=== au ===
au/io_fan.png
Bar = 20 um.
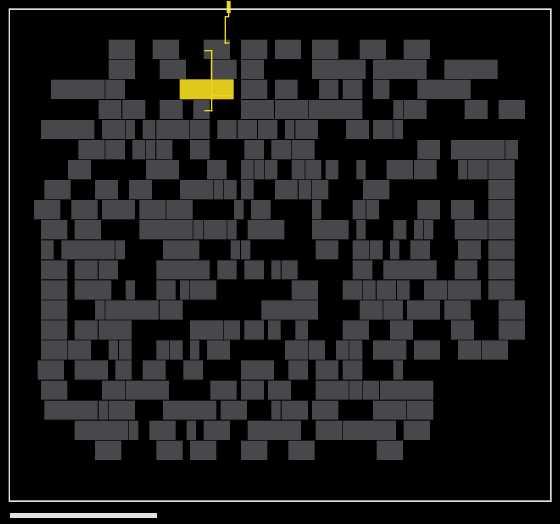
au/metal_density.png
The die is cut into 15 by 13 equal tiles; dark blue is low, red is high, scaled to the fullest tile. Values are wire area over tile area, all layers added.
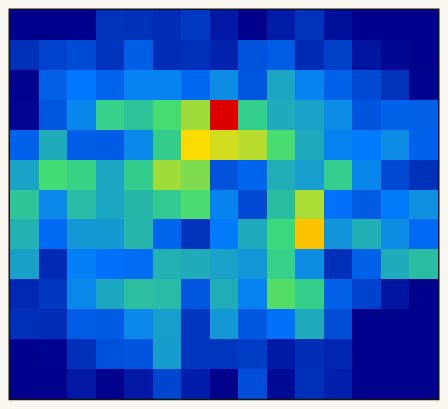
`src/rtl/au.sv`:
```
`default_nettype none
// ============================================================================
//  Module      : au
//  Description : 16-bit arithmetic unit with a 4-bit command. Performs
//                ADD / SUB with carry-out and signed overflow, plus optional
//                saturating operations: PADDSW (four signed 4-bit lanes) and
//                SADD16 (16-bit signed saturating add). All outputs are
//                registered; latency is one cycle and a new operation can be
//                accepted on every cycle.
//
//  Command decode (only Cmd[3] and Cmd[1] matter):
//      0?0?  ADD     Result = A + B, cout = carry, ovf = signed overflow
//      0?1?  SUB     Result = A - B, cout = no-borrow, ovf = signed overflow
//      1?0?  PADDSW  four signed 4-bit saturating lane adds   (AU_SAT_EN)
//      1?1?  SADD16  16-bit signed saturating add             (AU_SAT_EN)
//
//  Configuration macro:
//      AU_SAT_EN  defined   : PADDSW / SADD16 are implemented.
//                 undefined : Cmd[3] is ignored (1?0? = ADD, 1?1? = SUB) and
//                             the saturation logic is not built.
//
//  Ports:
//      clk        in   1   rising-edge clock
//      rst        in   1   synchronous active-high reset
//      in_valid   in   1   operands/command valid this cycle
//      Cmd        in   4   operation select
//      A          in   16  operand A
//      B          in   16  operand B
//      Result     out  16  registered result
//      cout       out  1   registered carry-out (0 for saturating ops)
//      ovf        out  1   registered signed overflow / saturation flag
//      out_valid  out  1   Result/cout/ovf updated on the previous edge
//
//  Revision    : 1.0  initial release
// ============================================================================
module au (
    input  logic        clk,
    input  logic        rst,
    input  logic        in_valid,
    input  logic [3:0]  Cmd,
    input  logic [15:0] A,
    input  logic [15:0] B,
    output logic [15:0] Result,
    output logic        cout,
    output logic        ovf,
    output logic        out_valid
);

    logic        w_sub;
    logic [15:0] w_b_op;
    logic [16:0] w_sum;
    logic        w_ovf_arith;
    logic [15:0] w_res;
    logic        w_cout;
    logic        w_ovf;
    logic        unused_cmd;

`ifdef AU_SAT_EN
    // Saturating commands always add, so subtraction only for 0?1?.
    assign w_sub      = Cmd[1] & ~Cmd[3];
    assign unused_cmd = ^{Cmd[2], Cmd[0]};
`else
    assign w_sub      = Cmd[1];
    assign unused_cmd = ^{Cmd[3], Cmd[2], Cmd[0]};
`endif

    // Single adder: SUB is A + ~B + 1, so bit 16 is the no-borrow flag.
    assign w_b_op      = w_sub ? ~B : B;
    assign w_sum       = {1'b0, A} + {1'b0, w_b_op} + {16'd0, w_sub};
    // Signed overflow: both addends share a sign that the sum does not.
    assign w_ovf_arith = (A[15] == w_b_op[15]) && (w_sum[15] != A[15]);

`ifdef AU_SAT_EN
    logic [15:0] w_lane_res;
    logic [3:0]  w_lane_sat;

    generate
        for (genvar i = 0; i < 4; i++) begin : g_lane
            logic [4:0] w_ls;
            // 5-bit sign-extended lane sum; bits 4 and 3 disagree on overflow,
            // and bit 4 then holds the true sign of the result.
            assign w_ls = {A[4*i+3], A[4*i +: 4]} + {B[4*i+3], B[4*i +: 4]};
            assign w_lane_sat[i]      = w_ls[4] ^ w_ls[3];
            assign w_lane_res[4*i +: 4] = w_lane_sat[i] ? (w_ls[4] ? 4'h8 : 4'h7)
                                                        : w_ls[3:0];
        end
    endgenerate

    always_comb begin
        w_res  = w_sum[15:0];
        w_cout = w_sum[16];
        w_ovf  = w_ovf_arith;
        if (Cmd[3]) begin
            w_cout = 1'b0;
            if (Cmd[1]) begin
                // SADD16: clamp toward the sign shared by both operands.
                if (w_ovf_arith) begin
                    w_res = A[15] ? 16'h8000 : 16'h7FFF;
                end
            end else begin
                w_res = w_lane_res;
                w_ovf = |w_lane_sat;
            end
        end
    end
`else
    assign w_res  = w_sum[15:0];
    assign w_cout = w_sum[16];
    assign w_ovf  = w_ovf_arith;
`endif

    // Outputs hold their last value when no new operation is accepted.
    always_ff @(posedge clk) begin
        if (rst) begin
            Result    <= 16'h0000;
            cout      <= 1'b0;
            ovf       <= 1'b0;
            out_valid <= 1'b0;
        end else if (in_valid) begin
            Result    <= w_res;
            cout      <= w_cout;
            ovf       <= w_ovf;
            out_valid <= 1'b1;
        end else begin
            out_valid <= 1'b0;
        end
    end

endmodule
`default_nettype wire

```
`config.mk`:
```
export PLATFORM = sky130hd
export DESIGN_NAME = au
export DESIGN_NICKNAME = d
export VERILOG_FILES = /design/src/rtl/au.sv
export SDC_FILE = /design/constraint.sdc
export NUM_CORES = 1
export LEC_CHECK = 0
export CAP_MARGIN = 20
export CORE_ASPECT_RATIO = 0.9
export CORE_MARGIN = 3
export CORE_UTILIZATION = 40
export CTS_CLUSTER_DIAMETER = 80
export DETAILED_ROUTE_END_ITERATION = 10
export PLACE_DENSITY_LB_ADDON = 0.2
export SLEW_MARGIN = 40
export SYNTH_ARGS = -nofsm -noshare
export SYNTH_HDL_FRONTEND = slang
export SYNTH_SLANG_ARGS = --single-unit
```
`constraint.sdc`:
```
create_clock -name clk -period 6.9 [get_ports clk]
set_clock_uncertainty 0.1 [all_clocks]
set_input_delay 0.69 -clock clk [delete_from_list [all_inputs] [get_ports clk]]
set_output_delay 0.69 -clock clk [all_outputs]
set_load 0.01 [all_outputs]
```
==> datasheet_impl.txt <==
Characteristics after synthesis and place and route

Parameter                              Value

Run status
  Status    finished, final reports clean

Yosys
  Async set or reset register ratio after synthesis    0%
  Seq cells post-synth    19
  Yosys stat cell total    189
  Cell type with the largest total area after synthesis    dfxtp_1
  Average size of a mapped cell    8.619 um2
  Top-area cell type share of the netlist area    23.35%
  Most common library cells after synthesis    dfxtp_1, ha_1, nand2_1, xor2_1, nor2_1
  Synth Cell Area    1629 um2

Power
  Total net switching power    0.1354 mW
  Net Sw Frac    34.05%
  Power density relative to cell area    178.9 nW/um2

Layout
  FF+latch area    380.4 um2
  Non-clock buffer count in the final layout    55
  Final nets    294
  Clock-cell share    2.026%
  Layout cells sized above 1    5.485%
  Area share of buffers outside the clock network    24.20%

Clock network
  Post CTS Setup Buffer Count    0
  Number of CTS-inserted buffers    3

Detailed routing
  Total routed wirelength    3.802 mm
  Total length of routed met3 wires    337 um
  Via density per instance    5.466
  Mean routed wirelength per cell    13.43 um

Die
  Placeable core area    3810 um2
  Die outline width    73.27 um
  Row Count    21

Setup path
  Critical Path End Type    flop
  Required time at the endpoint of the critical path    6.95 ns

Global route
  Number of global-route vias before repair    1422
  Sum of overflow across all layers after global routing    0

Place
  Detailed-placement wirelength estimate    2.893 mm

Final timing
  RSZ-0062 raised after global routing    false
About au/io_fan.png:
cout -> yellow  # direction output, edge top, end cells 1, buffers 1, wire 17.9 um

About au/metal_density.png:
mean over tiles = 0.13
densest ninth of the die = middle
tiles over half the peak = 7.2%

[power groups by stage]
stage	Sequential [mW]	Combinational, mW	Clock, mW
after floorplan	0.140	0.111	0
after CTS	0.131	0.188	0.0829
after detailed placement	0.133	0.187	0
final	0.130	0.187	0.0804
after global routing	0.132	0.209	0.0883
after global placement	0.133	0.186	0
[per-stage QoR]
step                      hold slack, ns  instance area, um2  utilization [%]  setup slack [ns]
after floorplan                   0.3899                1629                -             3.734
after global placement            0.3564                2188            57.44             2.979
after detailed placement          0.3669                2178            57.18             3.630
after CTS                         0.3796                2223            58.36             3.890
after global routing              0.4114                2223            58.36             3.716
final                             0.3753                2223            58.36             3.927
[worst max-delay path, delay by kind of cell]
kind	cells	cell delay, ns
compound gates	4	0.99
fa+ha+maj	1	0.27
buf+inv	1	0.52
simple gates	2	0.21
mux	1	0.34
[final timing paths]
| kind | to | depth (start not counted) | from | slack [ns] |
|---|---|---|---|---|
| setup / recovery | Result[14] | 9 | B[0] | 3.93 |
| hold / removal | Result[6] | 2 | Result[6] | 0.38 |
| setup reg to reg | Result[8] | 2 | Result[8] | 5.81 |
| hold reg to reg | Result[6] | 2 | Result[6] | 0.38 |

=== sdiv_iter ===
--- config.mk ---
export PLATFORM = sky130hd
export DESIGN_NAME = sdiv_iter
export DESIGN_NICKNAME = d
export VERILOG_FILES = /design/src/rtl/sdiv_iter.sv
export SDC_FILE = /design/constraint.sdc
export NUM_CORES = 1
export LEC_CHECK = 0
export CELL_PAD_IN_SITES_DETAIL_PLACEMENT = 1
export CELL_PAD_IN_SITES_GLOBAL_PLACEMENT = 1
export CORE_UTILIZATION = 40
export DETAILED_ROUTE_END_ITERATION = 8
export PLACE_DENSITY_LB_ADDON = 0.1
export SYNTH_ARGS = -nofsm -noshare
export SYNTH_HDL_FRONTEND = slang
export SYNTH_SLANG_ARGS = --single-unit
--- constraint.sdc ---
create_clock -name CLK -period 8 [get_ports CLK]
set_input_delay 0.8 -clock CLK [delete_from_list [all_inputs] [get_ports CLK]]
set_output_delay 0.8 -clock CLK [all_outputs]
set_load 0.005 [all_outputs]
--- src/rtl/sdiv_iter.sv ---
// Multi-cycle signed divider: restoring radix-2 on magnitudes, one quotient bit per clock, then a sign-fix cycle.
// Optional SDIV_DIV0_SAT_EN: divide-by-zero saturates Q and clears R instead of returning Q=-1, R=A.
module sdiv_iter #(
    parameter int WIDTH = 16,
    parameter int CW    = $clog2(WIDTH + 1)
) (
    input  logic             CLK,
    input  logic             RST,
    input  logic             REQ,
    input  logic [WIDTH-1:0] A,
    input  logic [WIDTH-1:0] D,
    output logic             ACK,
    output logic             BUSY,
    output logic             FDBZ,
    output logic             OVF,
    output logic [WIDTH-1:0] Q,
    output logic [WIDTH-1:0] R
);

    localparam logic [1:0] S_IDLE = 2'd0;
    localparam logic [1:0] S_CALC = 2'd1;
    localparam logic [1:0] S_FIX  = 2'd2;
    localparam logic [1:0] S_DONE = 2'd3;

    localparam logic [WIDTH-1:0] ZERO_VAL = '0;
    localparam logic [WIDTH-1:0] MIN_VAL  = {1'b1, {(WIDTH-1){1'b0}}};
    localparam logic [WIDTH-1:0] MAX_VAL  = {1'b0, {(WIDTH-1){1'b1}}};

    logic [1:0]       r_state;
    logic [CW-1:0]    r_cnt;
    logic [WIDTH-1:0] r_dvd;    // dividend magnitude; quotient bits shift in from the LSB end
    logic [WIDTH-1:0] r_dvs;
    logic [WIDTH-1:0] r_rem;
    logic             r_sign_q;
    logic             r_sign_r;
    logic             r_ack;
    logic             r_busy;
    logic             r_fdbz;
    logic             r_ovf;
    logic [WIDTH-1:0] r_q;
    logic [WIDTH-1:0] r_r;

    logic [WIDTH-1:0] w_a_mag;
    logic [WIDTH-1:0] w_d_mag;
    logic [WIDTH:0]   w_shift;
    logic [WIDTH:0]   w_diff;
    logic             w_ge;
    logic             w_div0;
    logic             w_ovf;
    logic [WIDTH-1:0] w_z_q;
    logic [WIDTH-1:0] w_z_r;

    // |MIN| wraps back to MIN, which read as unsigned is exactly 2^(WIDTH-1).
    assign w_a_mag = A[WIDTH-1] ? (ZERO_VAL - A) : A;
    assign w_d_mag = D[WIDTH-1] ? (ZERO_VAL - D) : D;

    // The shifted remainder is always below 2^WIDTH, so the top bit of the
    // WIDTH+1-bit difference is a clean borrow.
    assign w_shift = {r_rem, r_dvd[WIDTH-1]};
    assign w_diff  = w_shift - {1'b0, r_dvs};
    assign w_ge    = ~w_diff[WIDTH];

    assign w_div0 = (D == ZERO_VAL);
    assign w_ovf  = (A == MIN_VAL) && (D == {WIDTH{1'b1}});

`ifdef SDIV_DIV0_SAT_EN
    assign w_z_q = A[WIDTH-1] ? MIN_VAL : MAX_VAL;
    assign w_z_r = ZERO_VAL;
`else
    assign w_z_q = {WIDTH{1'b1}};
    assign w_z_r = A;
`endif

    always_ff @(posedge CLK) begin
        if (RST) begin
            r_state  <= S_IDLE;
            r_cnt    <= '0;
            r_dvd    <= '0;
            r_dvs    <= '0;
            r_rem    <= '0;
            r_sign_q <= 1'b0;
            r_sign_r <= 1'b0;
            r_ack    <= 1'b0;
            r_busy   <= 1'b0;
            r_fdbz   <= 1'b0;
            r_ovf    <= 1'b0;
            r_q      <= '0;
            r_r      <= '0;
        end else begin
            case (r_state)
                S_IDLE: begin
                    r_ack <= 1'b0;
                    if (REQ) begin
                        r_sign_q <= A[WIDTH-1] ^ D[WIDTH-1];
                        r_sign_r <= A[WIDTH-1];
                        r_dvd    <= w_a_mag;
                        r_dvs    <= w_d_mag;
                        r_rem    <= '0;
                        r_cnt    <= CW'(WIDTH);
                        if (w_div0) begin
                            r_fdbz  <= 1'b1;
                            r_ovf   <= 1'b0;
                            r_q     <= w_z_q;
                            r_r     <= w_z_r;
                            r_state <= S_DONE;
                        end else if (w_ovf) begin
                            r_fdbz  <= 1'b0;
                            r_ovf   <= 1'b1;
                            r_q     <= MIN_VAL;
                            r_r     <= ZERO_VAL;
                            r_state <= S_DONE;
                        end else begin
                            r_busy  <= 1'b1;
                            r_state <= S_CALC;
                        end
                    end
                end
                S_CALC: begin
                    if (!REQ) begin
                        r_busy  <= 1'b0;
                        r_state <= S_IDLE;
                    end else begin
                        r_rem <= w_ge ? w_diff[WIDTH-1:0] : w_shift[WIDTH-1:0];
                        r_dvd <= {r_dvd[WIDTH-2:0], w_ge};
                        r_cnt <= r_cnt - CW'(1);
                        if (r_cnt == CW'(1)) begin
                            r_state <= S_FIX;
                        end
                    end
                end
                S_FIX: begin
                    r_busy <= 1'b0;
                    if (!REQ) begin
                        r_state <= S_IDLE;
                    end else begin
                        r_q     <= r_sign_q ? (ZERO_VAL - r_dvd) : r_dvd;
                        r_r     <= r_sign_r ? (ZERO_VAL - r_rem) : r_rem;
                        r_fdbz  <= 1'b0;
                        r_ovf   <= 1'b0;
                        r_state <= S_DONE;
                    end
                end
                default: begin
                    // Results are held here; only REQ falling returns to IDLE.
                    if (REQ) begin
                        r_ack <= 1'b1;
                    end else begin
                        r_ack   <= 1'b0;
                        r_state <= S_IDLE;
                    end
                end
            endcase
        end
    end

    assign ACK  = r_ack;
    assign BUSY = r_busy;
    assign FDBZ = r_fdbz;
    assign OVF  = r_ovf;
    assign Q    = r_q;
    assign R    = r_r;

endmodule
sdiv_iter/clocks.png
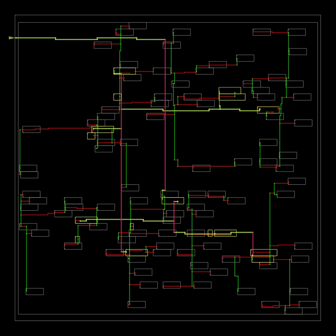
TritonCTS Sinks: 93
count of clock buffers in the final design: 10
total clock network power: 0.470 mW

sdiv_iter/metal_density.png
The die is cut into 26 by 26 equal tiles; dark blue is low, red is high, scaled to the fullest tile. Values are wire area over tile area, all layers added.
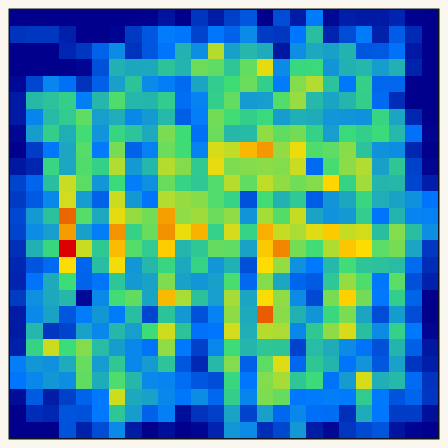
nearly empty tiles = 7.7%
densest ninth of the die = middle
tiles over half the peak = 24%
fullest tile = 0.53
mean over tiles = 0.18

## path summary, 6_finish.rpt
check,start,endpoint,slack (ns),cells after the start
worst min register to register,r_dvs[0],r_dvs[0],0.47,2
worst max-delay path,D[15],Q[15],4.14,8
worst min-delay path,r_dvs[0],r_dvs[0],0.47,2
worst max register to register,r_dvd[15],r_rem[6],4.38,10
## placed cells by master, fill, tap and decap left out, types with 5 or more instances in the layout
cell / n
a211oi_1: 18
a21oi_1: 39
a21oi_2: 12
a221oi_1: 6
a221oi_2: 13
and3_1: 6
buf_4: 5
clkbuf_16: 9
clkdlybuf4s50_1: 69
dfxtp_1: 93
ha_1: 27
inv_1: 34
mux2i_1: 19
nand2_1: 118
nand2b_1: 8
nand3_1: 5
nand3_2: 11
nand4_1: 8
nor2_1: 56
nor2_2: 10
nor2b_1: 6
nor3_1: 8
nor3_2: 18
nor4_1: 5
o211ai_1: 6
o21a_1: 5
o21ai_0: 42
o21ai_1: 5
o31ai_1: 16
o41ai_1: 9
or3_1: 5
xnor2_1: 28
xor2_1: 36
## report_power, final
group | switching, mW | internal, mW
registers | 0.0548 | 0.506
clock network | 0.196 | 0.274
logic | 0.318 | 0.198
==> datasheet_impl.txt <==
Characteristics after synthesis and place and route

Parameter                              Value

Die
  Starting utilization of the core area    41.48%
  Total Die Area    16450 um2
  Die Span Y    128.3 um
  Row Count    45

Clock network
  Post CTS Setup Buffer Count    0
  Max clock buf depth    2
  Clock network latency to the later pin of the worst-skew pair    0.37 ns
  Clk Tree Root Cell    clkbuf_16
  CTS-repair resized insts    0

Yosys
  Dominant kind of combinational cell    simple AND/OR/NAND/NOR gates
  Cell type with the largest total area after synthesis    dfxtp_1
  Proportion of synthesized chip area in sequential cells    29.20%
  Async set or reset register ratio after synthesis    0%
  Mux area share    2.983%
  Post-synthesis instance total    781

Setup path
  Critical Path End Type    flop

Global route
  Number of global-route vias before repair    5927
  Sum of overflow across all layers after global routing    0
  Global-route wire length before repair    31.77 mm
  Total global-route track usage    25.06%

Layout
  Gate Area    4150 um2
  Final nets    881
  Design area    7448 um2
  Area overhead of the layout relative to synthesis    16.82%
  FF+latch area    1862 um2
  Combinational share of cell area    55.72%
  Top class by area    combinational gates

Detailed routing
  Total length of routed met3 wires    471 um
  Drt first pass iters    4
  Total routed wirelength    19.53 mm

Final timing
  RSZ-0062 raised after global routing    false
  Shortest clock period the worst path allows after layout    3.865 ns
  Final setup fails    0
  Setup skew after layout    0.01580 ns
  Hold_ws    0.4700 ns
  Setup TNS after final layout    0 ns
  Final WS setup    4.135 ns

Run status
  Status    finished, final reports clean

Place
  Placed Area    7132 um2
  Gpl congestion    0.8729
  Port Buffer Count    70
  Count of placed standard cells including taps    1018

Job
  Number of max-capacitance violations reported    0

=== slow_tick_timer ===
slow_tick_timer/io_fan.png
Bar = 20 um.
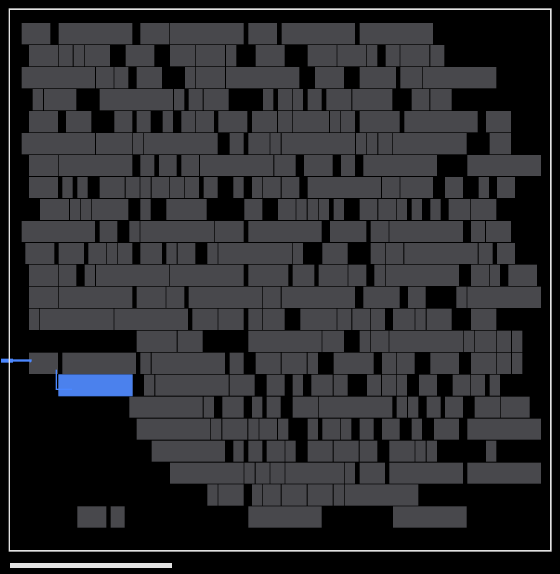
slow_tick_timer/detail.png
Region (0, 27) to (40, 67) um. Cells in grey, sequential cells in the stronger grey; small squares are vias.
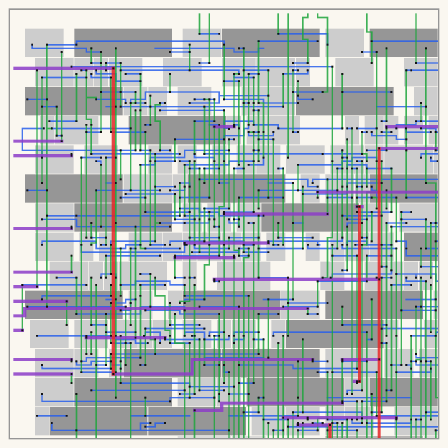
slow_tick_timer/wires.png
Two of the layers only.
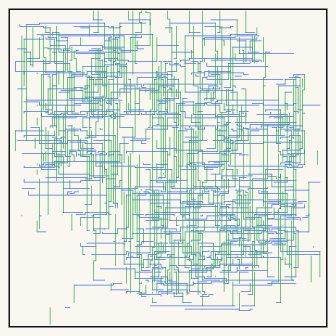
$ cat config.mk
export PLATFORM = sky130hd
export DESIGN_NAME = slow_tick_timer
export DESIGN_NICKNAME = d
export VERILOG_FILES = /design/src/rtl/slow_tick_timer.sv
export SDC_FILE = /design/constraint.sdc
export NUM_CORES = 1
export LEC_CHECK = 0
export CORE_UTILIZATION = 61
export CTS_CLUSTER_SIZE = 14
export DETAILED_ROUTE_END_ITERATION = 10
export PLACE_DENSITY = 0.9
export RECOVER_POWER = 100
export SLEW_MARGIN = 20
export SYNTH_ARGS = -nofsm -noshare
export SYNTH_HDL_FRONTEND = slang
export SYNTH_SLANG_ARGS = --single-unit
$ cat constraint.sdc
create_clock -name clk_fpga -period 7.1 [get_ports clk_fpga]
set_input_delay 1.42 -clock clk_fpga [delete_from_list [all_inputs] [get_ports clk_fpga]]
set_output_delay 1.42 -clock clk_fpga [all_outputs]
set_load 0.02 [all_outputs]
$ cat src/rtl/slow_tick_timer.sv
// slow_tick_timer: synchronizes a 10 Hz reference into single-cycle ticks, runs a
// start/stop/clear match clock (MM:SS.t) and flags a missing reference.
module slow_tick_timer #(
  parameter int SYNC_STAGES    = 2,
  parameter int TIMEOUT_CYCLES = 12_000_000,
  parameter int MAX_MINUTES    = 99
) (
  input  logic       clk_fpga,
  input  logic       rst,
  input  logic       clk_10Hz_in,
  input  logic       start,
  input  logic       stop,
  input  logic       clear,
  output logic       tick_10Hz,
  output logic [3:0] tenths,
  output logic [5:0] seconds,
  output logic [6:0] minutes,
  output logic       running,
  output logic       clk_lost
);
  localparam int WW = $clog2(TIMEOUT_CYCLES);
  localparam logic [WW-1:0] WD_MAX = WW'(TIMEOUT_CYCLES - 1);
  typedef enum logic [1:0] {IDLE, RUN, PAUSED} state_t;
  state_t state, state_nx;
  logic [SYNC_STAGES-1:0] sync;
  logic [SYNC_STAGES:0] vld;
  logic hist;
  logic [WW-1:0] wd, wd_nx;
  logic [3:0] tenths_nx;
  logic [5:0] seconds_nx;
  logic [6:0] minutes_nx;
  logic adv, at_max, roll_t, roll_s;
  // vld marks history samples taken from the real input, so a level already
  // high at reset release is never mistaken for a rising edge
  assign tick_10Hz = sync[SYNC_STAGES-1] & ~hist & vld[SYNC_STAGES];
  assign running = state == RUN;
  assign adv = tick_10Hz && state == RUN && !clear;
  assign roll_t = tenths == 4'd9;
  assign roll_s = roll_t && seconds == 6'd59;
  assign at_max = roll_s && minutes == 7'(MAX_MINUTES);
  assign wd_nx = tick_10Hz ? '0 : (wd == WD_MAX ? wd : wd + WW'(1));
  always_comb begin
    state_nx = state;
    tenths_nx = tenths;
    seconds_nx = seconds;
    minutes_nx = minutes;
    if (adv && !at_max) begin
      tenths_nx = roll_t ? 4'd0 : tenths + 4'd1;
      seconds_nx = !roll_t ? seconds : (roll_s ? 6'd0 : seconds + 6'd1);
      minutes_nx = roll_s ? minutes + 7'd1 : minutes;
    end
    if (clear) begin
      state_nx = IDLE;
      tenths_nx = '0;
      seconds_nx = '0;
      minutes_nx = '0;
    end else if (adv && at_max) state_nx = PAUSED;
    else if (stop) state_nx = state == RUN ? PAUSED : state;
    else if (start) state_nx = RUN;
  end
  always_ff @(posedge clk_fpga or posedge rst) begin
    if (rst) begin
      sync <= '0;
      vld <= '0;
      hist <= 1'b0;
      wd <= '0;
      clk_lost <= 1'b0;
      state <= IDLE;
      tenths <= '0;
      seconds <= '0;
      minutes <= '0;
    end else begin
      sync <= {sync[SYNC_STAGES-2:0], clk_10Hz_in};
      vld <= {vld[SYNC_STAGES-1:0], 1'b1};
      hist <= sync[SYNC_STAGES-1];
      wd <= wd_nx;
      clk_lost <= !tick_10Hz && (clk_lost || wd_nx == WD_MAX);
      state <= state_nx;
      tenths <= tenths_nx;
      seconds <= seconds_nx;
      minutes <= minutes_nx;
    end
  end
endmodule

==> datasheet_impl.txt <==
Characteristics after synthesis and place and route

Parameter                              Value

Run status
  Status    finished, violations left
  Failing checks    capacitance limit, slew limit

Detailed routing
  Detailed-route DRC error count    0
  Final ANT Viol Nets    0

Setup path
  Largest incremental delay on the critical path    0.90 ns
  Worst-path fanout max    26

Power
  Lkg Pwr    1.280 nW
  Total clock network power    0.170 mW
  Net Sw Frac    28.95%
  Power drawn by the sequential cells    0.336 mW

Layout
  Layout cells sized above 1    4.746%
  Filler cells    279

Clock network
  Max clock buf depth    2

Global route
  Global route hottest layer    met2

Place
  Detailed-placement wirelength estimate    3.865 mm

Final timing
  Setup TNS after final layout    0 ns
  Total count of max-transition violations in the final report    51
  Least-Margin Pin Slew    2.210 ns

Job
  OpenROAD warning count    27
  Number of max-capacitance violations reported    1

Die
  Starting utilization of the core area    63.70%
  Die outline width    66.86 um

Yosys
  Cell type with the largest total area after synthesis    dfrtp_1
  Post-synthesis instance total    269
  Top-area cell type share of the netlist area    48.76%

Hold path
  Worst min path class    flop to flop
  Beginning of the worst hold path    vld[0]
## Picture notes: slow_tick_timer/io_fan.png
clk_10Hz_in -> blue  # direction input, edge left, end cells 1, buffers 1, wire 6.50 um

## Picture notes: slow_tick_timer/detail.png
metal 4 -> red
metal 3 -> purple
metal 2 -> green
metal 1 -> blue
netlist names of flops here include = minutes (7), seconds (5), vld (3)
cells with their middle in the window = 125
sequential cells in the window = 22
most frequent = dfrtp_1 (22), dlygate4sd3_1 (17), nor2_1 (14)

## Picture notes: slow_tick_timer/wires.png
metal 2 -> green  # wire length 2850 um
metal 1 -> blue  # wire length 2490 um

how the worst max path moves through the flow:
stage,startpoint,to,slack [ns],cells past startpoint
global placement,clear,minutes[5],3.51,7
floorplan,clear,minutes[6],4.45,6
global route,sync[1],tick_10Hz,3.07,3
detailed placement,clear,minutes[6],3.35,7
CTS,sync[1],tick_10Hz,3.39,3
finish,sync[1],tick_10Hz,3.22,3
metrics by stage:
stage	hold slack [ns]	cells
after floorplan	0.3312	269
after global placement	0.3351	337
after detailed placement	0.3347	337
after CTS	0.3528	345
after global routing	0.3615	345
final	0.3523	345
area by class of cell:
cell class | instances | area, um2 | share of cell area [%]
clock buffers | 7 | 86.33 | 2.937
clock inverters | 1 | 5.005 | 0.1703
well taps | 50 | 62.56 | 2.129
flip-flops and latches | 50 | 1251 | 42.57
inverters | 9 | 35.03 | 1.192
repair buffers | 25 | 250.2 | 8.514
multi-input cells | 203 | 1249 | 42.49
critical path: cells and delay by family (launching register included):
| kind | cells | cell delay [ns] |
|---|---|---|
| flops | 1 | 0.39 |
| simple gates | 1 | 0.23 |
| buf+inv | 2 | 1.55 |

=== imem_loader ===
$ cat config.mk
export PLATFORM = sky130hd
export DESIGN_NAME = imem_loader
export DESIGN_NICKNAME = d
export VERILOG_FILES = /design/src/rtl/rv32i_pkg.sv /design/src/rtl/imem_loader_byte_packer.sv /design/src/rtl/imem_loader.sv
export SDC_FILE = /design/constraint.sdc
export NUM_CORES = 1
export LEC_CHECK = 0
export ABC_AREA = 1
export CELL_PAD_IN_SITES_DETAIL_PLACEMENT = 2
export CELL_PAD_IN_SITES_GLOBAL_PLACEMENT = 2
export CORE_ASPECT_RATIO = 2
export CORE_MARGIN = 5
export CORE_UTILIZATION = 30
export DETAILED_ROUTE_END_ITERATION = 10
export PLACE_DENSITY = 0.82
export SKIP_CTS_REPAIR_TIMING = 1
export SLEW_MARGIN = 20
export SYNTH_ARGS = -nofsm -noshare
export SYNTH_HDL_FRONTEND = slang
export SYNTH_SLANG_ARGS = --single-unit
$ cat constraint.sdc
create_clock -name clk -period 5.2 [get_ports clk]
set_clock_uncertainty 0.15 [all_clocks]
set_input_delay 1.04 -clock clk [delete_from_list [all_inputs] [get_ports clk]]
set_output_delay 1.04 -clock clk [all_outputs]
set_load 0.1 [all_outputs]
$ cat src/rtl/rv32i_pkg.sv
// rv32i_pkg: shared types and constants for the program loader slice.
package rv32i_pkg;
  typedef enum logic [1:0] {ST_IDLE, ST_LOAD, ST_RELEASE, ST_RUN} loader_state_t;
  localparam logic TGT_IMEM = 1'b0;
  localparam logic TGT_DMEM = 1'b1;
  localparam int WORD_BYTES = 4;
endpackage

$ cat src/rtl/imem_loader_byte_packer.sv
// byte_packer: assembles little-endian 32-bit words from a byte stream, zero-padding a short final group.
module byte_packer
  import rv32i_pkg::*;
(
  input  logic        clk,
  input  logic        rst,
  input  logic        clear,
  input  logic        in_fire,
  input  logic [7:0]  in_byte,
  input  logic        in_last,
  output logic        word_valid,
  output logic [31:0] word,
  output logic        partial
);
  logic [1:0]  idx_q, idx_d;
  logic [23:0] acc_q, acc_d;
  // acc_q holds only the bytes already received, so upper lanes are zero for padding
  always_comb begin
    word       = {8'h00, acc_q} | ({24'h0, in_byte} << {idx_q, 3'b000});
    word_valid = in_fire && (idx_q == 2'(WORD_BYTES - 1) || in_last);
    partial    = in_fire && in_last && idx_q != 2'(WORD_BYTES - 1);
    idx_d      = (clear || word_valid) ? 2'd0 : in_fire ? idx_q + 2'd1 : idx_q;
    acc_d      = (clear || word_valid) ? 24'h0 : in_fire ? word[23:0] : acc_q;
  end
  always_ff @(posedge clk) begin
    if (!rst) begin
      idx_q <= '0;
      acc_q <= '0;
    end else begin
      idx_q <= idx_d;
      acc_q <= acc_d;
    end
  end
endmodule

$ cat src/rtl/imem_loader.sv
// imem_loader: fills instruction or data memory from a byte stream, then releases the core.
module imem_loader
  import rv32i_pkg::*;
#(
  parameter int ADDR_W = 8
) (
  input  logic              clk,
  input  logic              rst,
  input  logic              start,
  input  logic              target,
  input  logic              in_valid,
  input  logic [7:0]        in_byte,
  input  logic              in_last,
  output logic              in_ready,
  output logic              imem_we,
  output logic              dmem_we,
  output logic [ADDR_W-1:0] mem_addr,
  output logic [31:0]       mem_wdata,
  output logic              core_rst,
  output logic              core_enable,
  output logic              busy,
  output logic              err,
  output logic [ADDR_W:0]   word_count
);
  loader_state_t     state_q, state_d;
  logic              tgt_q, tgt_d;
  logic [ADDR_W:0]   wc_q, wc_d;
  logic              err_q, err_d;
  logic              imem_we_q, imem_we_d, dmem_we_q, dmem_we_d;
  logic [ADDR_W-1:0] mem_addr_q, mem_addr_d;
  logic [31:0]       mem_wdata_q, mem_wdata_d;
  logic              core_rst_q, core_rst_d, core_enable_q, core_enable_d;
  logic              fire, go, wr, word_valid, partial;
  logic [31:0]       word;

  byte_packer u_packer (
    .clk       (clk),
    .rst       (rst),
    .clear     (go),
    .in_fire   (fire),
    .in_byte   (in_byte),
    .in_last   (in_last),
    .word_valid(word_valid),
    .word      (word),
    .partial   (partial)
  );

  // wc_q doubles as the write address; its top bit marks a full memory
  always_comb begin
    fire          = in_valid && state_q == ST_LOAD;
    go            = start && (state_q == ST_IDLE || state_q == ST_RUN);
    wr            = word_valid && !wc_q[ADDR_W];
    state_d       = go ? ST_LOAD
                  : (fire && in_last) ? ST_RELEASE
                  : state_q == ST_RELEASE ? ST_RUN : state_q;
    tgt_d         = go ? target : tgt_q;
    wc_d          = go ? '0 : wr ? wc_q + 1'b1 : wc_q;
    err_d         = !go && (err_q || partial || (word_valid && wc_q[ADDR_W]));
    imem_we_d     = wr && tgt_q == TGT_IMEM;
    dmem_we_d     = wr && tgt_q == TGT_DMEM;
    mem_addr_d    = wr ? wc_q[ADDR_W-1:0] : mem_addr_q;
    mem_wdata_d   = wr ? word : mem_wdata_q;
    core_rst_d    = state_d == ST_IDLE || state_d == ST_LOAD || state_q == ST_LOAD;
    core_enable_d = state_d == ST_RUN && state_q == ST_RUN;
  end

  always_ff @(posedge clk) begin
    if (!rst) begin
      state_q       <= ST_IDLE;
      tgt_q         <= TGT_IMEM;
      wc_q          <= '0;
      err_q         <= 1'b0;
      imem_we_q     <= 1'b0;
      dmem_we_q     <= 1'b0;
      mem_addr_q    <= '0;
      mem_wdata_q   <= '0;
      core_rst_q    <= 1'b1;
      core_enable_q <= 1'b0;
    end else begin
      state_q       <= state_d;
      tgt_q         <= tgt_d;
      wc_q          <= wc_d;
      err_q         <= err_d;
      imem_we_q     <= imem_we_d;
      dmem_we_q     <= dmem_we_d;
      mem_addr_q    <= mem_addr_d;
      mem_wdata_q   <= mem_wdata_d;
      core_rst_q    <= core_rst_d;
      core_enable_q <= core_enable_d;
    end
  end

  assign in_ready    = state_q == ST_LOAD;
  assign busy        = state_q == ST_LOAD || state_q == ST_RELEASE;
  assign imem_we     = imem_we_q;
  assign dmem_we     = dmem_we_q;
  assign mem_addr    = mem_addr_q;
  assign mem_wdata   = mem_wdata_q;
  assign core_rst    = core_rst_q;
  assign core_enable = core_enable_q;
  assign err         = err_q;
  assign word_count  = wc_q;
endmodule

==> datasheet_impl.txt <==
Characteristics after synthesis and place and route

Parameter                              Value

Clock network
  Clock network latency to the later pin of the worst-skew pair    0.34 ns
  TritonCTS Sinks    83
  Clock slew seen by the registers of the worst setup and hold paths    0.06 ns

Power
  Power density relative to cell area    373.3 nW/um2
  Net Sw Frac    26.54%
  Maximum ir drop on the vdd rail    0.0001730 V
  Logic gate share of total power    13.6%
  Power drawn by the sequential cells    0.664 mW
  Lkg Pwr    1.543 nW
  Total clock network power    0.761 mW
  Total net switching power    0.4372 mW

Die
  Die Span Y    157.4 um

Global route
  Total global-route track usage    17.48%
  Sum of overflow across all layers after global routing    0
  Routing usage on met2    35.97%

Yosys
  Seq cells post-synth    83
  Netlist cell types    22
  Number of flops mapped to enable cells by yosys    0

Setup path
  Critical path arrival    2.29 ns
  Count of cell instances traversed by the critical path    3
  Classification of the worst setup path    flop to primary output

Detailed routing
  Met1 wire length    4.022 mm
  Drt first pass iters    4
  Mean routed wirelength per cell    17.75 um

Final timing
  Relative slew margins    32.11%
  Cycle use final    67.00%
  Shortest clock period the worst path allows after layout    3.484 ns
  Least-Margin Pin Slew    1.015 ns

Place
  Count of placed standard cells including taps    620
  Gpl congestion    0.7343
  Worst setup timing slack at the placement stage    1.902 ns

Layout
  Flop Count    83
  Final standard cell count with taps included and fillers excluded    636
  Count of clock buffers in the final design    12
  Final design utilization    40.82%
  Top class by area    registers
  Layout cells sized above 1    5.645%
  Ant. Diodes    0
  Comb_multi_in    287
  FF+latch area    1662 um2
  Non-CTS inverters    37
  Area share of buffers outside the clock network    16.33%
  Combinational share of cell area    30.71%

Hold path
  Hold Path Stages    2

Run status
  Status    finished, final reports clean
## registers in the layout, indices dropped and copies added, names as in the netlist
| name | count |
|---|---|
| tgt_q | 1 |
| u_packer.idx_q | 2 |
| word_count | 9 |
| core_enable | 1 |
| err | 1 |
| u_packer.acc_q | 24 |
| core_rst | 1 |
| imem_we | 1 |
| dmem_we | 1 |
| state_q | 2 |
| mem_wdata | 32 |
| mem_addr | 8 |
## cell families after synthesis
kind of cell,after synthesis,synth area share [%]
AND-OR/OR-AND,108,17.43
buffers and inverters,59,7.834
adder cells (fa/ha/maj),6,2.304
AND/OR/NAND/NOR,173,21.43
flip-flops,83,51.00
## cell usage in the layout (no fill, tap or decap), drive strengths merged
cell,instances
o21ai,69
dfxtp,83
bufinv,3
nor2,69
nand3,21
inv,36
buf,4
nor3,2
ha,6
nand2,81
clkbuf,12
clkdlybuf4s50,69
a21oi,31
o21bai,8
clkinv,2
## final timing paths
check	slack, ns	to	startpoint
setup / recovery	1.72	busy	state_q[1]
hold / removal	0.32	mem_wdata[4]	mem_wdata[4]
setup reg to reg	2.08	word_count[5]	u_packer.idx_q[1]
hold reg to reg	0.32	mem_wdata[4]	mem_wdata[4]
imem_loader/flops_by_reg.png
Bar = 20 um. Other sequential cells in the stronger grey, the rest of the logic in the fainter grey.
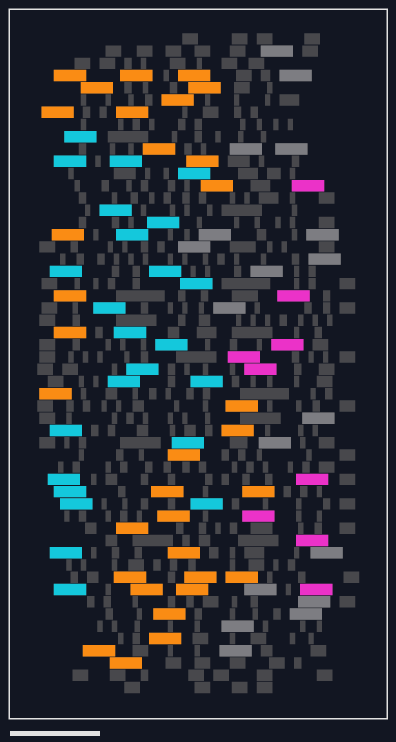
word_count -> magenta  # flops 9, where right middle
u_packer.acc_q -> cyan  # flops 24
mem_wdata -> orange  # flops 32

imem_loader/io_fan.png
Bar = 20 um.
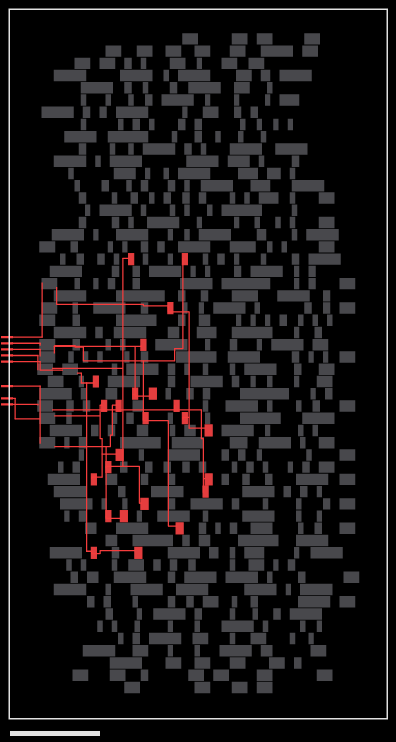
in_byte -> red  # direction input, edge left, end cells 24, buffers 8, wire 556 um


=== adder_sequencer_flat ===
adder_sequencer_flat/clocks.png
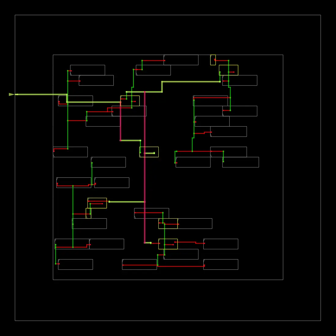
adder_sequencer_flat/io_fan.png
Bar = 20 um.
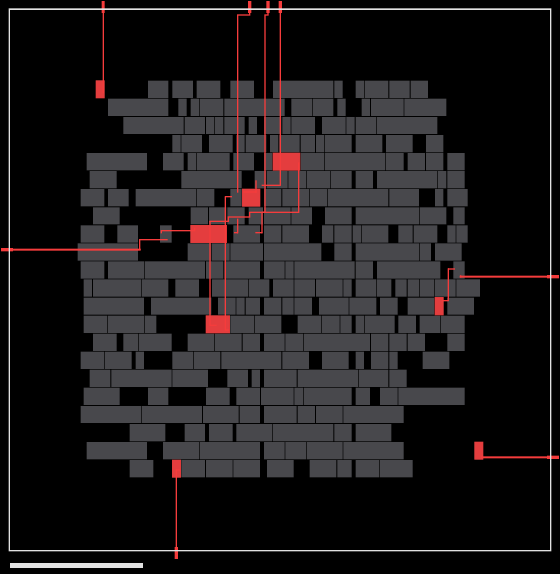
--- config.mk ---
export PLATFORM = sky130hd
export DESIGN_NAME = adder_sequencer_flat
export DESIGN_NICKNAME = d
export VERILOG_FILES = /design/src/rtl/adder_sequencer_pkg.sv /design/src/rtl/adder_sequencer_if.sv /design/src/rtl/adder_seq_settle_timer.sv /design/src/rtl/adder_sequencer.sv /design/src/flat_wrapper.sv
export SDC_FILE = /design/constraint.sdc
export NUM_CORES = 1
export LEC_CHECK = 0
export CAP_MARGIN = 20
export CORE_MARGIN = 10
export CORE_UTILIZATION = 40
export DETAILED_ROUTE_END_ITERATION = 7
export PLACE_DENSITY = 0.79
export SLEW_MARGIN = 20
export SYNTH_ARGS = -nofsm -noshare
export SYNTH_HDL_FRONTEND = slang
export SYNTH_SLANG_ARGS = --single-unit
export TNS_END_PERCENT = 100
--- constraint.sdc ---
create_clock -name clk -period 1.4 [get_ports clk]
set_input_delay 0.28 -clock clk [delete_from_list [all_inputs] [get_ports clk]]
set_output_delay 0.28 -clock clk [all_outputs]
set_load 0.005 [all_outputs]
--- src/rtl/adder_sequencer_pkg.sv ---
// rtl/adder_sequencer_pkg.sv - shared opcodes, FSM states and control-byte layout for adder_sequencer
//
// Holds the host opcode encoding, the sequencer state enum, bit positions
// inside the datapath control byte and the idle control value.
package adder_seq_pkg;

  localparam int OP_W     = 3;
  localparam int SETTLE_W = 4;

  localparam logic [OP_W-1:0] OP_NOP = 3'd0;
  localparam logic [OP_W-1:0] OP_LDA = 3'd1;
  localparam logic [OP_W-1:0] OP_ADD = 3'd2;
  localparam logic [OP_W-1:0] OP_SUB = 3'd3;
  localparam logic [OP_W-1:0] OP_OUT = 3'd4;

  typedef enum logic [2:0] {
    S_IDLE,
    S_DRIVE,
    S_LOADA,
    S_LOADB,
    S_EXEC,
    S_WB,
    S_CAP,
    S_RESP
  } state_e;

  // Bit positions inside the datapath control byte (uio_in).
  localparam int CTL_SEL = 7;
  localparam int CTL_NLA = 6;
  localparam int CTL_NLB = 5;
  localparam int CTL_EA  = 4;
  localparam int CTL_EU  = 3;
  localparam int CTL_SUB = 2;

  // nLa=1, nLb=1, every enable low.
  localparam logic [7:0] CTL_IDLE = 8'h60;

  function automatic logic op_is_legal(input logic [OP_W-1:0] op);
    return op <= OP_OUT;
  endfunction

  function automatic logic op_uses_operand(input logic [OP_W-1:0] op);
    return (op == OP_LDA) || (op == OP_ADD) || (op == OP_SUB);
  endfunction

endpackage

--- src/rtl/adder_sequencer_if.sv ---
// rtl/adder_sequencer_if.sv - host command/response handshake bundle for adder_sequencer
//
// master : host side, offers commands and consumes responses
// slave  : sequencer side
//   cmd_valid/cmd_ready/cmd_op/cmd_data  command channel
//   rsp_valid/rsp_ready/rsp_data/rsp_cf/rsp_zf/rsp_err  response channel
interface adder_sequencer_if
  import adder_seq_pkg::*;
#(
  parameter int DATA_W = 8
);
  logic              cmd_valid;
  logic              cmd_ready;
  logic [OP_W-1:0]   cmd_op;
  logic [DATA_W-1:0] cmd_data;

  logic              rsp_valid;
  logic              rsp_ready;
  logic [DATA_W-1:0] rsp_data;
  logic              rsp_cf;
  logic              rsp_zf;
  logic              rsp_err;

  modport master (
    output cmd_valid, cmd_op, cmd_data, rsp_ready,
    input  cmd_ready, rsp_valid, rsp_data, rsp_cf, rsp_zf, rsp_err
  );

  modport slave (
    input  cmd_valid, cmd_op, cmd_data, rsp_ready,
    output cmd_ready, rsp_valid, rsp_data, rsp_cf, rsp_zf, rsp_err
  );
endinterface

--- src/rtl/adder_seq_settle_timer.sv ---
// rtl/adder_seq_settle_timer.sv - loadable down-counter that flags the last settle cycle
//
// clk, rst     : clock, asynchronous active-high reset
// load_i       : load load_val_i into the counter
// load_val_i   : number of cycles to count
// en_i         : count down this cycle
// done_o       : high during the final counted cycle (count==1 while enabled)
module adder_seq_settle_timer #(
  parameter int CNT_W = 4
) (
  input  logic             clk,
  input  logic             rst,
  input  logic             load_i,
  input  logic [CNT_W-1:0] load_val_i,
  input  logic             en_i,
  output logic             done_o
);

  logic [CNT_W-1:0] count_q, count_d;

  always_comb begin
    count_d = count_q;
    if (load_i) begin
      count_d = load_val_i;
    end else if (en_i && (count_q != '0)) begin
      count_d = count_q - CNT_W'(1);
    end
  end

  always_ff @(posedge clk or posedge rst) begin
    if (rst) begin
      count_q <= '0;
    end else begin
      count_q <= count_d;
    end
  end

  assign done_o = en_i && (count_q == CNT_W'(1));

endmodule

--- src/rtl/adder_sequencer.sv ---
// rtl/adder_sequencer.sv - command sequencer driving the adder/accumulator datapath pins
//
// clk, rst     : clock, asynchronous active-high reset
// host         : command/response handshake (slave modport)
// bus_data_o   : operand byte to datapath ui_in
// ctl_out_o    : control byte to datapath uio_in {sel,nLa,nLb,Ea,Eu,sub,2'b00}
// acc_in_i     : accumulator (regA) from datapath uo_out
// flag_in_i    : {CF,ZF} from datapath uio_out
module adder_sequencer
  import adder_seq_pkg::*;
#(
  parameter int SETTLE_CYCLES = 1,
  parameter int DATA_W        = 8
) (
  input  logic               clk,
  input  logic               rst,
  adder_sequencer_if.slave   host,
  output logic [DATA_W-1:0]  bus_data_o,
  output logic [7:0]         ctl_out_o,
  input  logic [DATA_W-1:0]  acc_in_i,
  input  logic [1:0]         flag_in_i
);

  state_e            state_q, state_d;
  logic [OP_W-1:0]   op_q, op_d;
  logic [DATA_W-1:0] data_q, data_d;
  logic [DATA_W-1:0] rsp_data_q, rsp_data_d;
  logic              cf_q, cf_d;
  logic              zf_q, zf_d;
  logic              err_q, err_d;
  logic              accept;
  logic              settle_done;

  assign accept = host.cmd_valid && (state_q == S_IDLE);

  // Loaded on every accept; only consulted while in DRIVE.
  adder_seq_settle_timer #(
    .CNT_W (SETTLE_W)
  ) u_settle (
    .clk        (clk),
    .rst        (rst),
    .load_i     (accept),
    .load_val_i (SETTLE_W'(SETTLE_CYCLES)),
    .en_i       (state_q == S_DRIVE),
    .done_o     (settle_done)
  );

  always_ff @(posedge clk or posedge rst) begin
    if (rst) begin
      state_q <= S_IDLE;
    end else begin
      state_q <= state_d;
    end
  end

  always_comb begin
    state_d = state_q;
    case (state_q)
      S_IDLE: begin
        if (host.cmd_valid) begin
          if (op_uses_operand(host.cmd_op)) begin
            state_d = S_DRIVE;
          end else if (op_is_legal(host.cmd_op)) begin
            state_d = S_CAP;
          end else begin
            state_d = S_RESP;
          end
        end
      end
      S_DRIVE: begin
        if (settle_done) begin
          state_d = (op_q == OP_LDA) ? S_LOADA : S_LOADB;
        end
      end
      S_LOADA: state_d = S_CAP;
      S_LOADB: state_d = S_EXEC;
      S_EXEC:  state_d = S_WB;
      S_WB:    state_d = S_CAP;
      S_CAP:   state_d = S_RESP;
      S_RESP: begin
        if (host.rsp_ready) begin
          state_d = S_IDLE;
        end
      end
      default: state_d = S_IDLE;
    endcase
  end

  // Operand bus and control byte are pure decodes of registered state.
  always_comb begin
    ctl_out_o  = CTL_IDLE;
    bus_data_o = '0;
    case (state_q)
      S_DRIVE: bus_data_o = data_q;
      S_LOADA: begin
        bus_data_o         = data_q;
        ctl_out_o[CTL_NLA] = 1'b0;
      end
      S_LOADB: begin
        bus_data_o         = data_q;
        ctl_out_o[CTL_NLB] = 1'b0;
      end
      S_EXEC: begin
        ctl_out_o[CTL_EU]  = 1'b1;
        ctl_out_o[CTL_SUB] = (op_q == OP_SUB);
      end
      S_WB: begin
        // ALU result is written back into regA while Eu still selects it.
        ctl_out_o[CTL_EU]  = 1'b1;
        ctl_out_o[CTL_SUB] = (op_q == OP_SUB);
        ctl_out_o[CTL_NLA] = 1'b0;
      end
      S_CAP:   ctl_out_o[CTL_EA] = (op_q == OP_OUT);
      default: ;
    endcase
  end

  assign host.cmd_ready = (state_q == S_IDLE);
  assign host.rsp_valid = (state_q == S_RESP);
  assign host.rsp_data  = rsp_data_q;
  assign host.rsp_cf    = cf_q;
  assign host.rsp_zf    = zf_q;
  assign host.rsp_err   = err_q;

  always_comb begin
    op_d       = op_q;
    data_d     = data_q;
    rsp_data_d = rsp_data_q;
    cf_d       = cf_q;
    zf_d       = zf_q;
    err_d      = err_q;
    if (accept) begin
      op_d   = host.cmd_op;
      data_d = host.cmd_data;
      if (!op_is_legal(host.cmd_op)) begin
        err_d      = 1'b1;
        rsp_data_d = '0;
      end
    end
    // Only ADD/SUB pass through WB, so flags stay put for every other op.
    if (state_q == S_WB) begin
      cf_d = flag_in_i[1];
      zf_d = flag_in_i[0];
    end
    if (state_q == S_CAP) begin
      rsp_data_d = acc_in_i;
    end
    if ((state_q == S_RESP) && host.rsp_ready) begin
      err_d = 1'b0;
    end
  end

  always_ff @(posedge clk or posedge rst) begin
    if (rst) begin
      op_q       <= OP_NOP;
      data_q     <= '0;
      rsp_data_q <= '0;
      cf_q       <= 1'b0;
      zf_q       <= 1'b0;
      err_q      <= 1'b0;
    end else begin
      op_q       <= op_d;
      data_q     <= data_d;
      rsp_data_q <= rsp_data_d;
      cf_q       <= cf_d;
      zf_q       <= zf_d;
      err_q      <= err_d;
    end
  end

endmodule

--- src/flat_wrapper.sv ---
// flat-port wrapper written by rule: the top's interface ports become plain ports
module adder_sequencer_flat import adder_seq_pkg::*;
#(
  parameter int SETTLE_CYCLES = 1,
  parameter int DATA_W        = 8
)
  (clk, rst, bus_data_o, ctl_out_o, acc_in_i, flag_in_i, host_cmd_valid, host_cmd_op, host_cmd_data, host_rsp_ready, host_cmd_ready, host_rsp_valid, host_rsp_data, host_rsp_cf, host_rsp_zf, host_rsp_err);
  adder_sequencer_if #(.DATA_W(DATA_W)) host_i ();
  input  logic clk;
  input  logic rst;
  output logic [DATA_W-1:0] bus_data_o;
  output logic [7:0] ctl_out_o;
  input  logic [DATA_W-1:0] acc_in_i;
  input  logic [1:0] flag_in_i;
  input wire logic [$bits(host_i.cmd_valid)-1:0] host_cmd_valid;
  input wire logic [$bits(host_i.cmd_op)-1:0] host_cmd_op;
  input wire logic [$bits(host_i.cmd_data)-1:0] host_cmd_data;
  input wire logic [$bits(host_i.rsp_ready)-1:0] host_rsp_ready;
  output wire logic [$bits(host_i.cmd_ready)-1:0] host_cmd_ready;
  output wire logic [$bits(host_i.rsp_valid)-1:0] host_rsp_valid;
  output wire logic [$bits(host_i.rsp_data)-1:0] host_rsp_data;
  output wire logic [$bits(host_i.rsp_cf)-1:0] host_rsp_cf;
  output wire logic [$bits(host_i.rsp_zf)-1:0] host_rsp_zf;
  output wire logic [$bits(host_i.rsp_err)-1:0] host_rsp_err;
  assign host_i.cmd_valid = host_cmd_valid;
  assign host_i.cmd_op = host_cmd_op;
  assign host_i.cmd_data = host_cmd_data;
  assign host_i.rsp_ready = host_rsp_ready;
  assign host_cmd_ready = host_i.cmd_ready;
  assign host_rsp_valid = host_i.rsp_valid;
  assign host_rsp_data = host_i.rsp_data;
  assign host_rsp_cf = host_i.rsp_cf;
  assign host_rsp_zf = host_i.rsp_zf;
  assign host_rsp_err = host_i.rsp_err;
  adder_sequencer #(.SETTLE_CYCLES(SETTLE_CYCLES), .DATA_W(DATA_W)) u_core (.clk(clk), .rst(rst), .host(host_i), .bus_data_o(bus_data_o), .ctl_out_o(ctl_out_o), .acc_in_i(acc_in_i), .flag_in_i(flag_in_i));
endmodule
==> datasheet_impl.txt <==
Characteristics after synthesis and place and route

Parameter                              Value

Run status
  Failing checks    setup timing
  Status    finished, violations left

Layout
  Top cell excl fill/tap    buf_4
  Gate Area    927.1 um2

Power
  Internal power    3.795 mW
  Power density relative to cell area    2153 nW/um2
  Power group with the largest share    combinational logic
  Power in combinational cells    3.75 mW

Detailed routing
  Detailed-route DRC error count    0
  Mean routed wirelength per cell    18.46 um

Final timing
  Max Clock Freq    581.9 MHz
  Final WS setup    -0.3185 ns
  Final setup fails    39
  Cycle use final    122.8%

Clock network
  Number of CTS-inserted buffers    5
  Clk Tree Root Cell    clkbuf_8
  Cts hold-fix bufs    0

Global route
  Total global-route track usage    16.86%

Setup path
  Slowest-stage cell, CP    dfrtp_2
  Largest incremental delay on the critical path    0.47 ns

Hold path
  Worst min path class    input port to asynchronous set/reset pin

Yosys
  Dominant kind of combinational cell    simple AND/OR/NAND/NOR gates
  Leading register cell type out of synthesis    dfrtp_1
About adder_sequencer_flat/clocks.png:
Flop Count: 29
count of clock buffers in the final design: 8
total clock network power: 0.712 mW
TritonCTS Sinks: 29

About adder_sequencer_flat/io_fan.png:
ctl_out_o -> red  # direction output, edge 4 top, 2 right, 1 left, 1 bottom, end cells 8, buffers 6, wire 244 um

[repair_timing]
item / 4_1_cts / 5_1_grt
resized: 129 / 29
pin swaps: 23 / 18
setup buffers: 22 / 1
hold endpoints to repair: 0 / 0
cloned: 1 / 0
setup endpoints to repair: 41 / 42
[cell families after synthesis]
kind of cell             count (synthesis)
AND-OR/OR-AND                           22
other                                    1
multiplexers                            15
adder cells (fa/ha/maj)                  3
buffers and inverters                   14
XOR/XNOR                                 1
flip-flops                              29
AND/OR/NAND/NOR                         60
[flip-flops by register name, summed over array words and instances, names as in the netlist]
signal,cells
u_core.host.rsp_cf,1
u_core.u_settle.count_q,4
u_core.host.rsp_data,8
u_core.host.rsp_err,1
u_core.state_q,3
u_core.op_q,3
u_core.data_q,8
u_core.host.rsp_zf,1
[layout make-up]
class | count | share of cell area (%)
clock buffers | 8 | 3.227
inverters | 6 | 0.8068
multi-input cells | 104 | 33.21
flip-flops and latches | 29 | 26.13
well taps | 48 | 2.151
repair buffers | 106 | 34.47

=== output_serializer_flat ===
<file path="src/rtl/output_serializer_pkg.sv">
// Shared types and helpers for the output serializer: FSM state encoding
// and counter width sizing.
package output_serializer_pkg;

    typedef enum logic {
        IDLE  = 1'b0,
        SHIFT = 1'b1
    } state_t;

    // Width of a counter spanning 0..n-1, never narrower than one bit.
    function automatic int cnt_width(input int n);
        int w;
        w = $clog2(n);
        return (w < 1) ? 1 : w;
    endfunction

endpackage

</file>
<file path="src/rtl/output_serializer_if.sv">
// Producer-to-serializer bus: valid/ready word handshake plus the serial
// line and its framing strobes.
interface output_serializer_if #(
    parameter int DATA_WIDTH = 8
);
    logic [DATA_WIDTH-1:0] data_input;
    logic                  data_valid;
    logic                  data_ready;
    logic                  serial_out;
    logic                  frame_active;
    logic                  bit_strobe;
    logic                  tx_done;

    modport master (
        output data_input, data_valid,
        input  data_ready, serial_out, frame_active, bit_strobe, tx_done
    );

    modport slave (
        input  data_input, data_valid,
        output data_ready, serial_out, frame_active, bit_strobe, tx_done
    );
endinterface

</file>
<file path="src/rtl/serializer_bit_timer.sv">
// Divider and bit counters for the serializer; flags the first cycle of
// each bit, the shift point, and the final cycle of the frame.
module serializer_bit_timer
    import output_serializer_pkg::*;
#(
    parameter int DATA_WIDTH   = 8,
    parameter int CLKS_PER_BIT = 1
) (
    input  logic clk,
    input  logic reset,
    input  logic start,
    input  logic enable,
    output logic bit_strobe,
    output logic shift_en,
    output logic last_cycle
);
    localparam int DIV_W = cnt_width(CLKS_PER_BIT);
    localparam int BIT_W = cnt_width(DATA_WIDTH);
    localparam logic [DIV_W-1:0] DIV_MAX = DIV_W'(CLKS_PER_BIT - 1);
    localparam logic [BIT_W-1:0] BIT_MAX = BIT_W'(DATA_WIDTH - 1);

    logic [DIV_W-1:0] div_cnt;
    logic [BIT_W-1:0] bit_cnt;

    // start takes priority so a reload in the last cycle of a frame
    // begins the next word from bit position zero.
    always_ff @(posedge clk or negedge reset) begin
        if (!reset) begin
            div_cnt <= '0;
            bit_cnt <= '0;
        end else if (start) begin
            div_cnt <= '0;
            bit_cnt <= '0;
        end else if (enable) begin
            if (div_cnt == DIV_MAX) begin
                div_cnt <= '0;
                bit_cnt <= (bit_cnt == BIT_MAX) ? '0 : bit_cnt + BIT_W'(1);
            end else begin
                div_cnt <= div_cnt + DIV_W'(1);
            end
        end
    end

    assign bit_strobe = enable && (div_cnt == '0);
    assign shift_en   = enable && (div_cnt == DIV_MAX);
    assign last_cycle = shift_en && (bit_cnt == BIT_MAX);

endmodule

</file>
<file path="src/rtl/output_serializer.sv">
// Parallel-to-serial output stage: one-word holding register in front of
// an MSB-first shifter, giving gap-free back-to-back frames.
module output_serializer
    import output_serializer_pkg::*;
#(
    parameter int   DATA_WIDTH   = 8,
    parameter int   CLKS_PER_BIT = 1,
    parameter logic IDLE_LEVEL   = 1'b0
) (
    input logic               clk,
    input logic               reset,
    output_serializer_if.slave bus
);
    state_t                state;
    logic [DATA_WIDTH-1:0] hold;
    logic                  hold_valid;
    logic [DATA_WIDTH-1:0] shifter;
    logic                  serial_q;
    logic                  active_q;

    logic load;
    logic t_strobe;
    logic t_shift;
    logic t_last;

    // The hold word moves to the shifter when the line is free or the
    // current frame is in its final cycle.
    assign load = hold_valid && ((state == IDLE) || t_last);

    serializer_bit_timer #(
        .DATA_WIDTH  (DATA_WIDTH),
        .CLKS_PER_BIT(CLKS_PER_BIT)
    ) u_bit_timer (
        .clk       (clk),
        .reset     (reset),
        .start     (load),
        .enable    (state == SHIFT),
        .bit_strobe(t_strobe),
        .shift_en  (t_shift),
        .last_cycle(t_last)
    );

    // NOTE: every register here uses non-blocking assignment, so each
    // branch sees the pre-edge values of hold, shifter and state.
    always_ff @(posedge clk or negedge reset) begin
        if (!reset) begin
            state      <= IDLE;
            hold       <= '0;
            hold_valid <= 1'b0;
            shifter    <= '0;
            serial_q   <= IDLE_LEVEL;
            active_q   <= 1'b0;
        end else begin
            // Transfer and load are exclusive: one needs hold empty,
            // the other needs it full.
            if (bus.data_valid && !hold_valid) begin
                hold       <= bus.data_input;
                hold_valid <= 1'b1;
            end else if (load) begin
                hold_valid <= 1'b0;
            end

            case (state)
                IDLE: begin
                    if (hold_valid) begin
                        state    <= SHIFT;
                        shifter  <= hold;
                        serial_q <= hold[DATA_WIDTH-1];
                        active_q <= 1'b1;
                    end
                end
                SHIFT: begin
                    if (t_last) begin
                        if (hold_valid) begin
                            shifter  <= hold;
                            serial_q <= hold[DATA_WIDTH-1];
                        end else begin
                            state    <= IDLE;
                            serial_q <= IDLE_LEVEL;
                            active_q <= 1'b0;
                        end
                    end else if (t_shift) begin
                        shifter  <= {shifter[DATA_WIDTH-2:0], 1'b0};
                        serial_q <= shifter[DATA_WIDTH-2];
                    end
                end
                default: state <= IDLE;
            endcase
        end
    end

    assign bus.data_ready   = ~hold_valid;
    assign bus.serial_out   = serial_q;
    assign bus.frame_active = active_q;
    assign bus.bit_strobe   = t_strobe;
    assign bus.tx_done      = t_last;

endmodule

</file>
<file path="src/flat_wrapper.sv">
// flat-port wrapper written by rule: the top's interface ports become plain ports
module output_serializer_flat import output_serializer_pkg::*;
#(
    parameter int   DATA_WIDTH   = 8,
    parameter int   CLKS_PER_BIT = 1,
    parameter logic IDLE_LEVEL   = 1'b0
)
  (clk, reset, bus_data_input, bus_data_valid, bus_data_ready, bus_serial_out, bus_frame_active, bus_bit_strobe, bus_tx_done);
  output_serializer_if #(.DATA_WIDTH(DATA_WIDTH)) bus_i ();
  input logic clk;
  input logic reset;
  input wire logic [$bits(bus_i.data_input)-1:0] bus_data_input;
  input wire logic [$bits(bus_i.data_valid)-1:0] bus_data_valid;
  output wire logic [$bits(bus_i.data_ready)-1:0] bus_data_ready;
  output wire logic [$bits(bus_i.serial_out)-1:0] bus_serial_out;
  output wire logic [$bits(bus_i.frame_active)-1:0] bus_frame_active;
  output wire logic [$bits(bus_i.bit_strobe)-1:0] bus_bit_strobe;
  output wire logic [$bits(bus_i.tx_done)-1:0] bus_tx_done;
  assign bus_i.data_input = bus_data_input;
  assign bus_i.data_valid = bus_data_valid;
  assign bus_data_ready = bus_i.data_ready;
  assign bus_serial_out = bus_i.serial_out;
  assign bus_frame_active = bus_i.frame_active;
  assign bus_bit_strobe = bus_i.bit_strobe;
  assign bus_tx_done = bus_i.tx_done;
  output_serializer #(.DATA_WIDTH(DATA_WIDTH), .CLKS_PER_BIT(CLKS_PER_BIT), .IDLE_LEVEL(IDLE_LEVEL)) u_core (.clk(clk), .reset(reset), .bus(bus_i));
endmodule
</file>
<file path="config.mk">
export PLATFORM = sky130hd
export DESIGN_NAME = output_serializer_flat
export DESIGN_NICKNAME = d
export VERILOG_FILES = /design/src/rtl/output_serializer_pkg.sv /design/src/rtl/output_serializer_if.sv /design/src/rtl/serializer_bit_timer.sv /design/src/rtl/output_serializer.sv /design/src/flat_wrapper.sv
export SDC_FILE = /design/constraint.sdc
export NUM_CORES = 1
export LEC_CHECK = 0
export CELL_PAD_IN_SITES_DETAIL_PLACEMENT = 1
export CELL_PAD_IN_SITES_GLOBAL_PLACEMENT = 1
export CORE_ASPECT_RATIO = 0.5
export CORE_MARGIN = 2
export CORE_UTILIZATION = 30
export DETAILED_ROUTE_END_ITERATION = 10
export HOLD_SLACK_MARGIN = 0.03
export MAX_ROUTING_LAYER = met4
export PLACE_DENSITY = 0.59
export SLEW_MARGIN = 15
export SYNTH_ARGS = -nofsm -noshare
export SYNTH_HDL_FRONTEND = slang
export SYNTH_HIERARCHICAL = 1
export SYNTH_SLANG_ARGS = --single-unit
</file>
<file path="constraint.sdc">
create_clock -name clk -period 1.93 [get_ports clk]
set_clock_uncertainty 0.05 [all_clocks]
set_input_delay 0.386 -clock clk [delete_from_list [all_inputs] [get_ports clk]]
set_output_delay 0.386 -clock clk [all_outputs]
set_load 0.01 [all_outputs]
</file>
output_serializer_flat/io_fan.png
Bar = 20 um.
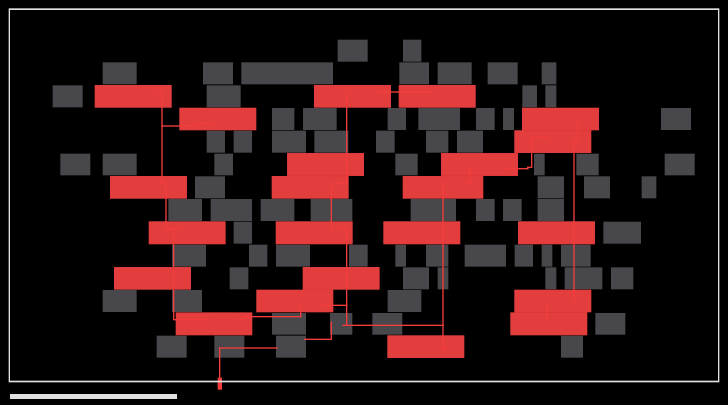
reset -> red  # direction input, edge bottom, end cells 22, buffers 2, wire 172 um

output_serializer_flat/flops_by_reg.png
Bar = 20 um. Other sequential cells in the stronger grey, the rest of the logic in the fainter grey.
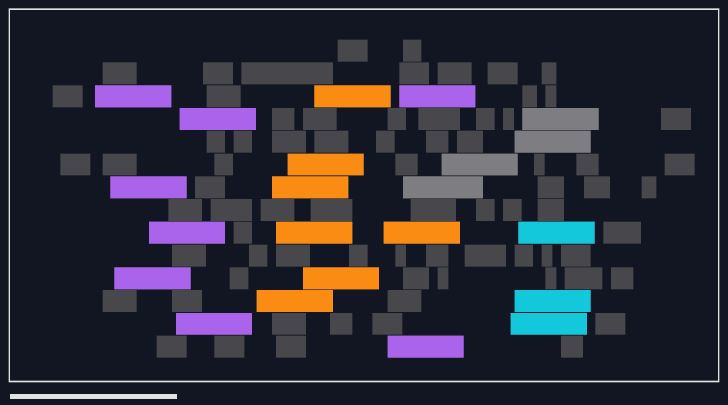
u_core/shifter -> orange  # flops 7
u_core/hold -> purple  # flops 8
u_core/u_bit_timer/bit_cnt -> cyan  # flops 3
not coloured = 4

==> datasheet_impl.txt <==
Characteristics after synthesis and place and route

Parameter                              Value

Run status
  Status    finished, final reports clean

Place
  Placed Area    1185 um2
  Count of placed standard cells including taps    131
  Gpl congestion    0.7523
  Port Buffer Count    15

Yosys
  Post-synthesis instance total    75
  Largest cells by area after synthesis    dfrtp_1, mux2_2, o221a_2
  Seq cells post-synth    22
  Synth Area in Compound Gates    12.07%
  Top-area cell type share of the netlist area    56.48%
  Average size of a mapped cell    13.00 um2
  Fraction of the mapped netlist area in adder cells    2.567%
  Syn_nets    88

Global route
  Global-route wire length before repair    3.408 mm
  Sum of overflow across all layers after global routing    0

Power
  Logic gate share of total power    40.8%
  Lkg Pwr    0.5764 nW
  Total net switching power    0.6442 mW
  Power share of the sequential group    38.8%
  Total clock network power    0.429 mW

Setup path
  Classification of the worst setup path    flop to flop
  Count of cell instances traversed by the critical path    6
  Timing endpoint of the critical path    u_core/shifter[3]
  Category of the worst setup path launch point    flop
  Critical Path End Type    flop
  Critical path arrival    1.95 ns

Die
  TAP cells    40
  I/O Pins    16

Hold path
  Worst min path class    input port to asynchronous set/reset pin

Layout
  Ant. Diodes    0
  Clock-cell share    5.583%

Clock network
  Clk Tree Root Cell    clkbuf_8
  H-tree depth reported by CTS    1

Final timing
  Relative slew margins    79.98%
  Shortest clock period the worst path allows after layout    1.853 ns
  RSZ-0062 raised after global routing    false

Detailed routing
  Total length of routed met3 wires    94 um
  Detailed-route DRC error count    0
  Via density per instance    4.869
  Met1 wire length    873 um
==> metal layers <==
layer,up-vias,global-route usage (%)
li1,313,-
met1,335,14.49
met2,17,21.89
met3,2,3.918
met4,0,3.810
met5,-,-
==> synthesized netlist by cell type, drive strengths merged, types with 2 or more instances <==
master  count
dfrtp      22
mux2        9
o221a       6
or3         6
buf         4
nor2        4
inv         3
a21oi       2
and3        2
ha          2
mux2i       2
nand2       2
nand2b      2
nor2b       2
==> layout by cell type, fill, tap and decap left out, drive strengths merged, types with 2 or more instances in the layout <==
cell type / n
nand2: 2
mux2: 9
clkdlybuf4s50: 14
dfrtp: 22
inv: 3
o221a: 6
a21oi: 2
clkbuf: 4
buf: 7
mux2i: 2
or3: 6
nand2b: 2
nor2: 4
and3: 2
nor2b: 2
ha: 2
==> state kept, by name, indices dropped and copies added (netlist names) <==
| register | flops |
|---|---|
| u_core/state | 1 |
| u_core/bus.serial_out | 1 |
| u_core/shifter | 7 |
| u_core/bus.frame_active | 1 |
| u_core/u_bit_timer/bit_cnt | 3 |
| u_core/hold | 8 |
| u_core/hold_valid | 1 |

=== demuxb4_gather ===
demuxb4_gather/wires.png
Two of the layers only.
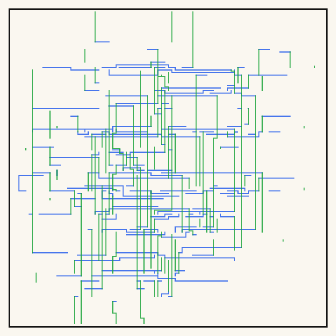
demuxb4_gather/placement_by_type.png
Fill, decap, tap and diode cells in grey.
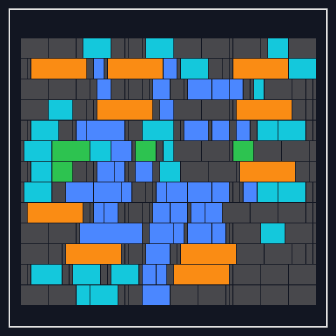
demuxb4_gather/io_fan.png
Bar = 10 um.
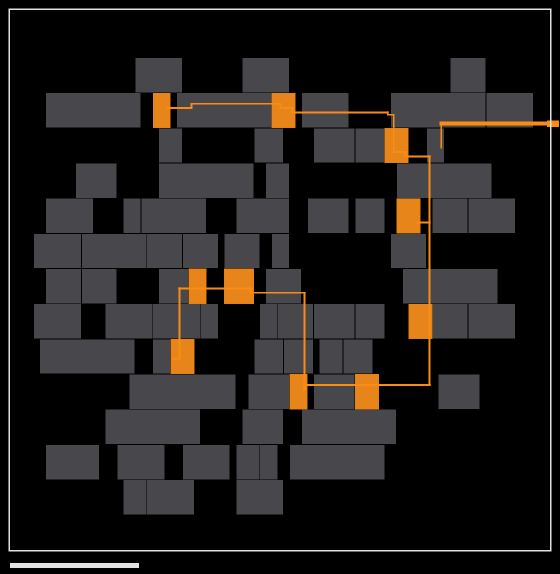
**src/rtl/demuxb4_pkg.sv**
```systemverilog
// demuxb4_pkg: shared constants, FSM state and lane helpers for demuxb4_gather
package demuxb4_pkg;
   localparam int LANES = 4;
   typedef enum logic {COLLECT = 1'b0, FULL = 1'b1} state_t;
   function automatic logic [1:0] lane_idx(input logic [1:0] sl);
      return {sl[1], sl[0]};
   endfunction
   function automatic logic [LANES-1:0] lane_oh(input logic [1:0] lane);
      return LANES'(1) << lane;
   endfunction
endpackage

```
**src/rtl/demuxb4_lane.sv**
```systemverilog
// demuxb4_lane: one lane register with write enable and optional polarity restore
module demuxb4_lane #(
   parameter int WIDTH = 1,
   parameter int INV = 1
) (
   input  logic             CK,
   input  logic             RST,
   input  logic             we,
   input  logic [WIDTH-1:0] d,
   output logic [WIDTH-1:0] q
);
   always_ff @(posedge CK)
      q <= RST ? '0 : we ? ((INV != 0) ? ~d : d) : q;
endmodule

```
**src/rtl/demuxb4_gather.sv**
```systemverilog
// demuxb4_gather: inverting 1:4 demux that gathers four lane beats into one word
module demuxb4_gather
   import demuxb4_pkg::*;
#(
   parameter int WIDTH = 1,
   parameter int INV = 1
) (
   input  logic                   CK,
   input  logic                   RST,
   input  logic [WIDTH-1:0]       D,
   input  logic [1:0]             SL,
   input  logic                   IVLD,
   output logic                   IRDY,
   output logic [LANES*WIDTH-1:0] Q,
   output logic                   OVLD,
   input  logic                   ORDY,
   output logic [LANES-1:0]       FILL,
   output logic                   ERR
);
   state_t state;
   logic [1:0] lane;
   logic [LANES-1:0] oh, fill_n;
   logic acc;
   assign lane = lane_idx(SL);
   assign oh = lane_oh(lane);
   assign IRDY = (state == COLLECT) || ORDY;
   assign acc = IVLD && IRDY;
   assign fill_n = FILL | oh;
   assign OVLD = (state == FULL);
   always_ff @(posedge CK) begin
      if (RST) begin
         state <= COLLECT;
         FILL <= '0;
         ERR <= 1'b0;
      end else if (state == COLLECT) begin
         if (acc) begin
            FILL <= fill_n;
            ERR <= ERR | FILL[lane];
            state <= (fill_n == '1) ? FULL : COLLECT;
         end
      end else if (ORDY) begin
         // a beat accepted while draining starts the next word
         FILL <= acc ? oh : '0;
         state <= COLLECT;
      end
   end
   for (genvar i = 0; i < LANES; i++) begin : g_lane
      demuxb4_lane #(.WIDTH(WIDTH), .INV(INV)) u_lane (
         .CK(CK),
         .RST(RST),
         .we(acc && (lane == 2'(i))),
         .d(D),
         .q(Q[i*WIDTH +: WIDTH])
      );
   end
endmodule
```
**config.mk**
```make
export PLATFORM = sky130hd
export DESIGN_NAME = demuxb4_gather
export DESIGN_NICKNAME = d
export VERILOG_FILES = /design/src/rtl/demuxb4_pkg.sv /design/src/rtl/demuxb4_lane.sv /design/src/rtl/demuxb4_gather.sv
export SDC_FILE = /design/constraint.sdc
export NUM_CORES = 1
export LEC_CHECK = 0
export CELL_PAD_IN_SITES_DETAIL_PLACEMENT = 0
export CELL_PAD_IN_SITES_GLOBAL_PLACEMENT = 1
export CORE_UTILIZATION = 33
export CTS_CLUSTER_SIZE = 10
export DETAILED_ROUTE_END_ITERATION = 8
export GPL_TIMING_DRIVEN = 0
export PLACE_DENSITY_LB_ADDON = 0.1
export SYNTH_ARGS = -nofsm -noshare
export SYNTH_HDL_FRONTEND = slang
export SYNTH_SLANG_ARGS = --single-unit
```
**constraint.sdc**
```tcl
create_clock -name CK -period 2.1 [get_ports CK]
set_input_delay 0.63 -clock CK [delete_from_list [all_inputs] [get_ports CK]]
set_output_delay 0.63 -clock CK [all_outputs]
set_load 0.005 [all_outputs]
```
==> datasheet_impl.txt <==
Characteristics after synthesis and place and route

Parameter                              Value

Run status
  Status    finished, final reports clean

Setup path
  Classification of the worst setup path    input port to primary output
  Category of the worst setup path launch point    input port
  Worst-case register-to-register setup slack    0.95 ns
  Critical R2R Launch    FILL[3]
  Cell-by-cell listing of the critical path    dlygate4sd2_1 > nand2b_4 > buf_6 > dlygate4sd2_1
  Largest incremental delay on the critical path    0.25 ns
  Cell family with most CP delay    buffers and inverters
  Library cell appearing most often on the critical path    dlygate4sd2_1

Hold path
  Beginning of the worst hold path    ERR

Yosys
  Dominant kind of combinational cell    simple AND/OR/NAND/NOR gates
  Synth Cell Area    521.8 um2
  Leading register cell type out of synthesis    dfxtp_1
  Tally of yosys warning messages    0
  Proportion of synthesized chip area in sequential cells    38.37%
  Synth Area in Compound Gates    20.86%
  Total cell area reported by yosys after synthesis    521.8 um2
  Fraction of synthesized cell area in xor and xnor cells    0%
  Fraction of the mapped netlist area in adder cells    0%
  Async set or reset register ratio after synthesis    0%
  Fraction of the mapped netlist area in simple logic gates    23.74%
  Yosys stat cell total    59
  Number of flops mapped to enable cells by yosys    0

Place
  Gpl congestion    0.7961
  Port Buffer Count    14
  Detailed-placement wirelength estimate    829.7 um

Die
  Total Die Area    1744 um2
  I/O Pins    18
  Die outline width    41.76 um

Power
  Power density relative to cell area    607.3 nW/um2
  Final Total Pwr    0.4514 mW

Detailed routing
  Final ANT Viol Nets    0
  Starting DRT DRC Count    13
  Met2 layer wire length in the routed design    547 um
  Drt first pass iters    2

Layout
  Top cell excl fill/tap    clkdlybuf4s50_1
  Final standard cell count with taps included and fillers excluded    94

Final timing
  Least-Margin Pin Slew    0.4295 ns
  Relative slew margins    71.36%
  Hold_ws    0.4709 ns

Global route
  Routing usage on met2    21.56%
  Sum of overflow across all layers after global routing    0
  Global-route wire length before repair    1.966 mm

Clock network
  TritonCTS Sinks    10
  Clock network latency to the later pin of the worst-skew pair    0.27 ns
Notes on demuxb4_gather/wires.png above:
metal 2 -> green  # wire length 548 um
metal 1 -> blue  # wire length 555 um

Notes on demuxb4_gather/placement_by_type.png above:
clock drivers and dummy loads -> green  # cells 4
combinational and other logic -> blue  # cells 40
flops -> orange  # cells 10
other buffers and delay cells -> cyan  # cells 25

Notes on demuxb4_gather/io_fan.png above:
RST -> orange  # direction input, edge right, end cells 10, buffers 1, wire 86.5 um

stage by stage:
step	util, %	setup slack [ns]
CTS	53.76	0.09507
floorplan	-	0.5245
finish	53.76	0.09855
global placement	49.23	-0.5451
global route	53.76	0.07414
detailed placement	49.23	-0.5524
report_power, final:
group	internal, mW	switching, mW
Combinational	0.0420	0.0279
Sequential	0.199	0.00749
Clock	0.105	0.0701
synth_stat cells (all sizes together) (3+ instances only):
library cell | count | share of area [%]
dfxtp | 10 | 38
buf | 7 | 9.8
a21oi | 5 | 4.8
a31oi | 5 | 6.0
nor3 | 5 | 4.8
and4 | 3 | 5.0
nand2 | 3 | 2.2
nor2 | 3 | 2.2
timing repair:
action / in CTS / in global routing
setup buffers: 2 / 0
gates resized: 5 / 0
setup endpoints to repair: 1 / 0
hold buffers: 0 / 0
registers in the layout (all words and copies together), names as in the netlist:
name / flops
ERR: 1
g_lane.u_lane.q: 4
FILL: 4
OVLD: 1
layout make-up:
type                            instances  share of cell area, %
Buffer                                  9                  8.754
Clock buffer                            4                  4.882
Inverter                                2                  1.010
Multi-Input combinational cell         38                  35.35
Sequential cell                        10                  26.94
Tap cell                               15                  2.525
Timing Repair Buffer                   16                  20.54

=== cfeb_link_sync_monitor_flat ===
===== config.mk =====
export PLATFORM = sky130hd
export DESIGN_NAME = cfeb_link_sync_monitor_flat
export DESIGN_NICKNAME = d
export VERILOG_FILES = /design/src/rtl/cfeb_link_sync_monitor_pkg.sv /design/src/rtl/cfeb_link_sync_monitor_if.sv /design/src/rtl/cfeb_link_sync_monitor_grp_fsm.sv /design/src/rtl/cfeb_link_sync_monitor.sv /design/src/flat_wrapper.sv
export SDC_FILE = /design/constraint.sdc
export NUM_CORES = 1
export LEC_CHECK = 0
export CORE_ASPECT_RATIO = 1.25
export CORE_MARGIN = 2
export CORE_UTILIZATION = 45
export DETAILED_ROUTE_END_ITERATION = 12
export GPL_TIMING_DRIVEN = 0
export PLACE_DENSITY_LB_ADDON = 0.08
export SYNTH_ARGS = -nofsm -noshare
export SYNTH_HDL_FRONTEND = slang
export SYNTH_SLANG_ARGS = --single-unit

===== constraint.sdc =====
create_clock -name clk -period 2.8 [get_ports clk]
set_input_delay 0.28 -clock clk [delete_from_list [all_inputs] [get_ports clk]]
set_output_delay 0.28 -clock clk [all_outputs]
set_load 0.1 [all_outputs]

===== src/rtl/cfeb_link_sync_monitor_pkg.sv =====
// cfeb_sync_pkg: shared state encoding, arm-counter width and default frame markers for the CFEB sync monitor.
package cfeb_sync_pkg;
   typedef enum logic [2:0] {
      ST_IDLE    = 3'd0,
      ST_ARM     = 3'd1,
      ST_SYNCED  = 3'd2,
      ST_SUSPECT = 3'd3,
      ST_LOST    = 3'd4
   } state_t;
   localparam int ARMW = 5;
   localparam logic [7:0] KCHAR_A_DEF = 8'hBC;
   localparam logic [7:0] KCHAR_B_DEF = 8'hFC;
   // A group is judged on its markers only once it has finished arming.
   function automatic logic is_checking(state_t s);
      return s == ST_SYNCED || s == ST_SUSPECT || s == ST_LOST;
   endfunction
endpackage


===== src/rtl/cfeb_link_sync_monitor_if.sv =====
// cfeb_link_sync_monitor_if: link inputs, control and status bundle of the CFEB sync monitor.
interface cfeb_link_sync_monitor_if #(
   parameter int NCH  = 7,
   parameter int NGRP = 2,
   parameter int ERRW = 16
);
   logic                 ttc_resync;
   logic [NCH*8-1:0]     kchar;
   logic [NCH-1:0]       link_good;
   logic [NCH-1:0]       fiber_enable;
   logic [NCH-1:0]       sync_done;
   logic [NGRP*4-1:0]    rxd_delay;
   logic [7:0]           kchar_a;
   logic [7:0]           kchar_b;
   logic [3:0]           lost_thresh;
   logic                 errcnt_clear;
   logic [NGRP-1:0]      grp_synced;
   logic [NGRP-1:0]      grp_lostsync;
   logic [NGRP*3-1:0]    grp_state;
   logic [NGRP*ERRW-1:0] grp_errcnt;
   logic [NCH-1:0]       ch_bad;
   modport master (
      output ttc_resync, kchar, link_good, fiber_enable, sync_done, rxd_delay,
             kchar_a, kchar_b, lost_thresh, errcnt_clear,
      input  grp_synced, grp_lostsync, grp_state, grp_errcnt, ch_bad
   );
   modport slave (
      input  ttc_resync, kchar, link_good, fiber_enable, sync_done, rxd_delay,
             kchar_a, kchar_b, lost_thresh, errcnt_clear,
      output grp_synced, grp_lostsync, grp_state, grp_errcnt, ch_bad
   );
endinterface


===== src/rtl/cfeb_link_sync_monitor_grp_fsm.sv =====
// cfeb_sync_grp_fsm: per-group arm/synced/suspect/lost tracker with arm delay, bad-run and saturating error counters.
module cfeb_sync_grp_fsm
   import cfeb_sync_pkg::*;
#(
   parameter int ERRW = 16
) (
   input  logic            clk,
   input  logic            rst_n,
   input  logic            match_i,
   input  logic            sync_done_i,
   input  logic            ttc_resync_i,
   input  logic            errcnt_clear_i,
   input  logic [3:0]      rxd_delay_i,
   input  logic [3:0]      lost_thresh_i,
   output state_t          state_o,
   output logic            synced_o,
   output logic            lostsync_o,
   output logic [ERRW-1:0] errcnt_o
);
   state_t            state_q, state_d;
   logic [ARMW-1:0]   arm_q, arm_d;
   logic [3:0]        bad_q, bad_d, thr;
   logic              synced_q, synced_d, lost_q, lost_d;
   logic [ERRW-1:0]   err_q, err_d;

   always_ff @(posedge clk or negedge rst_n) begin
      if (!rst_n) begin
         state_q  <= ST_IDLE;
         arm_q    <= '0;
         bad_q    <= '0;
         synced_q <= 1'b1;
         lost_q   <= 1'b0;
         err_q    <= '0;
      end else begin
         state_q  <= state_d;
         arm_q    <= arm_d;
         bad_q    <= bad_d;
         synced_q <= synced_d;
         lost_q   <= lost_d;
         err_q    <= err_d;
      end
   end

   assign thr = (lost_thresh_i == 4'd0) ? 4'd1 : lost_thresh_i;

   always_comb begin
      state_d = state_q;
      arm_d   = arm_q;
      bad_d   = bad_q;
      case (state_q)
         ST_IDLE: if (sync_done_i) begin
            state_d = ST_ARM;
            arm_d   = ARMW'(rxd_delay_i) + ARMW'(1);
         end
         ST_ARM: begin
            arm_d   = arm_q - ARMW'(1);
            state_d = (arm_q == ARMW'(1)) ? ST_SYNCED : ST_ARM;
         end
         ST_SYNCED: if (!match_i) begin
            bad_d   = 4'd1;
            state_d = (thr == 4'd1) ? ST_LOST : ST_SUSPECT;
         end
         ST_SUSPECT: begin
            bad_d   = match_i ? 4'd0 : bad_q + 4'd1;
            state_d = match_i ? ST_SYNCED : (bad_q + 4'd1 >= thr) ? ST_LOST : ST_SUSPECT;
         end
         default: state_d = state_q;
      endcase
      if (ttc_resync_i || !sync_done_i) state_d = ST_IDLE;
      synced_d = is_checking(state_d) ? match_i : 1'b1;
      lost_d   = ttc_resync_i ? 1'b0 : lost_q | (state_d == ST_LOST);
      err_d    = errcnt_clear_i ? '0 :
                 (!match_i && is_checking(state_q) && !(&err_q)) ? err_q + ERRW'(1) : err_q;
   end

   assign state_o    = state_q;
   assign synced_o   = synced_q;
   assign lostsync_o = lost_q;
   assign errcnt_o   = err_q;
endmodule


===== src/rtl/cfeb_link_sync_monitor.sv =====
// cfeb_link_sync_monitor: per-group CFEB fiber frame-marker agreement monitor with lost-sync tracking and culprit flags.
module cfeb_link_sync_monitor
   import cfeb_sync_pkg::*;
#(
   parameter int                  NCH      = 7,
   parameter int                  NGRP     = 2,
   parameter logic [NGRP*NCH-1:0] GRP_MASK = {7'h70, 7'h0F},
   parameter int                  ERRW     = 16
) (
   input logic                     clk,
   input logic                     rst_n,
   cfeb_link_sync_monitor_if.slave bus
);
   logic [NCH-1:0]       lg1_q, lg2_q, act, in_set, is_a, chk, ch_bad_q, ch_bad_d;
   logic [NGRP-1:0]      match, gsd, checking, syn, lost;
   logic [NGRP*ERRW-1:0] err;
   state_t               st [NGRP];

   always_ff @(posedge clk or negedge rst_n) begin
      if (!rst_n) begin
         lg1_q    <= '0;
         lg2_q    <= '0;
         ch_bad_q <= '0;
      end else begin
         lg1_q    <= bus.link_good;
         lg2_q    <= lg1_q;
         ch_bad_q <= ch_bad_d;
      end
   end

   // A falling link_good drops the channel at once; a rising one must hold for two edges.
   assign act = bus.fiber_enable & bus.link_good & lg2_q;

   for (genvar i = 0; i < NCH; i++) begin : g_ch
      assign in_set[i] = bus.kchar[8*i +: 8] == bus.kchar_a || bus.kchar[8*i +: 8] == bus.kchar_b;
      assign is_a[i]   = bus.kchar[8*i +: 8] == bus.kchar_a;
   end

   for (genvar g = 0; g < NGRP; g++) begin : g_grp
      localparam logic [NCH-1:0] M = GRP_MASK[g*NCH +: NCH];
      logic [NCH-1:0] ga;
      assign ga = act & M;
      // All members legal markers, and not a mix of kchar_a and non-kchar_a.
      assign match[g]    = !(|(ga & ~in_set)) && !(|(ga & is_a) && |(ga & ~is_a));
      assign gsd[g]      = &(bus.sync_done | ~M);
      assign checking[g] = is_checking(st[g]);
      cfeb_sync_grp_fsm #(.ERRW(ERRW)) u_fsm (
         .clk           (clk),
         .rst_n         (rst_n),
         .match_i       (match[g]),
         .sync_done_i   (gsd[g]),
         .ttc_resync_i  (bus.ttc_resync),
         .errcnt_clear_i(bus.errcnt_clear),
         .rxd_delay_i   (bus.rxd_delay[4*g +: 4]),
         .lost_thresh_i (bus.lost_thresh),
         .state_o       (st[g]),
         .synced_o      (syn[g]),
         .lostsync_o    (lost[g]),
         .errcnt_o      (err[g*ERRW +: ERRW])
      );
      assign bus.grp_state[3*g +: 3] = st[g];
   end

   always_comb begin
      chk = '0;
      for (int g = 0; g < NGRP; g++) chk = chk | (GRP_MASK[g*NCH +: NCH] & {NCH{checking[g]}});
   end

   assign ch_bad_d         = bus.errcnt_clear ? '0 : ch_bad_q | (act & ~in_set & chk);
   assign bus.ch_bad       = ch_bad_q;
   assign bus.grp_synced   = syn;
   assign bus.grp_lostsync = lost;
   assign bus.grp_errcnt   = err;
endmodule


===== src/flat_wrapper.sv =====
// flat-port wrapper written by rule: the top's interface ports become plain ports
module cfeb_link_sync_monitor_flat import cfeb_sync_pkg::*;
#(
   parameter int                  NCH      = 7,
   parameter int                  NGRP     = 2,
   parameter logic [NGRP*NCH-1:0] GRP_MASK = {7'h70, 7'h0F},
   parameter int                  ERRW     = 16
)
  (clk, rst_n, bus_ttc_resync, bus_kchar, bus_link_good, bus_fiber_enable, bus_sync_done, bus_rxd_delay, bus_kchar_a, bus_kchar_b, bus_lost_thresh, bus_errcnt_clear, bus_grp_synced, bus_grp_lostsync, bus_grp_state, bus_grp_errcnt, bus_ch_bad);
  cfeb_link_sync_monitor_if #(.NCH(NCH), .NGRP(NGRP), .ERRW(ERRW)) bus_i ();
  input logic clk;
  input logic rst_n;
  input wire logic [$bits(bus_i.ttc_resync)-1:0] bus_ttc_resync;
  input wire logic [$bits(bus_i.kchar)-1:0] bus_kchar;
  input wire logic [$bits(bus_i.link_good)-1:0] bus_link_good;
  input wire logic [$bits(bus_i.fiber_enable)-1:0] bus_fiber_enable;
  input wire logic [$bits(bus_i.sync_done)-1:0] bus_sync_done;
  input wire logic [$bits(bus_i.rxd_delay)-1:0] bus_rxd_delay;
  input wire logic [$bits(bus_i.kchar_a)-1:0] bus_kchar_a;
  input wire logic [$bits(bus_i.kchar_b)-1:0] bus_kchar_b;
  input wire logic [$bits(bus_i.lost_thresh)-1:0] bus_lost_thresh;
  input wire logic [$bits(bus_i.errcnt_clear)-1:0] bus_errcnt_clear;
  output wire logic [$bits(bus_i.grp_synced)-1:0] bus_grp_synced;
  output wire logic [$bits(bus_i.grp_lostsync)-1:0] bus_grp_lostsync;
  output wire logic [$bits(bus_i.grp_state)-1:0] bus_grp_state;
  output wire logic [$bits(bus_i.grp_errcnt)-1:0] bus_grp_errcnt;
  output wire logic [$bits(bus_i.ch_bad)-1:0] bus_ch_bad;
  assign bus_i.ttc_resync = bus_ttc_resync;
  assign bus_i.kchar = bus_kchar;
  assign bus_i.link_good = bus_link_good;
  assign bus_i.fiber_enable = bus_fiber_enable;
  assign bus_i.sync_done = bus_sync_done;
  assign bus_i.rxd_delay = bus_rxd_delay;
  assign bus_i.kchar_a = bus_kchar_a;
  assign bus_i.kchar_b = bus_kchar_b;
  assign bus_i.lost_thresh = bus_lost_thresh;
  assign bus_i.errcnt_clear = bus_errcnt_clear;
  assign bus_grp_synced = bus_i.grp_synced;
  assign bus_grp_lostsync = bus_i.grp_lostsync;
  assign bus_grp_state = bus_i.grp_state;
  assign bus_grp_errcnt = bus_i.grp_errcnt;
  assign bus_ch_bad = bus_i.ch_bad;
  cfeb_link_sync_monitor #(.NCH(NCH), .NGRP(NGRP), .GRP_MASK(GRP_MASK), .ERRW(ERRW)) u_core (.clk(clk), .rst_n(rst_n), .bus(bus_i));
endmodule

==> datasheet_impl.txt <==
Characteristics after synthesis and place and route

Parameter                              Value

Yosys
  Seq cells post-synth    81
  Fraction of the mapped netlist area in simple logic gates    23.01%
  Mux area share    3.215%
  Async set or reset register ratio after synthesis    100.0%
  Yosys top cell by instances    xor2_1
  Total cell area reported by yosys after synthesis    5877 um2
  Netlist cell types    61
  Number of flops mapped to enable cells by yosys    0
  Largest cells by area after synthesis    dfrtp_1, xor2_1, xnor2_1
  Dominant kind of combinational cell    simple AND/OR/NAND/NOR gates
  Syn_nets    776

Die
  Starting utilization of the core area    46.20%
  Placeable core area    12720 um2
  I/O Pins    158

Detailed routing
  Final ANT Viol Nets    0
  Starting DRT DRC Count    313
  Mean routed wirelength per cell    17.45 um
  Total routed wirelength    17.14 mm

Clock network
  TritonCTS Sinks    81
  Clk Tree Root Cell    clkbuf_16
  CTS-repair resized insts    3

Job
  OpenROAD warning count    28
  Number of max-capacitance violations reported    0

Place
  Placed Area    7531 um2
  Detailed-placement wirelength estimate    13.38 mm

Run status
  Status    finished, final reports clean

Power
  Maximum ir drop on the vdd rail    0.0003932 V
  Final Total Pwr    3.163 mW

Final timing
  Max Clock Freq    359.4 MHz
  Shortest clock period the worst path allows after layout    2.783 ns
  Relative slew margins    30.14%
  Cycle use final    99.38%

Setup path
  Critical R2R Launch    u_core.g_grp[1].u_fsm.errcnt_o[3]
  Slowest-stage cell, CP    or4_4
  Critical Path End Type    flop

Hold path
  Beginning of the worst hold path    u_core.lg1_q[1]
  Endpoint with the worst hold slack    u_core.lg2_q[1]

Layout
  Layout cells sized above 1    11.67%
  Ant. Diodes    0

Global route
  Antenna violations before repair    0
[per-layer routing]
metal	up-vias	share of wire, %	global-route usage [%]
li1	2644	-	-
met1	2665	40	27.43
met2	164	53	45.05
met3	30	4.9	3.707
met4	0	2.5	9.284
met5	-	0	0
[per-stage QoR]
step	std cells	utilization, %	hold WS, ns	setup slack (ns)
final	982	63.18	0.3504	0.01728
after global routing	982	63.18	0.3557	-0.02615
after CTS	978	62.00	0.3528	0.01625
after detailed placement	961	59.21	0.2848	-0.5849
after global placement	960	59.01	0.3333	-1.793
after floorplan	651	-	-0.01559	0.01387
[power by group]
group | internal [mW] | leakage [nW] | switching [mW]
Combinational | 0.297 | 1.99 | 0.315
Clock | 0.854 | 0.163 | 0.442
Sequential | 1.22 | 1.04 | 0.0389
[layout make-up]
| cell class | count | area (um2) | area share, % |
|---|---|---|---|
| tap | 168 | 210.2 | 2.616 |
| buffer | 38 | 224.0 | 2.787 |
| inverter | 19 | 71.32 | 0.8874 |
| timing repair buffer | 148 | 1499 | 18.65 |
| sequential | 81 | 2037 | 25.35 |
| multi-input combinational | 512 | 3661 | 45.56 |
| clock buffer | 14 | 274.0 | 3.410 |
| clock inverter | 2 | 60.06 | 0.7473 |
cfeb_link_sync_monitor_flat/clocks.png
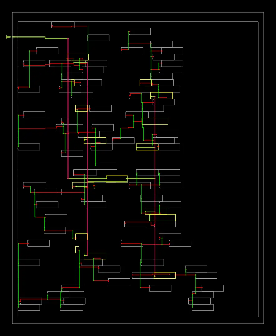
setup skew after layout: 0.007471 ns
count of clock buffers in the final design: 14


=== divide_flat ===
divide_flat/flops_by_reg.png
Bar = 20 um. Other sequential cells in the stronger grey, the rest of the logic in the fainter grey.
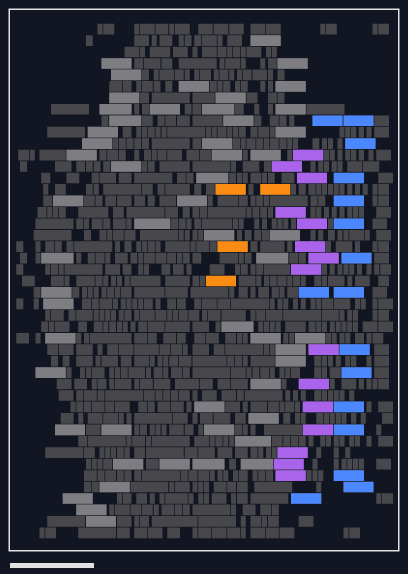
divide_flat/io_fan.png
Bar = 20 um.
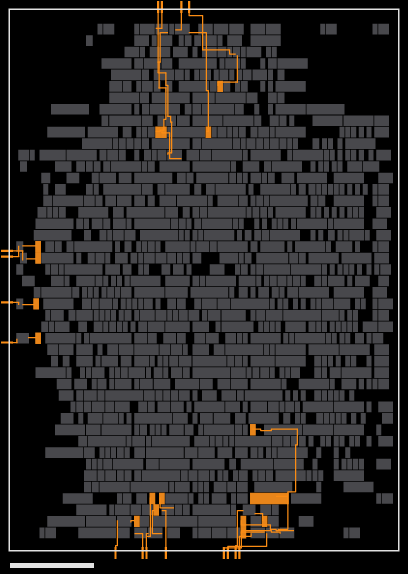
divide_flat/wires.png
Two of the layers only.
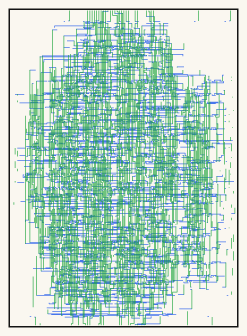
[config.mk]
export PLATFORM = sky130hd
export DESIGN_NAME = divide_flat
export DESIGN_NICKNAME = d
export VERILOG_FILES = /design/src/rtl/divide_if.sv /design/src/rtl/divide.sv /design/src/flat_wrapper.sv
export SDC_FILE = /design/constraint.sdc
export NUM_CORES = 1
export LEC_CHECK = 0
export ABC_AREA = 1
export CAP_MARGIN = 20
export CORE_ASPECT_RATIO = 1.4
export CORE_UTILIZATION = 49
export DETAILED_ROUTE_END_ITERATION = 10
export GPL_TIMING_DRIVEN = 0
export PLACE_DENSITY = 0.86
export SYNTH_ARGS = -nofsm -noshare
export SYNTH_HDL_FRONTEND = slang
export SYNTH_SLANG_ARGS = --single-unit
[constraint.sdc]
create_clock -name clk -period 1.8 [get_ports clk]
set_input_delay 0.18 -clock clk [delete_from_list [all_inputs] [get_ports clk]]
set_output_delay 0.18 -clock clk [all_outputs]
set_load 0.01 [all_outputs]
[src/rtl/divide_if.sv]
// Operand/result handshake bundle for the divide block.
// The master drives operands and out_ready; the slave is the divider.
interface divide_if #(
    parameter int WIDTH = 16
);
    logic                   in_valid;
    logic                   in_ready;
    logic [2*WIDTH-1:0]     dividend;
    logic [WIDTH-1:0]       divisor;
    logic                   out_valid;
    logic                   out_ready;
    logic [WIDTH-1:0]       quotient;
    logic [WIDTH-1:0]       remainder;
    logic                   err_dbz;
    logic                   err_ovf;

    modport master (
        output in_valid, dividend, divisor, out_ready,
        input  in_ready, out_valid, quotient, remainder, err_dbz, err_ovf
    );

    modport slave (
        input  in_valid, dividend, divisor, out_ready,
        output in_ready, out_valid, quotient, remainder, err_dbz, err_ovf
    );
endinterface

[src/rtl/divide.sv]
// Sequential restoring divider: 2*WIDTH / WIDTH -> WIDTH quotient, one bit per cycle.
// Define DIVIDE_REMAINDER_EN to drive the remainder port; otherwise it is tied to 0.
//
// state | meaning
// IDLE  | in_ready=1, waiting for operands
// BUSY  | WIDTH restoring steps, MSB first
// DONE  | result (or error) presented until out_ready
module divide #(
    parameter int WIDTH = 16
) (
    input  logic      clk,
    input  logic      rst,
    divide_if.slave   bus
);
    localparam int CW = $clog2(WIDTH);

    typedef enum logic [1:0] {IDLE, BUSY, DONE} state_t;

    state_t             state;
    logic [WIDTH-1:0]   dvs;
    logic [WIDTH-1:0]   dvd_lo;
    logic [WIDTH-1:0]   quo;
    logic [WIDTH:0]     prem;
    logic [CW-1:0]      cnt;

    logic [WIDTH:0]     shifted;
    logic [WIDTH:0]     diff;
    logic [WIDTH:0]     prem_nxt;
    logic               qbit;
    logic               last_step;

    // Partial remainder stays below divisor, so its top bit is free for the shift.
    always_comb begin
        shifted   = {prem[WIDTH-1:0], dvd_lo[WIDTH-1]};
        diff      = shifted - {1'b0, dvs};
        qbit      = (shifted >= {1'b0, dvs});
        prem_nxt  = qbit ? diff : shifted;
        last_step = (state == BUSY) && (cnt == '0);
    end

    always_ff @(posedge clk) begin
        if (rst) begin
            state        <= IDLE;
            bus.in_ready <= 1'b1;
            bus.out_valid <= 1'b0;
            bus.quotient <= '0;
            bus.err_dbz  <= 1'b0;
            bus.err_ovf  <= 1'b0;
            dvs          <= '0;
            dvd_lo       <= '0;
            quo          <= '0;
            prem         <= '0;
            cnt          <= '0;
        end else begin
            case (state)
                IDLE: begin
                    if (bus.in_valid) begin
                        dvs          <= bus.divisor;
                        dvd_lo       <= bus.dividend[WIDTH-1:0];
                        prem         <= {1'b0, bus.dividend[2*WIDTH-1:WIDTH]};
                        quo          <= '0;
                        cnt          <= CW'(WIDTH - 1);
                        bus.in_ready <= 1'b0;
                        if (bus.divisor == '0) begin
                            state         <= DONE;
                            bus.out_valid <= 1'b1;
                            bus.quotient  <= '1;
                            bus.err_dbz   <= 1'b1;
                        end else if (bus.dividend[2*WIDTH-1:WIDTH] >= bus.divisor) begin
                            state         <= DONE;
                            bus.out_valid <= 1'b1;
                            bus.quotient  <= '1;
                            bus.err_ovf   <= 1'b1;
                        end else begin
                            state <= BUSY;
                        end
                    end
                end
                BUSY: begin
                    prem   <= prem_nxt;
                    dvd_lo <= {dvd_lo[WIDTH-2:0], 1'b0};
                    quo    <= {quo[WIDTH-2:0], qbit};
                    cnt    <= cnt - 1'b1;
                    if (cnt == '0) begin
                        state         <= DONE;
                        bus.out_valid <= 1'b1;
                        bus.quotient  <= {quo[WIDTH-2:0], qbit};
                    end
                end
                DONE: begin
                    if (bus.out_ready) begin
                        state         <= IDLE;
                        bus.in_ready  <= 1'b1;
                        bus.out_valid <= 1'b0;
                        bus.quotient  <= '0;
                        bus.err_dbz   <= 1'b0;
                        bus.err_ovf   <= 1'b0;
                    end
                end
                default: begin
                    state         <= IDLE;
                    bus.in_ready  <= 1'b1;
                    bus.out_valid <= 1'b0;
                end
            endcase
        end
    end

`ifdef DIVIDE_REMAINDER_EN
    logic [WIDTH-1:0] rem_q;

    // Error results leave this at 0; it is only loaded on the final step.
    always_ff @(posedge clk) begin
        if (rst) begin
            rem_q <= '0;
        end else if (last_step) begin
            rem_q <= prem_nxt[WIDTH-1:0];
        end else if (state == DONE && bus.out_ready) begin
            rem_q <= '0;
        end
    end

    assign bus.remainder = rem_q;
`else
    assign bus.remainder = '0;
`endif

endmodule

[src/flat_wrapper.sv]
// flat-port wrapper written by rule: the top's interface ports become plain ports
module divide_flat 
#(
    parameter int WIDTH = 16
)
  (clk, rst, bus_in_valid, bus_dividend, bus_divisor, bus_out_ready, bus_in_ready, bus_out_valid, bus_quotient, bus_remainder, bus_err_dbz, bus_err_ovf);
  divide_if #(.WIDTH(WIDTH)) bus_i ();
  input  logic clk;
  input  logic rst;
  input wire logic [$bits(bus_i.in_valid)-1:0] bus_in_valid;
  input wire logic [$bits(bus_i.dividend)-1:0] bus_dividend;
  input wire logic [$bits(bus_i.divisor)-1:0] bus_divisor;
  input wire logic [$bits(bus_i.out_ready)-1:0] bus_out_ready;
  output wire logic [$bits(bus_i.in_ready)-1:0] bus_in_ready;
  output wire logic [$bits(bus_i.out_valid)-1:0] bus_out_valid;
  output wire logic [$bits(bus_i.quotient)-1:0] bus_quotient;
  output wire logic [$bits(bus_i.remainder)-1:0] bus_remainder;
  output wire logic [$bits(bus_i.err_dbz)-1:0] bus_err_dbz;
  output wire logic [$bits(bus_i.err_ovf)-1:0] bus_err_ovf;
  assign bus_i.in_valid = bus_in_valid;
  assign bus_i.dividend = bus_dividend;
  assign bus_i.divisor = bus_divisor;
  assign bus_i.out_ready = bus_out_ready;
  assign bus_in_ready = bus_i.in_ready;
  assign bus_out_valid = bus_i.out_valid;
  assign bus_quotient = bus_i.quotient;
  assign bus_remainder = bus_i.remainder;
  assign bus_err_dbz = bus_i.err_dbz;
  assign bus_err_ovf = bus_i.err_ovf;
  divide #(.WIDTH(WIDTH)) u_core (.clk(clk), .rst(rst), .bus(bus_i));
endmodule
==> datasheet_impl.txt <==
Characteristics after synthesis and place and route

Parameter                              Value

Run status
  Status    finished, violations left
  Failing checks    setup timing

Clock network
  CTS tree    built
  Clk Tree Root Cell    clkbuf_16
  CTS-repair resized insts    151
  H-tree depth reported by CTS    3
  Clock slew seen by the registers of the worst setup and hold paths    0.07 ns
  Number of CTS-inserted buffers    9

Place
  Gpl congestion    0.8769
  Worst setup timing slack at the placement stage    -0.7310 ns
  Placed Area    6544 um2
  Detailed-placement wirelength estimate    10.79 mm

Setup path
  Setup crit start    u_core.prem[13]
  Timing endpoint of the critical path    u_core.prem[4]

Yosys
  Synth Area in Compound Gates    16.67%
  Average size of a mapped cell    6.937 um2
  Proportion of synthesized chip area in sequential cells    31.91%
  Dominant kind of combinational cell    simple AND/OR/NAND/NOR gates
  Seq cells post-synth    89
  Top-area cell type share of the netlist area    31.91%
  Yosys stat cell total    805
  Total cell area reported by yosys after synthesis    5584 um2
  Leading register cell type out of synthesis    dfxtp_1

Final timing
  Least-Margin Pin Slew    0.8407 ns
  Final setup fails    40
  Relative slew margins    43.95%
  Total count of max-transition violations in the final report    0
  Final WS setup    -0.2572 ns
  Setup skew after layout    0.01246 ns
  Cycle use final    114.3%

Layout
  Final nets    1035
  Commonest cells after routing, fill and taps aside    nand2_1, inv_1, dfxtp_1, nor2_1, buf_4
  Layout cells sized above 1    31.87%
  Final standard cell count with taps included and fillers excluded    1095
  Final design utilization    72.23%
  Ant. Diodes    0

Hold path
  Beginning of the worst hold path    bus_divisor[9]

Die
  Total Die Area    11830 um2

Global route
  Total global-route track usage    29.76%
  Global-route wire length before repair    27.69 mm

Detailed routing
  Routed vias    6365
  Met1 wire length    6.949 mm

Power
  Final Total Pwr    18.77 mW
  Lkg Pwr    3.512 nW

Job
  OpenROAD warning count    28
Notes on divide_flat/flops_by_reg.png above:
u_core.bus.quotient -> blue  # flops 16
u_core.cnt -> orange  # flops 4, where middle
u_core.quo -> purple  # flops 15
not coloured = 54

Notes on divide_flat/io_fan.png above:
bus_divisor -> orange  # direction input, edge 8 bottom, 4 left, 4 top, end cells 17, buffers 16, wire 341 um

Notes on divide_flat/wires.png above:
metal 1 -> blue  # wire length 6950 um
metal 2 -> green  # wire length 10300 um

-- critical path, stage by stage, from the launching register on --
cell and delay (ns):
dfxtp_4 0.36, ha_4 0.27, a21oi_2 0.24, o21ai_1 0.13
nor2_2 0.14, o21ai_4 0.10, nor2_8 0.16, nand2_8 0.09
buf_8 0.16, nand2_2 0.07, nand3_2 0.06, a21oi_2 0.17
-- final cells by class --
| cell class | count | area (um2) |
|---|---|---|
| multi-input cells | 570 | 3859 |
| fillers | 755 | 3049 |
| inverters | 112 | 420.4 |
| flip-flops and latches | 89 | 1800 |
| repair buffers | 118 | 1020 |
| plain buffers | 49 | 346.6 |
| well taps | 141 | 176.4 |
| clock inverters | 4 | 51.30 |
| clock buffers | 12 | 256.5 |
-- flip-flops by register name, summed over array words and instances, names as in the netlist --
register              cells
u_core.bus.in_ready       1
u_core.prem              16
u_core.quo               15
u_core.dvs               16
u_core.bus.err_ovf        1
u_core.bus.quotient      16
u_core.dvd_lo            16
u_core.bus.err_dbz        1
u_core.state              2
u_core.bus.out_valid      1
u_core.cnt                4
-- where the power goes --
part | internal, mW | total [mW] | switching (mW)
Clock | 1.15 | 2.00 | 0.843
Sequential | 2.70 | 3.23 | 0.530
Combinational | 5.49 | 13.5 | 8.06

=== seg7_scan_driver ===
$ cat config.mk
export PLATFORM = sky130hd
export DESIGN_NAME = seg7_scan_driver
export DESIGN_NICKNAME = d
export VERILOG_FILES = /design/src/rtl/seg7_scan_driver.sv
export SDC_FILE = /design/constraint.sdc
export NUM_CORES = 1
export LEC_CHECK = 0
export CORE_ASPECT_RATIO = 1.4
export CORE_MARGIN = 1
export CORE_UTILIZATION = 40
export DETAILED_ROUTE_END_ITERATION = 6
export HOLD_SLACK_MARGIN = 0.08
export PLACE_DENSITY = 0.72
export SLEW_MARGIN = 40
export SYNTH_ARGS = -nofsm -noshare
export SYNTH_HDL_FRONTEND = slang
export SYNTH_SLANG_ARGS = --single-unit
$ cat constraint.sdc
create_clock -name clk -period 2.8 [get_ports clk]
set_input_delay 0.56 -clock clk [delete_from_list [all_inputs] [get_ports clk]]
set_output_delay 0.56 -clock clk [all_outputs]
set_load 0.1 [all_outputs]
$ cat src/rtl/seg7_scan_driver.sv
`timescale 1ns/1ps
`default_nettype none
// ============================================================================
// Module      : seg7_scan_driver
// Description : Time-multiplexed driver for an N-digit common-anode
//               seven-segment display. Hex nibbles are loaded in one shot
//               into a pending buffer and promoted to the displayed (shadow)
//               buffer only at frame boundaries, so a frame never mixes two
//               loads. Digits are scanned at a programmable rate, with
//               optional leading-zero blanking and per-digit decimal points.
// Revision    : 1.0 - initial release
// ----------------------------------------------------------------------------
// Ports
//   clk          in   1           system clock, rising edge
//   rst_n        in   1           asynchronous active-low reset
//   value        in   4*N_DIGITS  hex nibbles, value[3:0] = digit 0 (right)
//   dp_in        in   N_DIGITS    decimal point per digit, 1 = lit
//   load         in   1           1-cycle strobe capturing value/dp_in
//   enable       in   1           1 = scan, 0 = display dark
//   lz_blank_en  in   1           1 = blank leading zero digits
//   an           out  N_DIGITS    digit anodes, active low, one-hot-low
//   segment      out  8           {a,b,c,d,e,f,g,dp}, active low
//   frame_done   out  1           1-cycle pulse per completed frame
// ============================================================================
module seg7_scan_driver #(
  parameter int N_DIGITS = 8,
  parameter int CLK_DIV  = 100000
) (
  input  logic                  clk,
  input  logic                  rst_n,
  input  logic [4*N_DIGITS-1:0] value,
  input  logic [N_DIGITS-1:0]   dp_in,
  input  logic                  load,
  input  logic                  enable,
  input  logic                  lz_blank_en,
  output logic [N_DIGITS-1:0]   an,
  output logic [7:0]            segment,
  output logic                  frame_done
);

  localparam int c_presc_w = (CLK_DIV > 1) ? $clog2(CLK_DIV) : 1;
  localparam int c_idx_w   = (N_DIGITS > 1) ? $clog2(N_DIGITS) : 1;
  localparam int c_val_w   = 4 * N_DIGITS;

  localparam logic [c_presc_w-1:0] c_presc_last = c_presc_w'(CLK_DIV - 1);
  localparam logic [c_idx_w-1:0]   c_idx_last   = c_idx_w'(N_DIGITS - 1);

  // Segment pattern {a..g} for a hex nibble, active low, without the dp bit.
  function automatic logic [6:0] glyph(input logic [3:0] nib);
    logic [6:0] g;
    case (nib)
      4'h0: g = 7'h01;
      4'h1: g = 7'h4F;
      4'h2: g = 7'h12;
      4'h3: g = 7'h06;
      4'h4: g = 7'h4C;
      4'h5: g = 7'h24;
      4'h6: g = 7'h20;
      4'h7: g = 7'h0F;
      4'h8: g = 7'h00;
      4'h9: g = 7'h04;
      4'hA: g = 7'h08;
      4'hB: g = 7'h60;
      4'hC: g = 7'h31;
      4'hD: g = 7'h42;
      4'hE: g = 7'h30;
      default: g = 7'h38;
    endcase
    return g;
  endfunction

  // --------------------------------------------------------------------------
  // State
  // --------------------------------------------------------------------------
  logic [c_presc_w-1:0] prescaler_q, prescaler_d;
  logic [c_idx_w-1:0]   idx_q, idx_d;
  logic [c_val_w-1:0]   pend_val_q, pend_val_d;
  logic [N_DIGITS-1:0]  pend_dp_q, pend_dp_d;
  logic                 pend_valid_q, pend_valid_d;
  logic [c_val_w-1:0]   shad_val_q, shad_val_d;
  logic [N_DIGITS-1:0]  shad_dp_q, shad_dp_d;
  logic [N_DIGITS-1:0]  an_q, an_d;
  logic [7:0]           seg_q, seg_d;
  logic                 frame_done_q, frame_done_d;

  logic                 w_tick;
  logic                 w_wrap;
  logic                 w_commit;
  logic                 w_all_zero;
  logic [N_DIGITS-1:0]  w_zero_from;
  logic [3:0]           w_nib;
  logic                 w_dp;
  logic                 w_blank;

  // --------------------------------------------------------------------------
  // Scan timing and buffer management
  // --------------------------------------------------------------------------
  always_comb begin
    w_tick   = enable && (prescaler_q == c_presc_last);
    w_wrap   = w_tick && (idx_q == c_idx_last);
    // Shadow may only change when the display is about to restart at digit 0
    // or is dark, so a frame never shows two different loads.
    w_commit = w_wrap || !enable;

    prescaler_d  = prescaler_q;
    idx_d        = idx_q;
    pend_val_d   = pend_val_q;
    pend_dp_d    = pend_dp_q;
    pend_valid_d = pend_valid_q;
    shad_val_d   = shad_val_q;
    shad_dp_d    = shad_dp_q;
    frame_done_d = w_wrap;

    if (!enable) begin
      prescaler_d = '0;
      idx_d       = '0;
    end else if (w_tick) begin
      prescaler_d = '0;
      idx_d       = w_wrap ? '0 : idx_q + 1'b1;
    end else begin
      prescaler_d = prescaler_q + 1'b1;
    end

    if (load) begin
      pend_val_d = value;
      pend_dp_d  = dp_in;
    end

    if (load && w_commit) begin
      // A load landing on a commit point goes straight to the display and
      // supersedes anything still pending.
      shad_val_d   = value;
      shad_dp_d    = dp_in;
      pend_valid_d = 1'b0;
    end else if (load) begin
      pend_valid_d = 1'b1;
    end else if (w_commit && pend_valid_q) begin
      shad_val_d   = pend_val_q;
      shad_dp_d    = pend_dp_q;
      pend_valid_d = 1'b0;
    end
  end

  // --------------------------------------------------------------------------
  // Leading-zero detection: w_zero_from[k] = nibbles k..N-1 are all zero
  // --------------------------------------------------------------------------
  always_comb begin
    w_all_zero  = 1'b1;
    w_zero_from = '0;
    for (int k = N_DIGITS - 1; k >= 0; k--) begin
      w_all_zero     = w_all_zero && (shad_val_q[4*k +: 4] == 4'h0);
      w_zero_from[k] = w_all_zero;
    end
  end

  // --------------------------------------------------------------------------
  // Digit select and output decode (registered one cycle behind idx)
  // --------------------------------------------------------------------------
  always_comb begin
    w_nib   = 4'h0;
    w_dp    = 1'b0;
    w_blank = 1'b0;
    an_d    = '1;
    seg_d   = 8'hFF;

    for (int i = 0; i < N_DIGITS; i++) begin
      if (idx_q == c_idx_w'(i)) begin
        w_nib   = shad_val_q[4*i +: 4];
        w_dp    = shad_dp_q[i];
        // Digit 0 always shows, so an all-zero value still reads "0".
        w_blank = lz_blank_en && (i != 0) && w_zero_from[i];
        an_d[i] = 1'b0;
      end
    end

    if (enable) begin
      seg_d = w_blank ? {7'h7F, ~w_dp} : {glyph(w_nib), ~w_dp};
    end else begin
      an_d = '1;
    end
  end

  always_ff @(posedge clk or negedge rst_n) begin
    if (!rst_n) begin
      prescaler_q  <= '0;
      idx_q        <= '0;
      pend_val_q   <= '0;
      pend_dp_q    <= '0;
      pend_valid_q <= 1'b0;
      shad_val_q   <= '0;
      shad_dp_q    <= '0;
      an_q         <= '1;
      seg_q        <= 8'hFF;
      frame_done_q <= 1'b0;
    end else begin
      prescaler_q  <= prescaler_d;
      idx_q        <= idx_d;
      pend_val_q   <= pend_val_d;
      pend_dp_q    <= pend_dp_d;
      pend_valid_q <= pend_valid_d;
      shad_val_q   <= shad_val_d;
      shad_dp_q    <= shad_dp_d;
      an_q         <= an_d;
      seg_q        <= seg_d;
      frame_done_q <= frame_done_d;
    end
  end

  assign an         = an_q;
  assign segment    = seg_q;
  assign frame_done = frame_done_q;

endmodule
`default_nettype wire

seg7_scan_driver/detail.png
Region (5, 85) to (45, 125) um. Cells in grey, sequential cells in the stronger grey; small squares are vias.
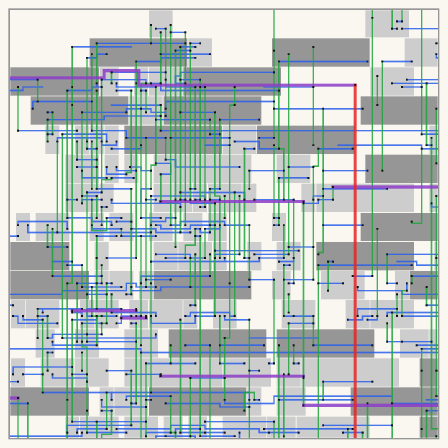
metal 2 -> green
metal 3 -> purple
metal 1 -> blue
metal 4 -> red
netlist names of flops here include = prescaler_q (15), pend_val_q (2)
sequential cells in the window = 20
most frequent = nor2_1 (21), dfrtp_1 (20), xnor2_1 (8)
cells with their middle in the window = 102

seg7_scan_driver/flops_by_reg.png
Bar = 20 um. Other sequential cells in the stronger grey, the rest of the logic in the fainter grey.
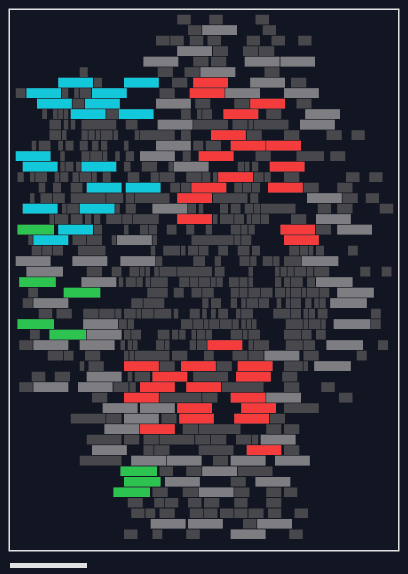
shad_val_q -> red  # flops 32
prescaler_q -> cyan  # flops 17, where top left
an -> green  # flops 8

-- stage by stage --
step	hold slack [ns]	power, mW	cell area (um2)	util (%)	setup slack (ns)
floorplan	0.2644	2.581	5429	-	0.1955
detailed placement	0.4424	2.848	6248	46.89	0.1136
global route	0.2157	5.362	6923	51.95	0.007369
finish	0.1680	5.156	6923	51.95	0.1420
global placement	0.4381	2.816	6248	46.89	0.2261
CTS	0.1845	5.178	6880	51.63	0.09998
-- how the worst max path moves through the flow --
stage	startpoint	endpoint	slack [ns]	cells after the start
after floorplan	idx_q[2]	segment[1]	0.20	13
after global placement	idx_q[0]	segment[1]	0.23	11
after detailed placement	idx_q[0]	segment[1]	0.11	11
after CTS	idx_q[0]	segment[1]	0.1	11
after global routing	idx_q[0]	segment[3]	0.007	11
final	idx_q[0]	segment[1]	0.14	11
-- report_power, final --
group          total (mW)  internal (mW)  switching (mW)
Sequential           2.04           1.92           0.118
Combinational       0.803          0.352           0.451
Clock                2.31           1.59           0.720
Total                5.16           3.87            1.29
==> datasheet_impl.txt <==
Characteristics after synthesis and place and route

Parameter                              Value

Setup path
  Depth of the worst register-to-register path    11
  Library cell appearing most often on the critical path    ha_1

Layout
  Area overhead of the layout relative to synthesis    27.52%
  Final nets    589
  Combinational share of cell area    32.77%
  Seq/total area    42.94%

Final timing
  Setup TNS after final layout    0 ns
  Total count of max-transition violations in the final report    0

Run status
  Status    finished, final reports clean

Detailed routing
  Routed vias    3844
  Mean routed wirelength per cell    16.14 um

Global route
  Met3 track demand over resource in global routing    4.771%
  Global route hottest layer    met2
  Antenna violations before repair    0

Yosys
  Cell type with the largest total area after synthesis    dfrtp_1
  Mux area share    16.57%
  Netlist cell types    55
  Largest cells by area after synthesis    dfrtp_1, mux2_2, dfstp_2

Hold path
  Worst min path class    input port to asynchronous set/reset pin

Clock network
  Max clock buf depth    2
  Post CTS Setup Buffer Count    0

Die
  Starting utilization of the core area    40.74%

=== case_3 ===
<file path="src/rtl/traffic_pkg.sv">
// Shared lamp codes, controller states and default dwell times for the
// highway/country-road traffic-signal blocks.
package traffic_pkg;

   localparam logic [2:0] RED    = 3'd0;
   localparam logic [2:0] YELLOW = 3'd1;
   localparam logic [2:0] GREEN  = 3'd2;

   localparam int Y2R_DELAY_DFLT = 3;
   localparam int R2G_DELAY_DFLT = 2;

   typedef enum logic [2:0] {
      S0_HWY_GREEN   = 3'd0,
      S1_HWY_YELLOW  = 3'd1,
      S2_ALL_RED     = 3'd2,
      S3_CNTRY_GREEN = 3'd3,
      S4_CNTRY_YELLOW = 3'd4
   } state_e;

   function automatic int max_int(input int a, input int b);
      return (a > b) ? a : b;
   endfunction

endpackage

</file>
<file path="src/rtl/case_3.sv">
// Case-3 traffic-light controller: Moore FSM that holds the highway green and
// yields to the country road through timed yellow / all-red intervals.
module case_3
   import traffic_pkg::*;
#(
   parameter int Y2R_DELAY = Y2R_DELAY_DFLT,
   parameter int R2G_DELAY = R2G_DELAY_DFLT
) (
   input  logic       CLOCK,
   input  logic       CLEAR,
   input  logic       CAR_ON_CNTRY_RD,
   output logic [2:0] MAIN_SIG,
   output logic [2:0] CNTRY_SIG
);

   localparam int CNT_W = $clog2(max_int(Y2R_DELAY, R2G_DELAY)) + 1;
   localparam logic [CNT_W-1:0] Y2R_LAST = CNT_W'(Y2R_DELAY - 1);
   localparam logic [CNT_W-1:0] R2G_LAST = CNT_W'(R2G_DELAY - 1);

   state_e           state_q, state_d;
   logic [CNT_W-1:0] cnt_q, cnt_d;

   always_ff @(posedge CLOCK or negedge CLEAR) begin
      if (!CLEAR) begin
         state_q <= S0_HWY_GREEN;
         cnt_q   <= '0;
      end else begin
         state_q <= state_d;
         cnt_q   <= cnt_d;
      end
   end

   // Counter is zero whenever a timed state is entered, so it only advances
   // while dwelling and is cleared on every exit.
   always_comb begin
      state_d = state_q;
      cnt_d   = '0;
      case (state_q)
         S0_HWY_GREEN: begin
            if (CAR_ON_CNTRY_RD) state_d = S1_HWY_YELLOW;
         end
         S1_HWY_YELLOW: begin
            if (cnt_q == Y2R_LAST) state_d = S2_ALL_RED;
            else                   cnt_d   = cnt_q + 1'b1;
         end
         S2_ALL_RED: begin
            if (cnt_q == R2G_LAST) state_d = S3_CNTRY_GREEN;
            else                   cnt_d   = cnt_q + 1'b1;
         end
         S3_CNTRY_GREEN: begin
            if (!CAR_ON_CNTRY_RD) state_d = S4_CNTRY_YELLOW;
         end
         S4_CNTRY_YELLOW: begin
            if (cnt_q == Y2R_LAST) state_d = S0_HWY_GREEN;
            else                   cnt_d   = cnt_q + 1'b1;
         end
         default: state_d = S0_HWY_GREEN;
      endcase
   end

   // Lamps decode from the state register only, so they cannot glitch on the sensor.
   always_comb begin
      MAIN_SIG  = GREEN;
      CNTRY_SIG = RED;
      case (state_q)
         S0_HWY_GREEN: begin
            MAIN_SIG  = GREEN;
            CNTRY_SIG = RED;
         end
         S1_HWY_YELLOW: begin
            MAIN_SIG  = YELLOW;
            CNTRY_SIG = RED;
         end
         S2_ALL_RED: begin
            MAIN_SIG  = RED;
            CNTRY_SIG = RED;
         end
         S3_CNTRY_GREEN: begin
            MAIN_SIG  = RED;
            CNTRY_SIG = GREEN;
         end
         S4_CNTRY_YELLOW: begin
            MAIN_SIG  = RED;
            CNTRY_SIG = YELLOW;
         end
         default: begin
            MAIN_SIG  = RED;
            CNTRY_SIG = RED;
         end
      endcase
   end

endmodule

</file>
<file path="config.mk">
export PLATFORM = sky130hd
export DESIGN_NAME = case_3
export DESIGN_NICKNAME = d
export VERILOG_FILES = /design/src/rtl/traffic_pkg.sv /design/src/rtl/case_3.sv
export SDC_FILE = /design/constraint.sdc
export NUM_CORES = 1
export LEC_CHECK = 0
export CORE_AREA = 4 4 41 43
export CTS_CLUSTER_DIAMETER = 200
export DETAILED_ROUTE_END_ITERATION = 7
export DIE_AREA = 0 0 45 47
export PLACE_DENSITY = 0.55
export SYNTH_ARGS = -nofsm -noshare
export SYNTH_HDL_FRONTEND = slang
export SYNTH_SLANG_ARGS = --single-unit
</file>
<file path="constraint.sdc">
create_clock -name CLOCK -period 1.52 [get_ports CLOCK]
set_clock_uncertainty 0.05 [all_clocks]
set_input_delay 0.228 -clock CLOCK [delete_from_list [all_inputs] [get_ports CLOCK]]
set_output_delay 0.228 -clock CLOCK [all_outputs]
set_load 0.05 [all_outputs]
</file>
case_3/wires.png
Two of the layers only.
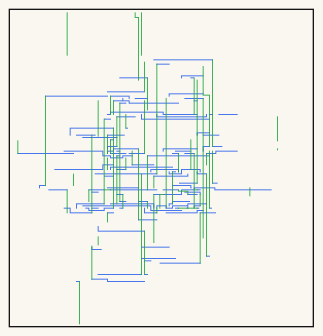
metal 2 -> green  # wire length 380 um
metal 1 -> blue  # wire length 395 um

==> datasheet_impl.txt <==
Characteristics after synthesis and place and route

Parameter                              Value

Layout
  Design area    569.3 um2
  Top class by area    combinational gates
  Non-CTS inverters    4
  Flop Count    6
  Clock-cell share    3.956%

Die
  Die outline width    45 um

Power
  Total net switching power    0.5913 mW
  Power share of the sequential group    24.1%
  Power density relative to cell area    2357 nW/um2
  Maximum ir drop on the vdd rail    0.0009249 V
  Lkg Pwr    0.2532 nW

Yosys
  Seq cells post-synth    6
  Yosys stat cell total    43
  Post-synthesis instance total    43

Global route
  Global-route wire length before repair    1.207 mm
  Met3 track demand over resource in global routing    2.299%
  Total global-route track usage    8.671%
  Number of global-route vias before repair    269
  M1 GR Usage    10.21%

Clock network
  Cts hold-fix bufs    0
  CTS-repair resized insts    3
  CTS tree    built

Run status
  Status    finished, final reports clean

Job
  Number of max-capacitance violations reported    0

Detailed routing
  Final ANT Viol Nets    0
  Via density per instance    4.662
  Total length of routed met3 wires    33 um

Setup path
  Depth of the worst register-to-register path    3
  Worst-path fanout max    5
  Setup crit start    state_q[1]

Final timing
  Cycle use final    96.61%
==> synth_stat cells (all sizes together) <==
| cell type | count | share of area, % |
|---|---|---|
| o21ba | 1 | 2.6 |
| and3 | 1 | 1.6 |
| a221o | 1 | 2.6 |
| o21a | 1 | 1.9 |
| nand2 | 3 | 2.9 |
| o22ai | 1 | 1.6 |
| xnor2 | 2 | 4.5 |
| and3b | 1 | 2.3 |
| a22o | 2 | 4.5 |
| nor3 | 1 | 1.3 |
| and2 | 2 | 3.2 |
| conb | 1 | 0.97 |
| dfrtp | 6 | 39 |
| a211oi | 1 | 3.2 |
| nor3b | 1 | 1.9 |
| inv | 4 | 3.9 |
| nor2b | 3 | 4.9 |
| a21oi | 1 | 1.3 |
| o21ai | 3 | 3.9 |
| nor2 | 3 | 2.9 |
| buf | 4 | 8.8 |
==> sequential cells by signal, summed over array words and instances (netlist names) <==
| name | count |
|---|---|
| cnt_q | 3 |
| state_q | 3 |
==> metrics by stage <==
stage               setup slack [ns]  utilization [%]
finish                       0.05148            43.75
global route               -0.006630            43.75
CTS                         -0.02940            39.90
detailed placement            0.1033            37.79
global placement             0.09535            37.79
floorplan                  -0.007628                -


==> layout pictures side by side <==
Where the registers sit.
Bar = 20 um. Other sequential cells in the stronger grey, the rest of the logic in the fainter grey.
panel A
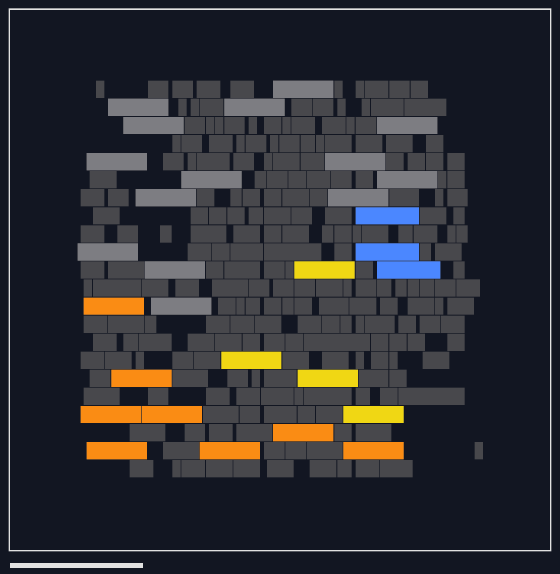
panel B
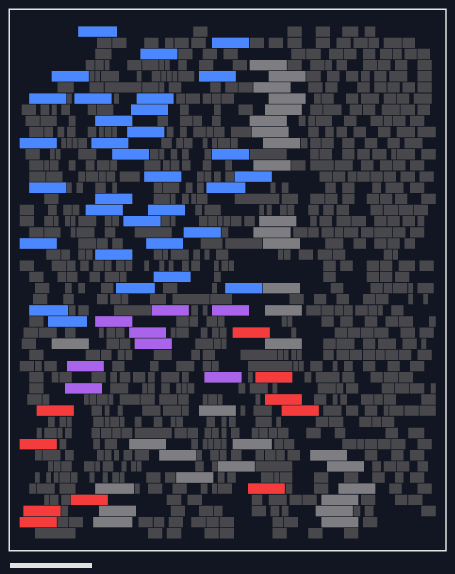
panel C
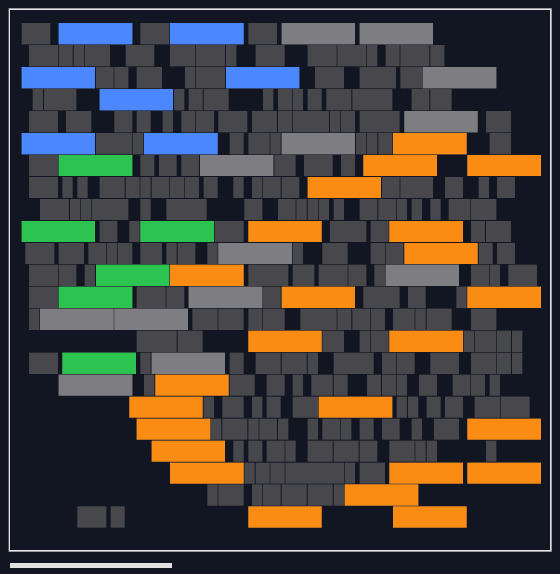
adder_sequencer_flat: panel A
slow_tick_timer: panel C
cfeb_link_sync_monitor_flat: panel B
- most cells: panel B
- largest die: panel B

Key to panel A:
u_core.state_q -> blue  # flops 3
u_core.u_settle.count_q -> yellow  # flops 4
u_core.data_q -> orange  # flops 8
not coloured = 14


## Gallery

Routed metal, one colour a layer.
Two of the layers only.
(a)
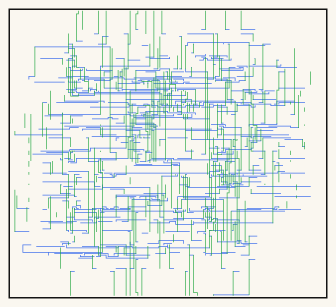
(b)
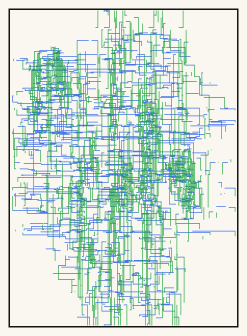
(c)
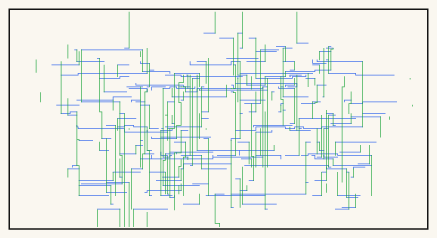
(d)
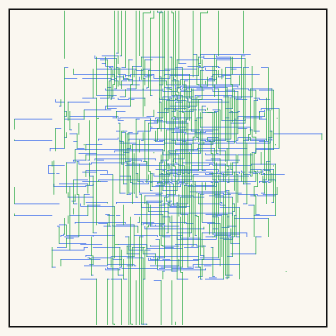
(e)
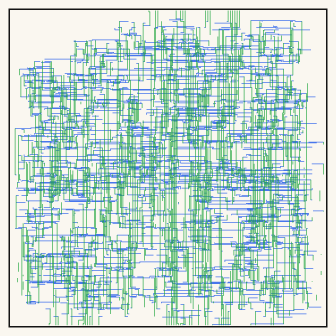
(f)
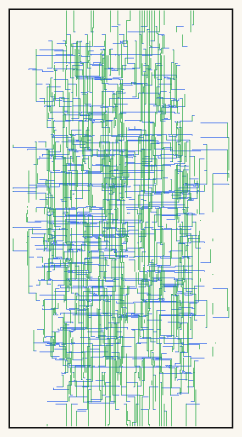
output_serializer_flat -> (c)
seg7_scan_driver -> (b)
sdiv_iter -> (e)
au -> (a)
imem_loader -> (f)
adder_sequencer_flat -> (d)
The one with the least wire is (c).

Power is estimated from default activity; no workload was simulated.
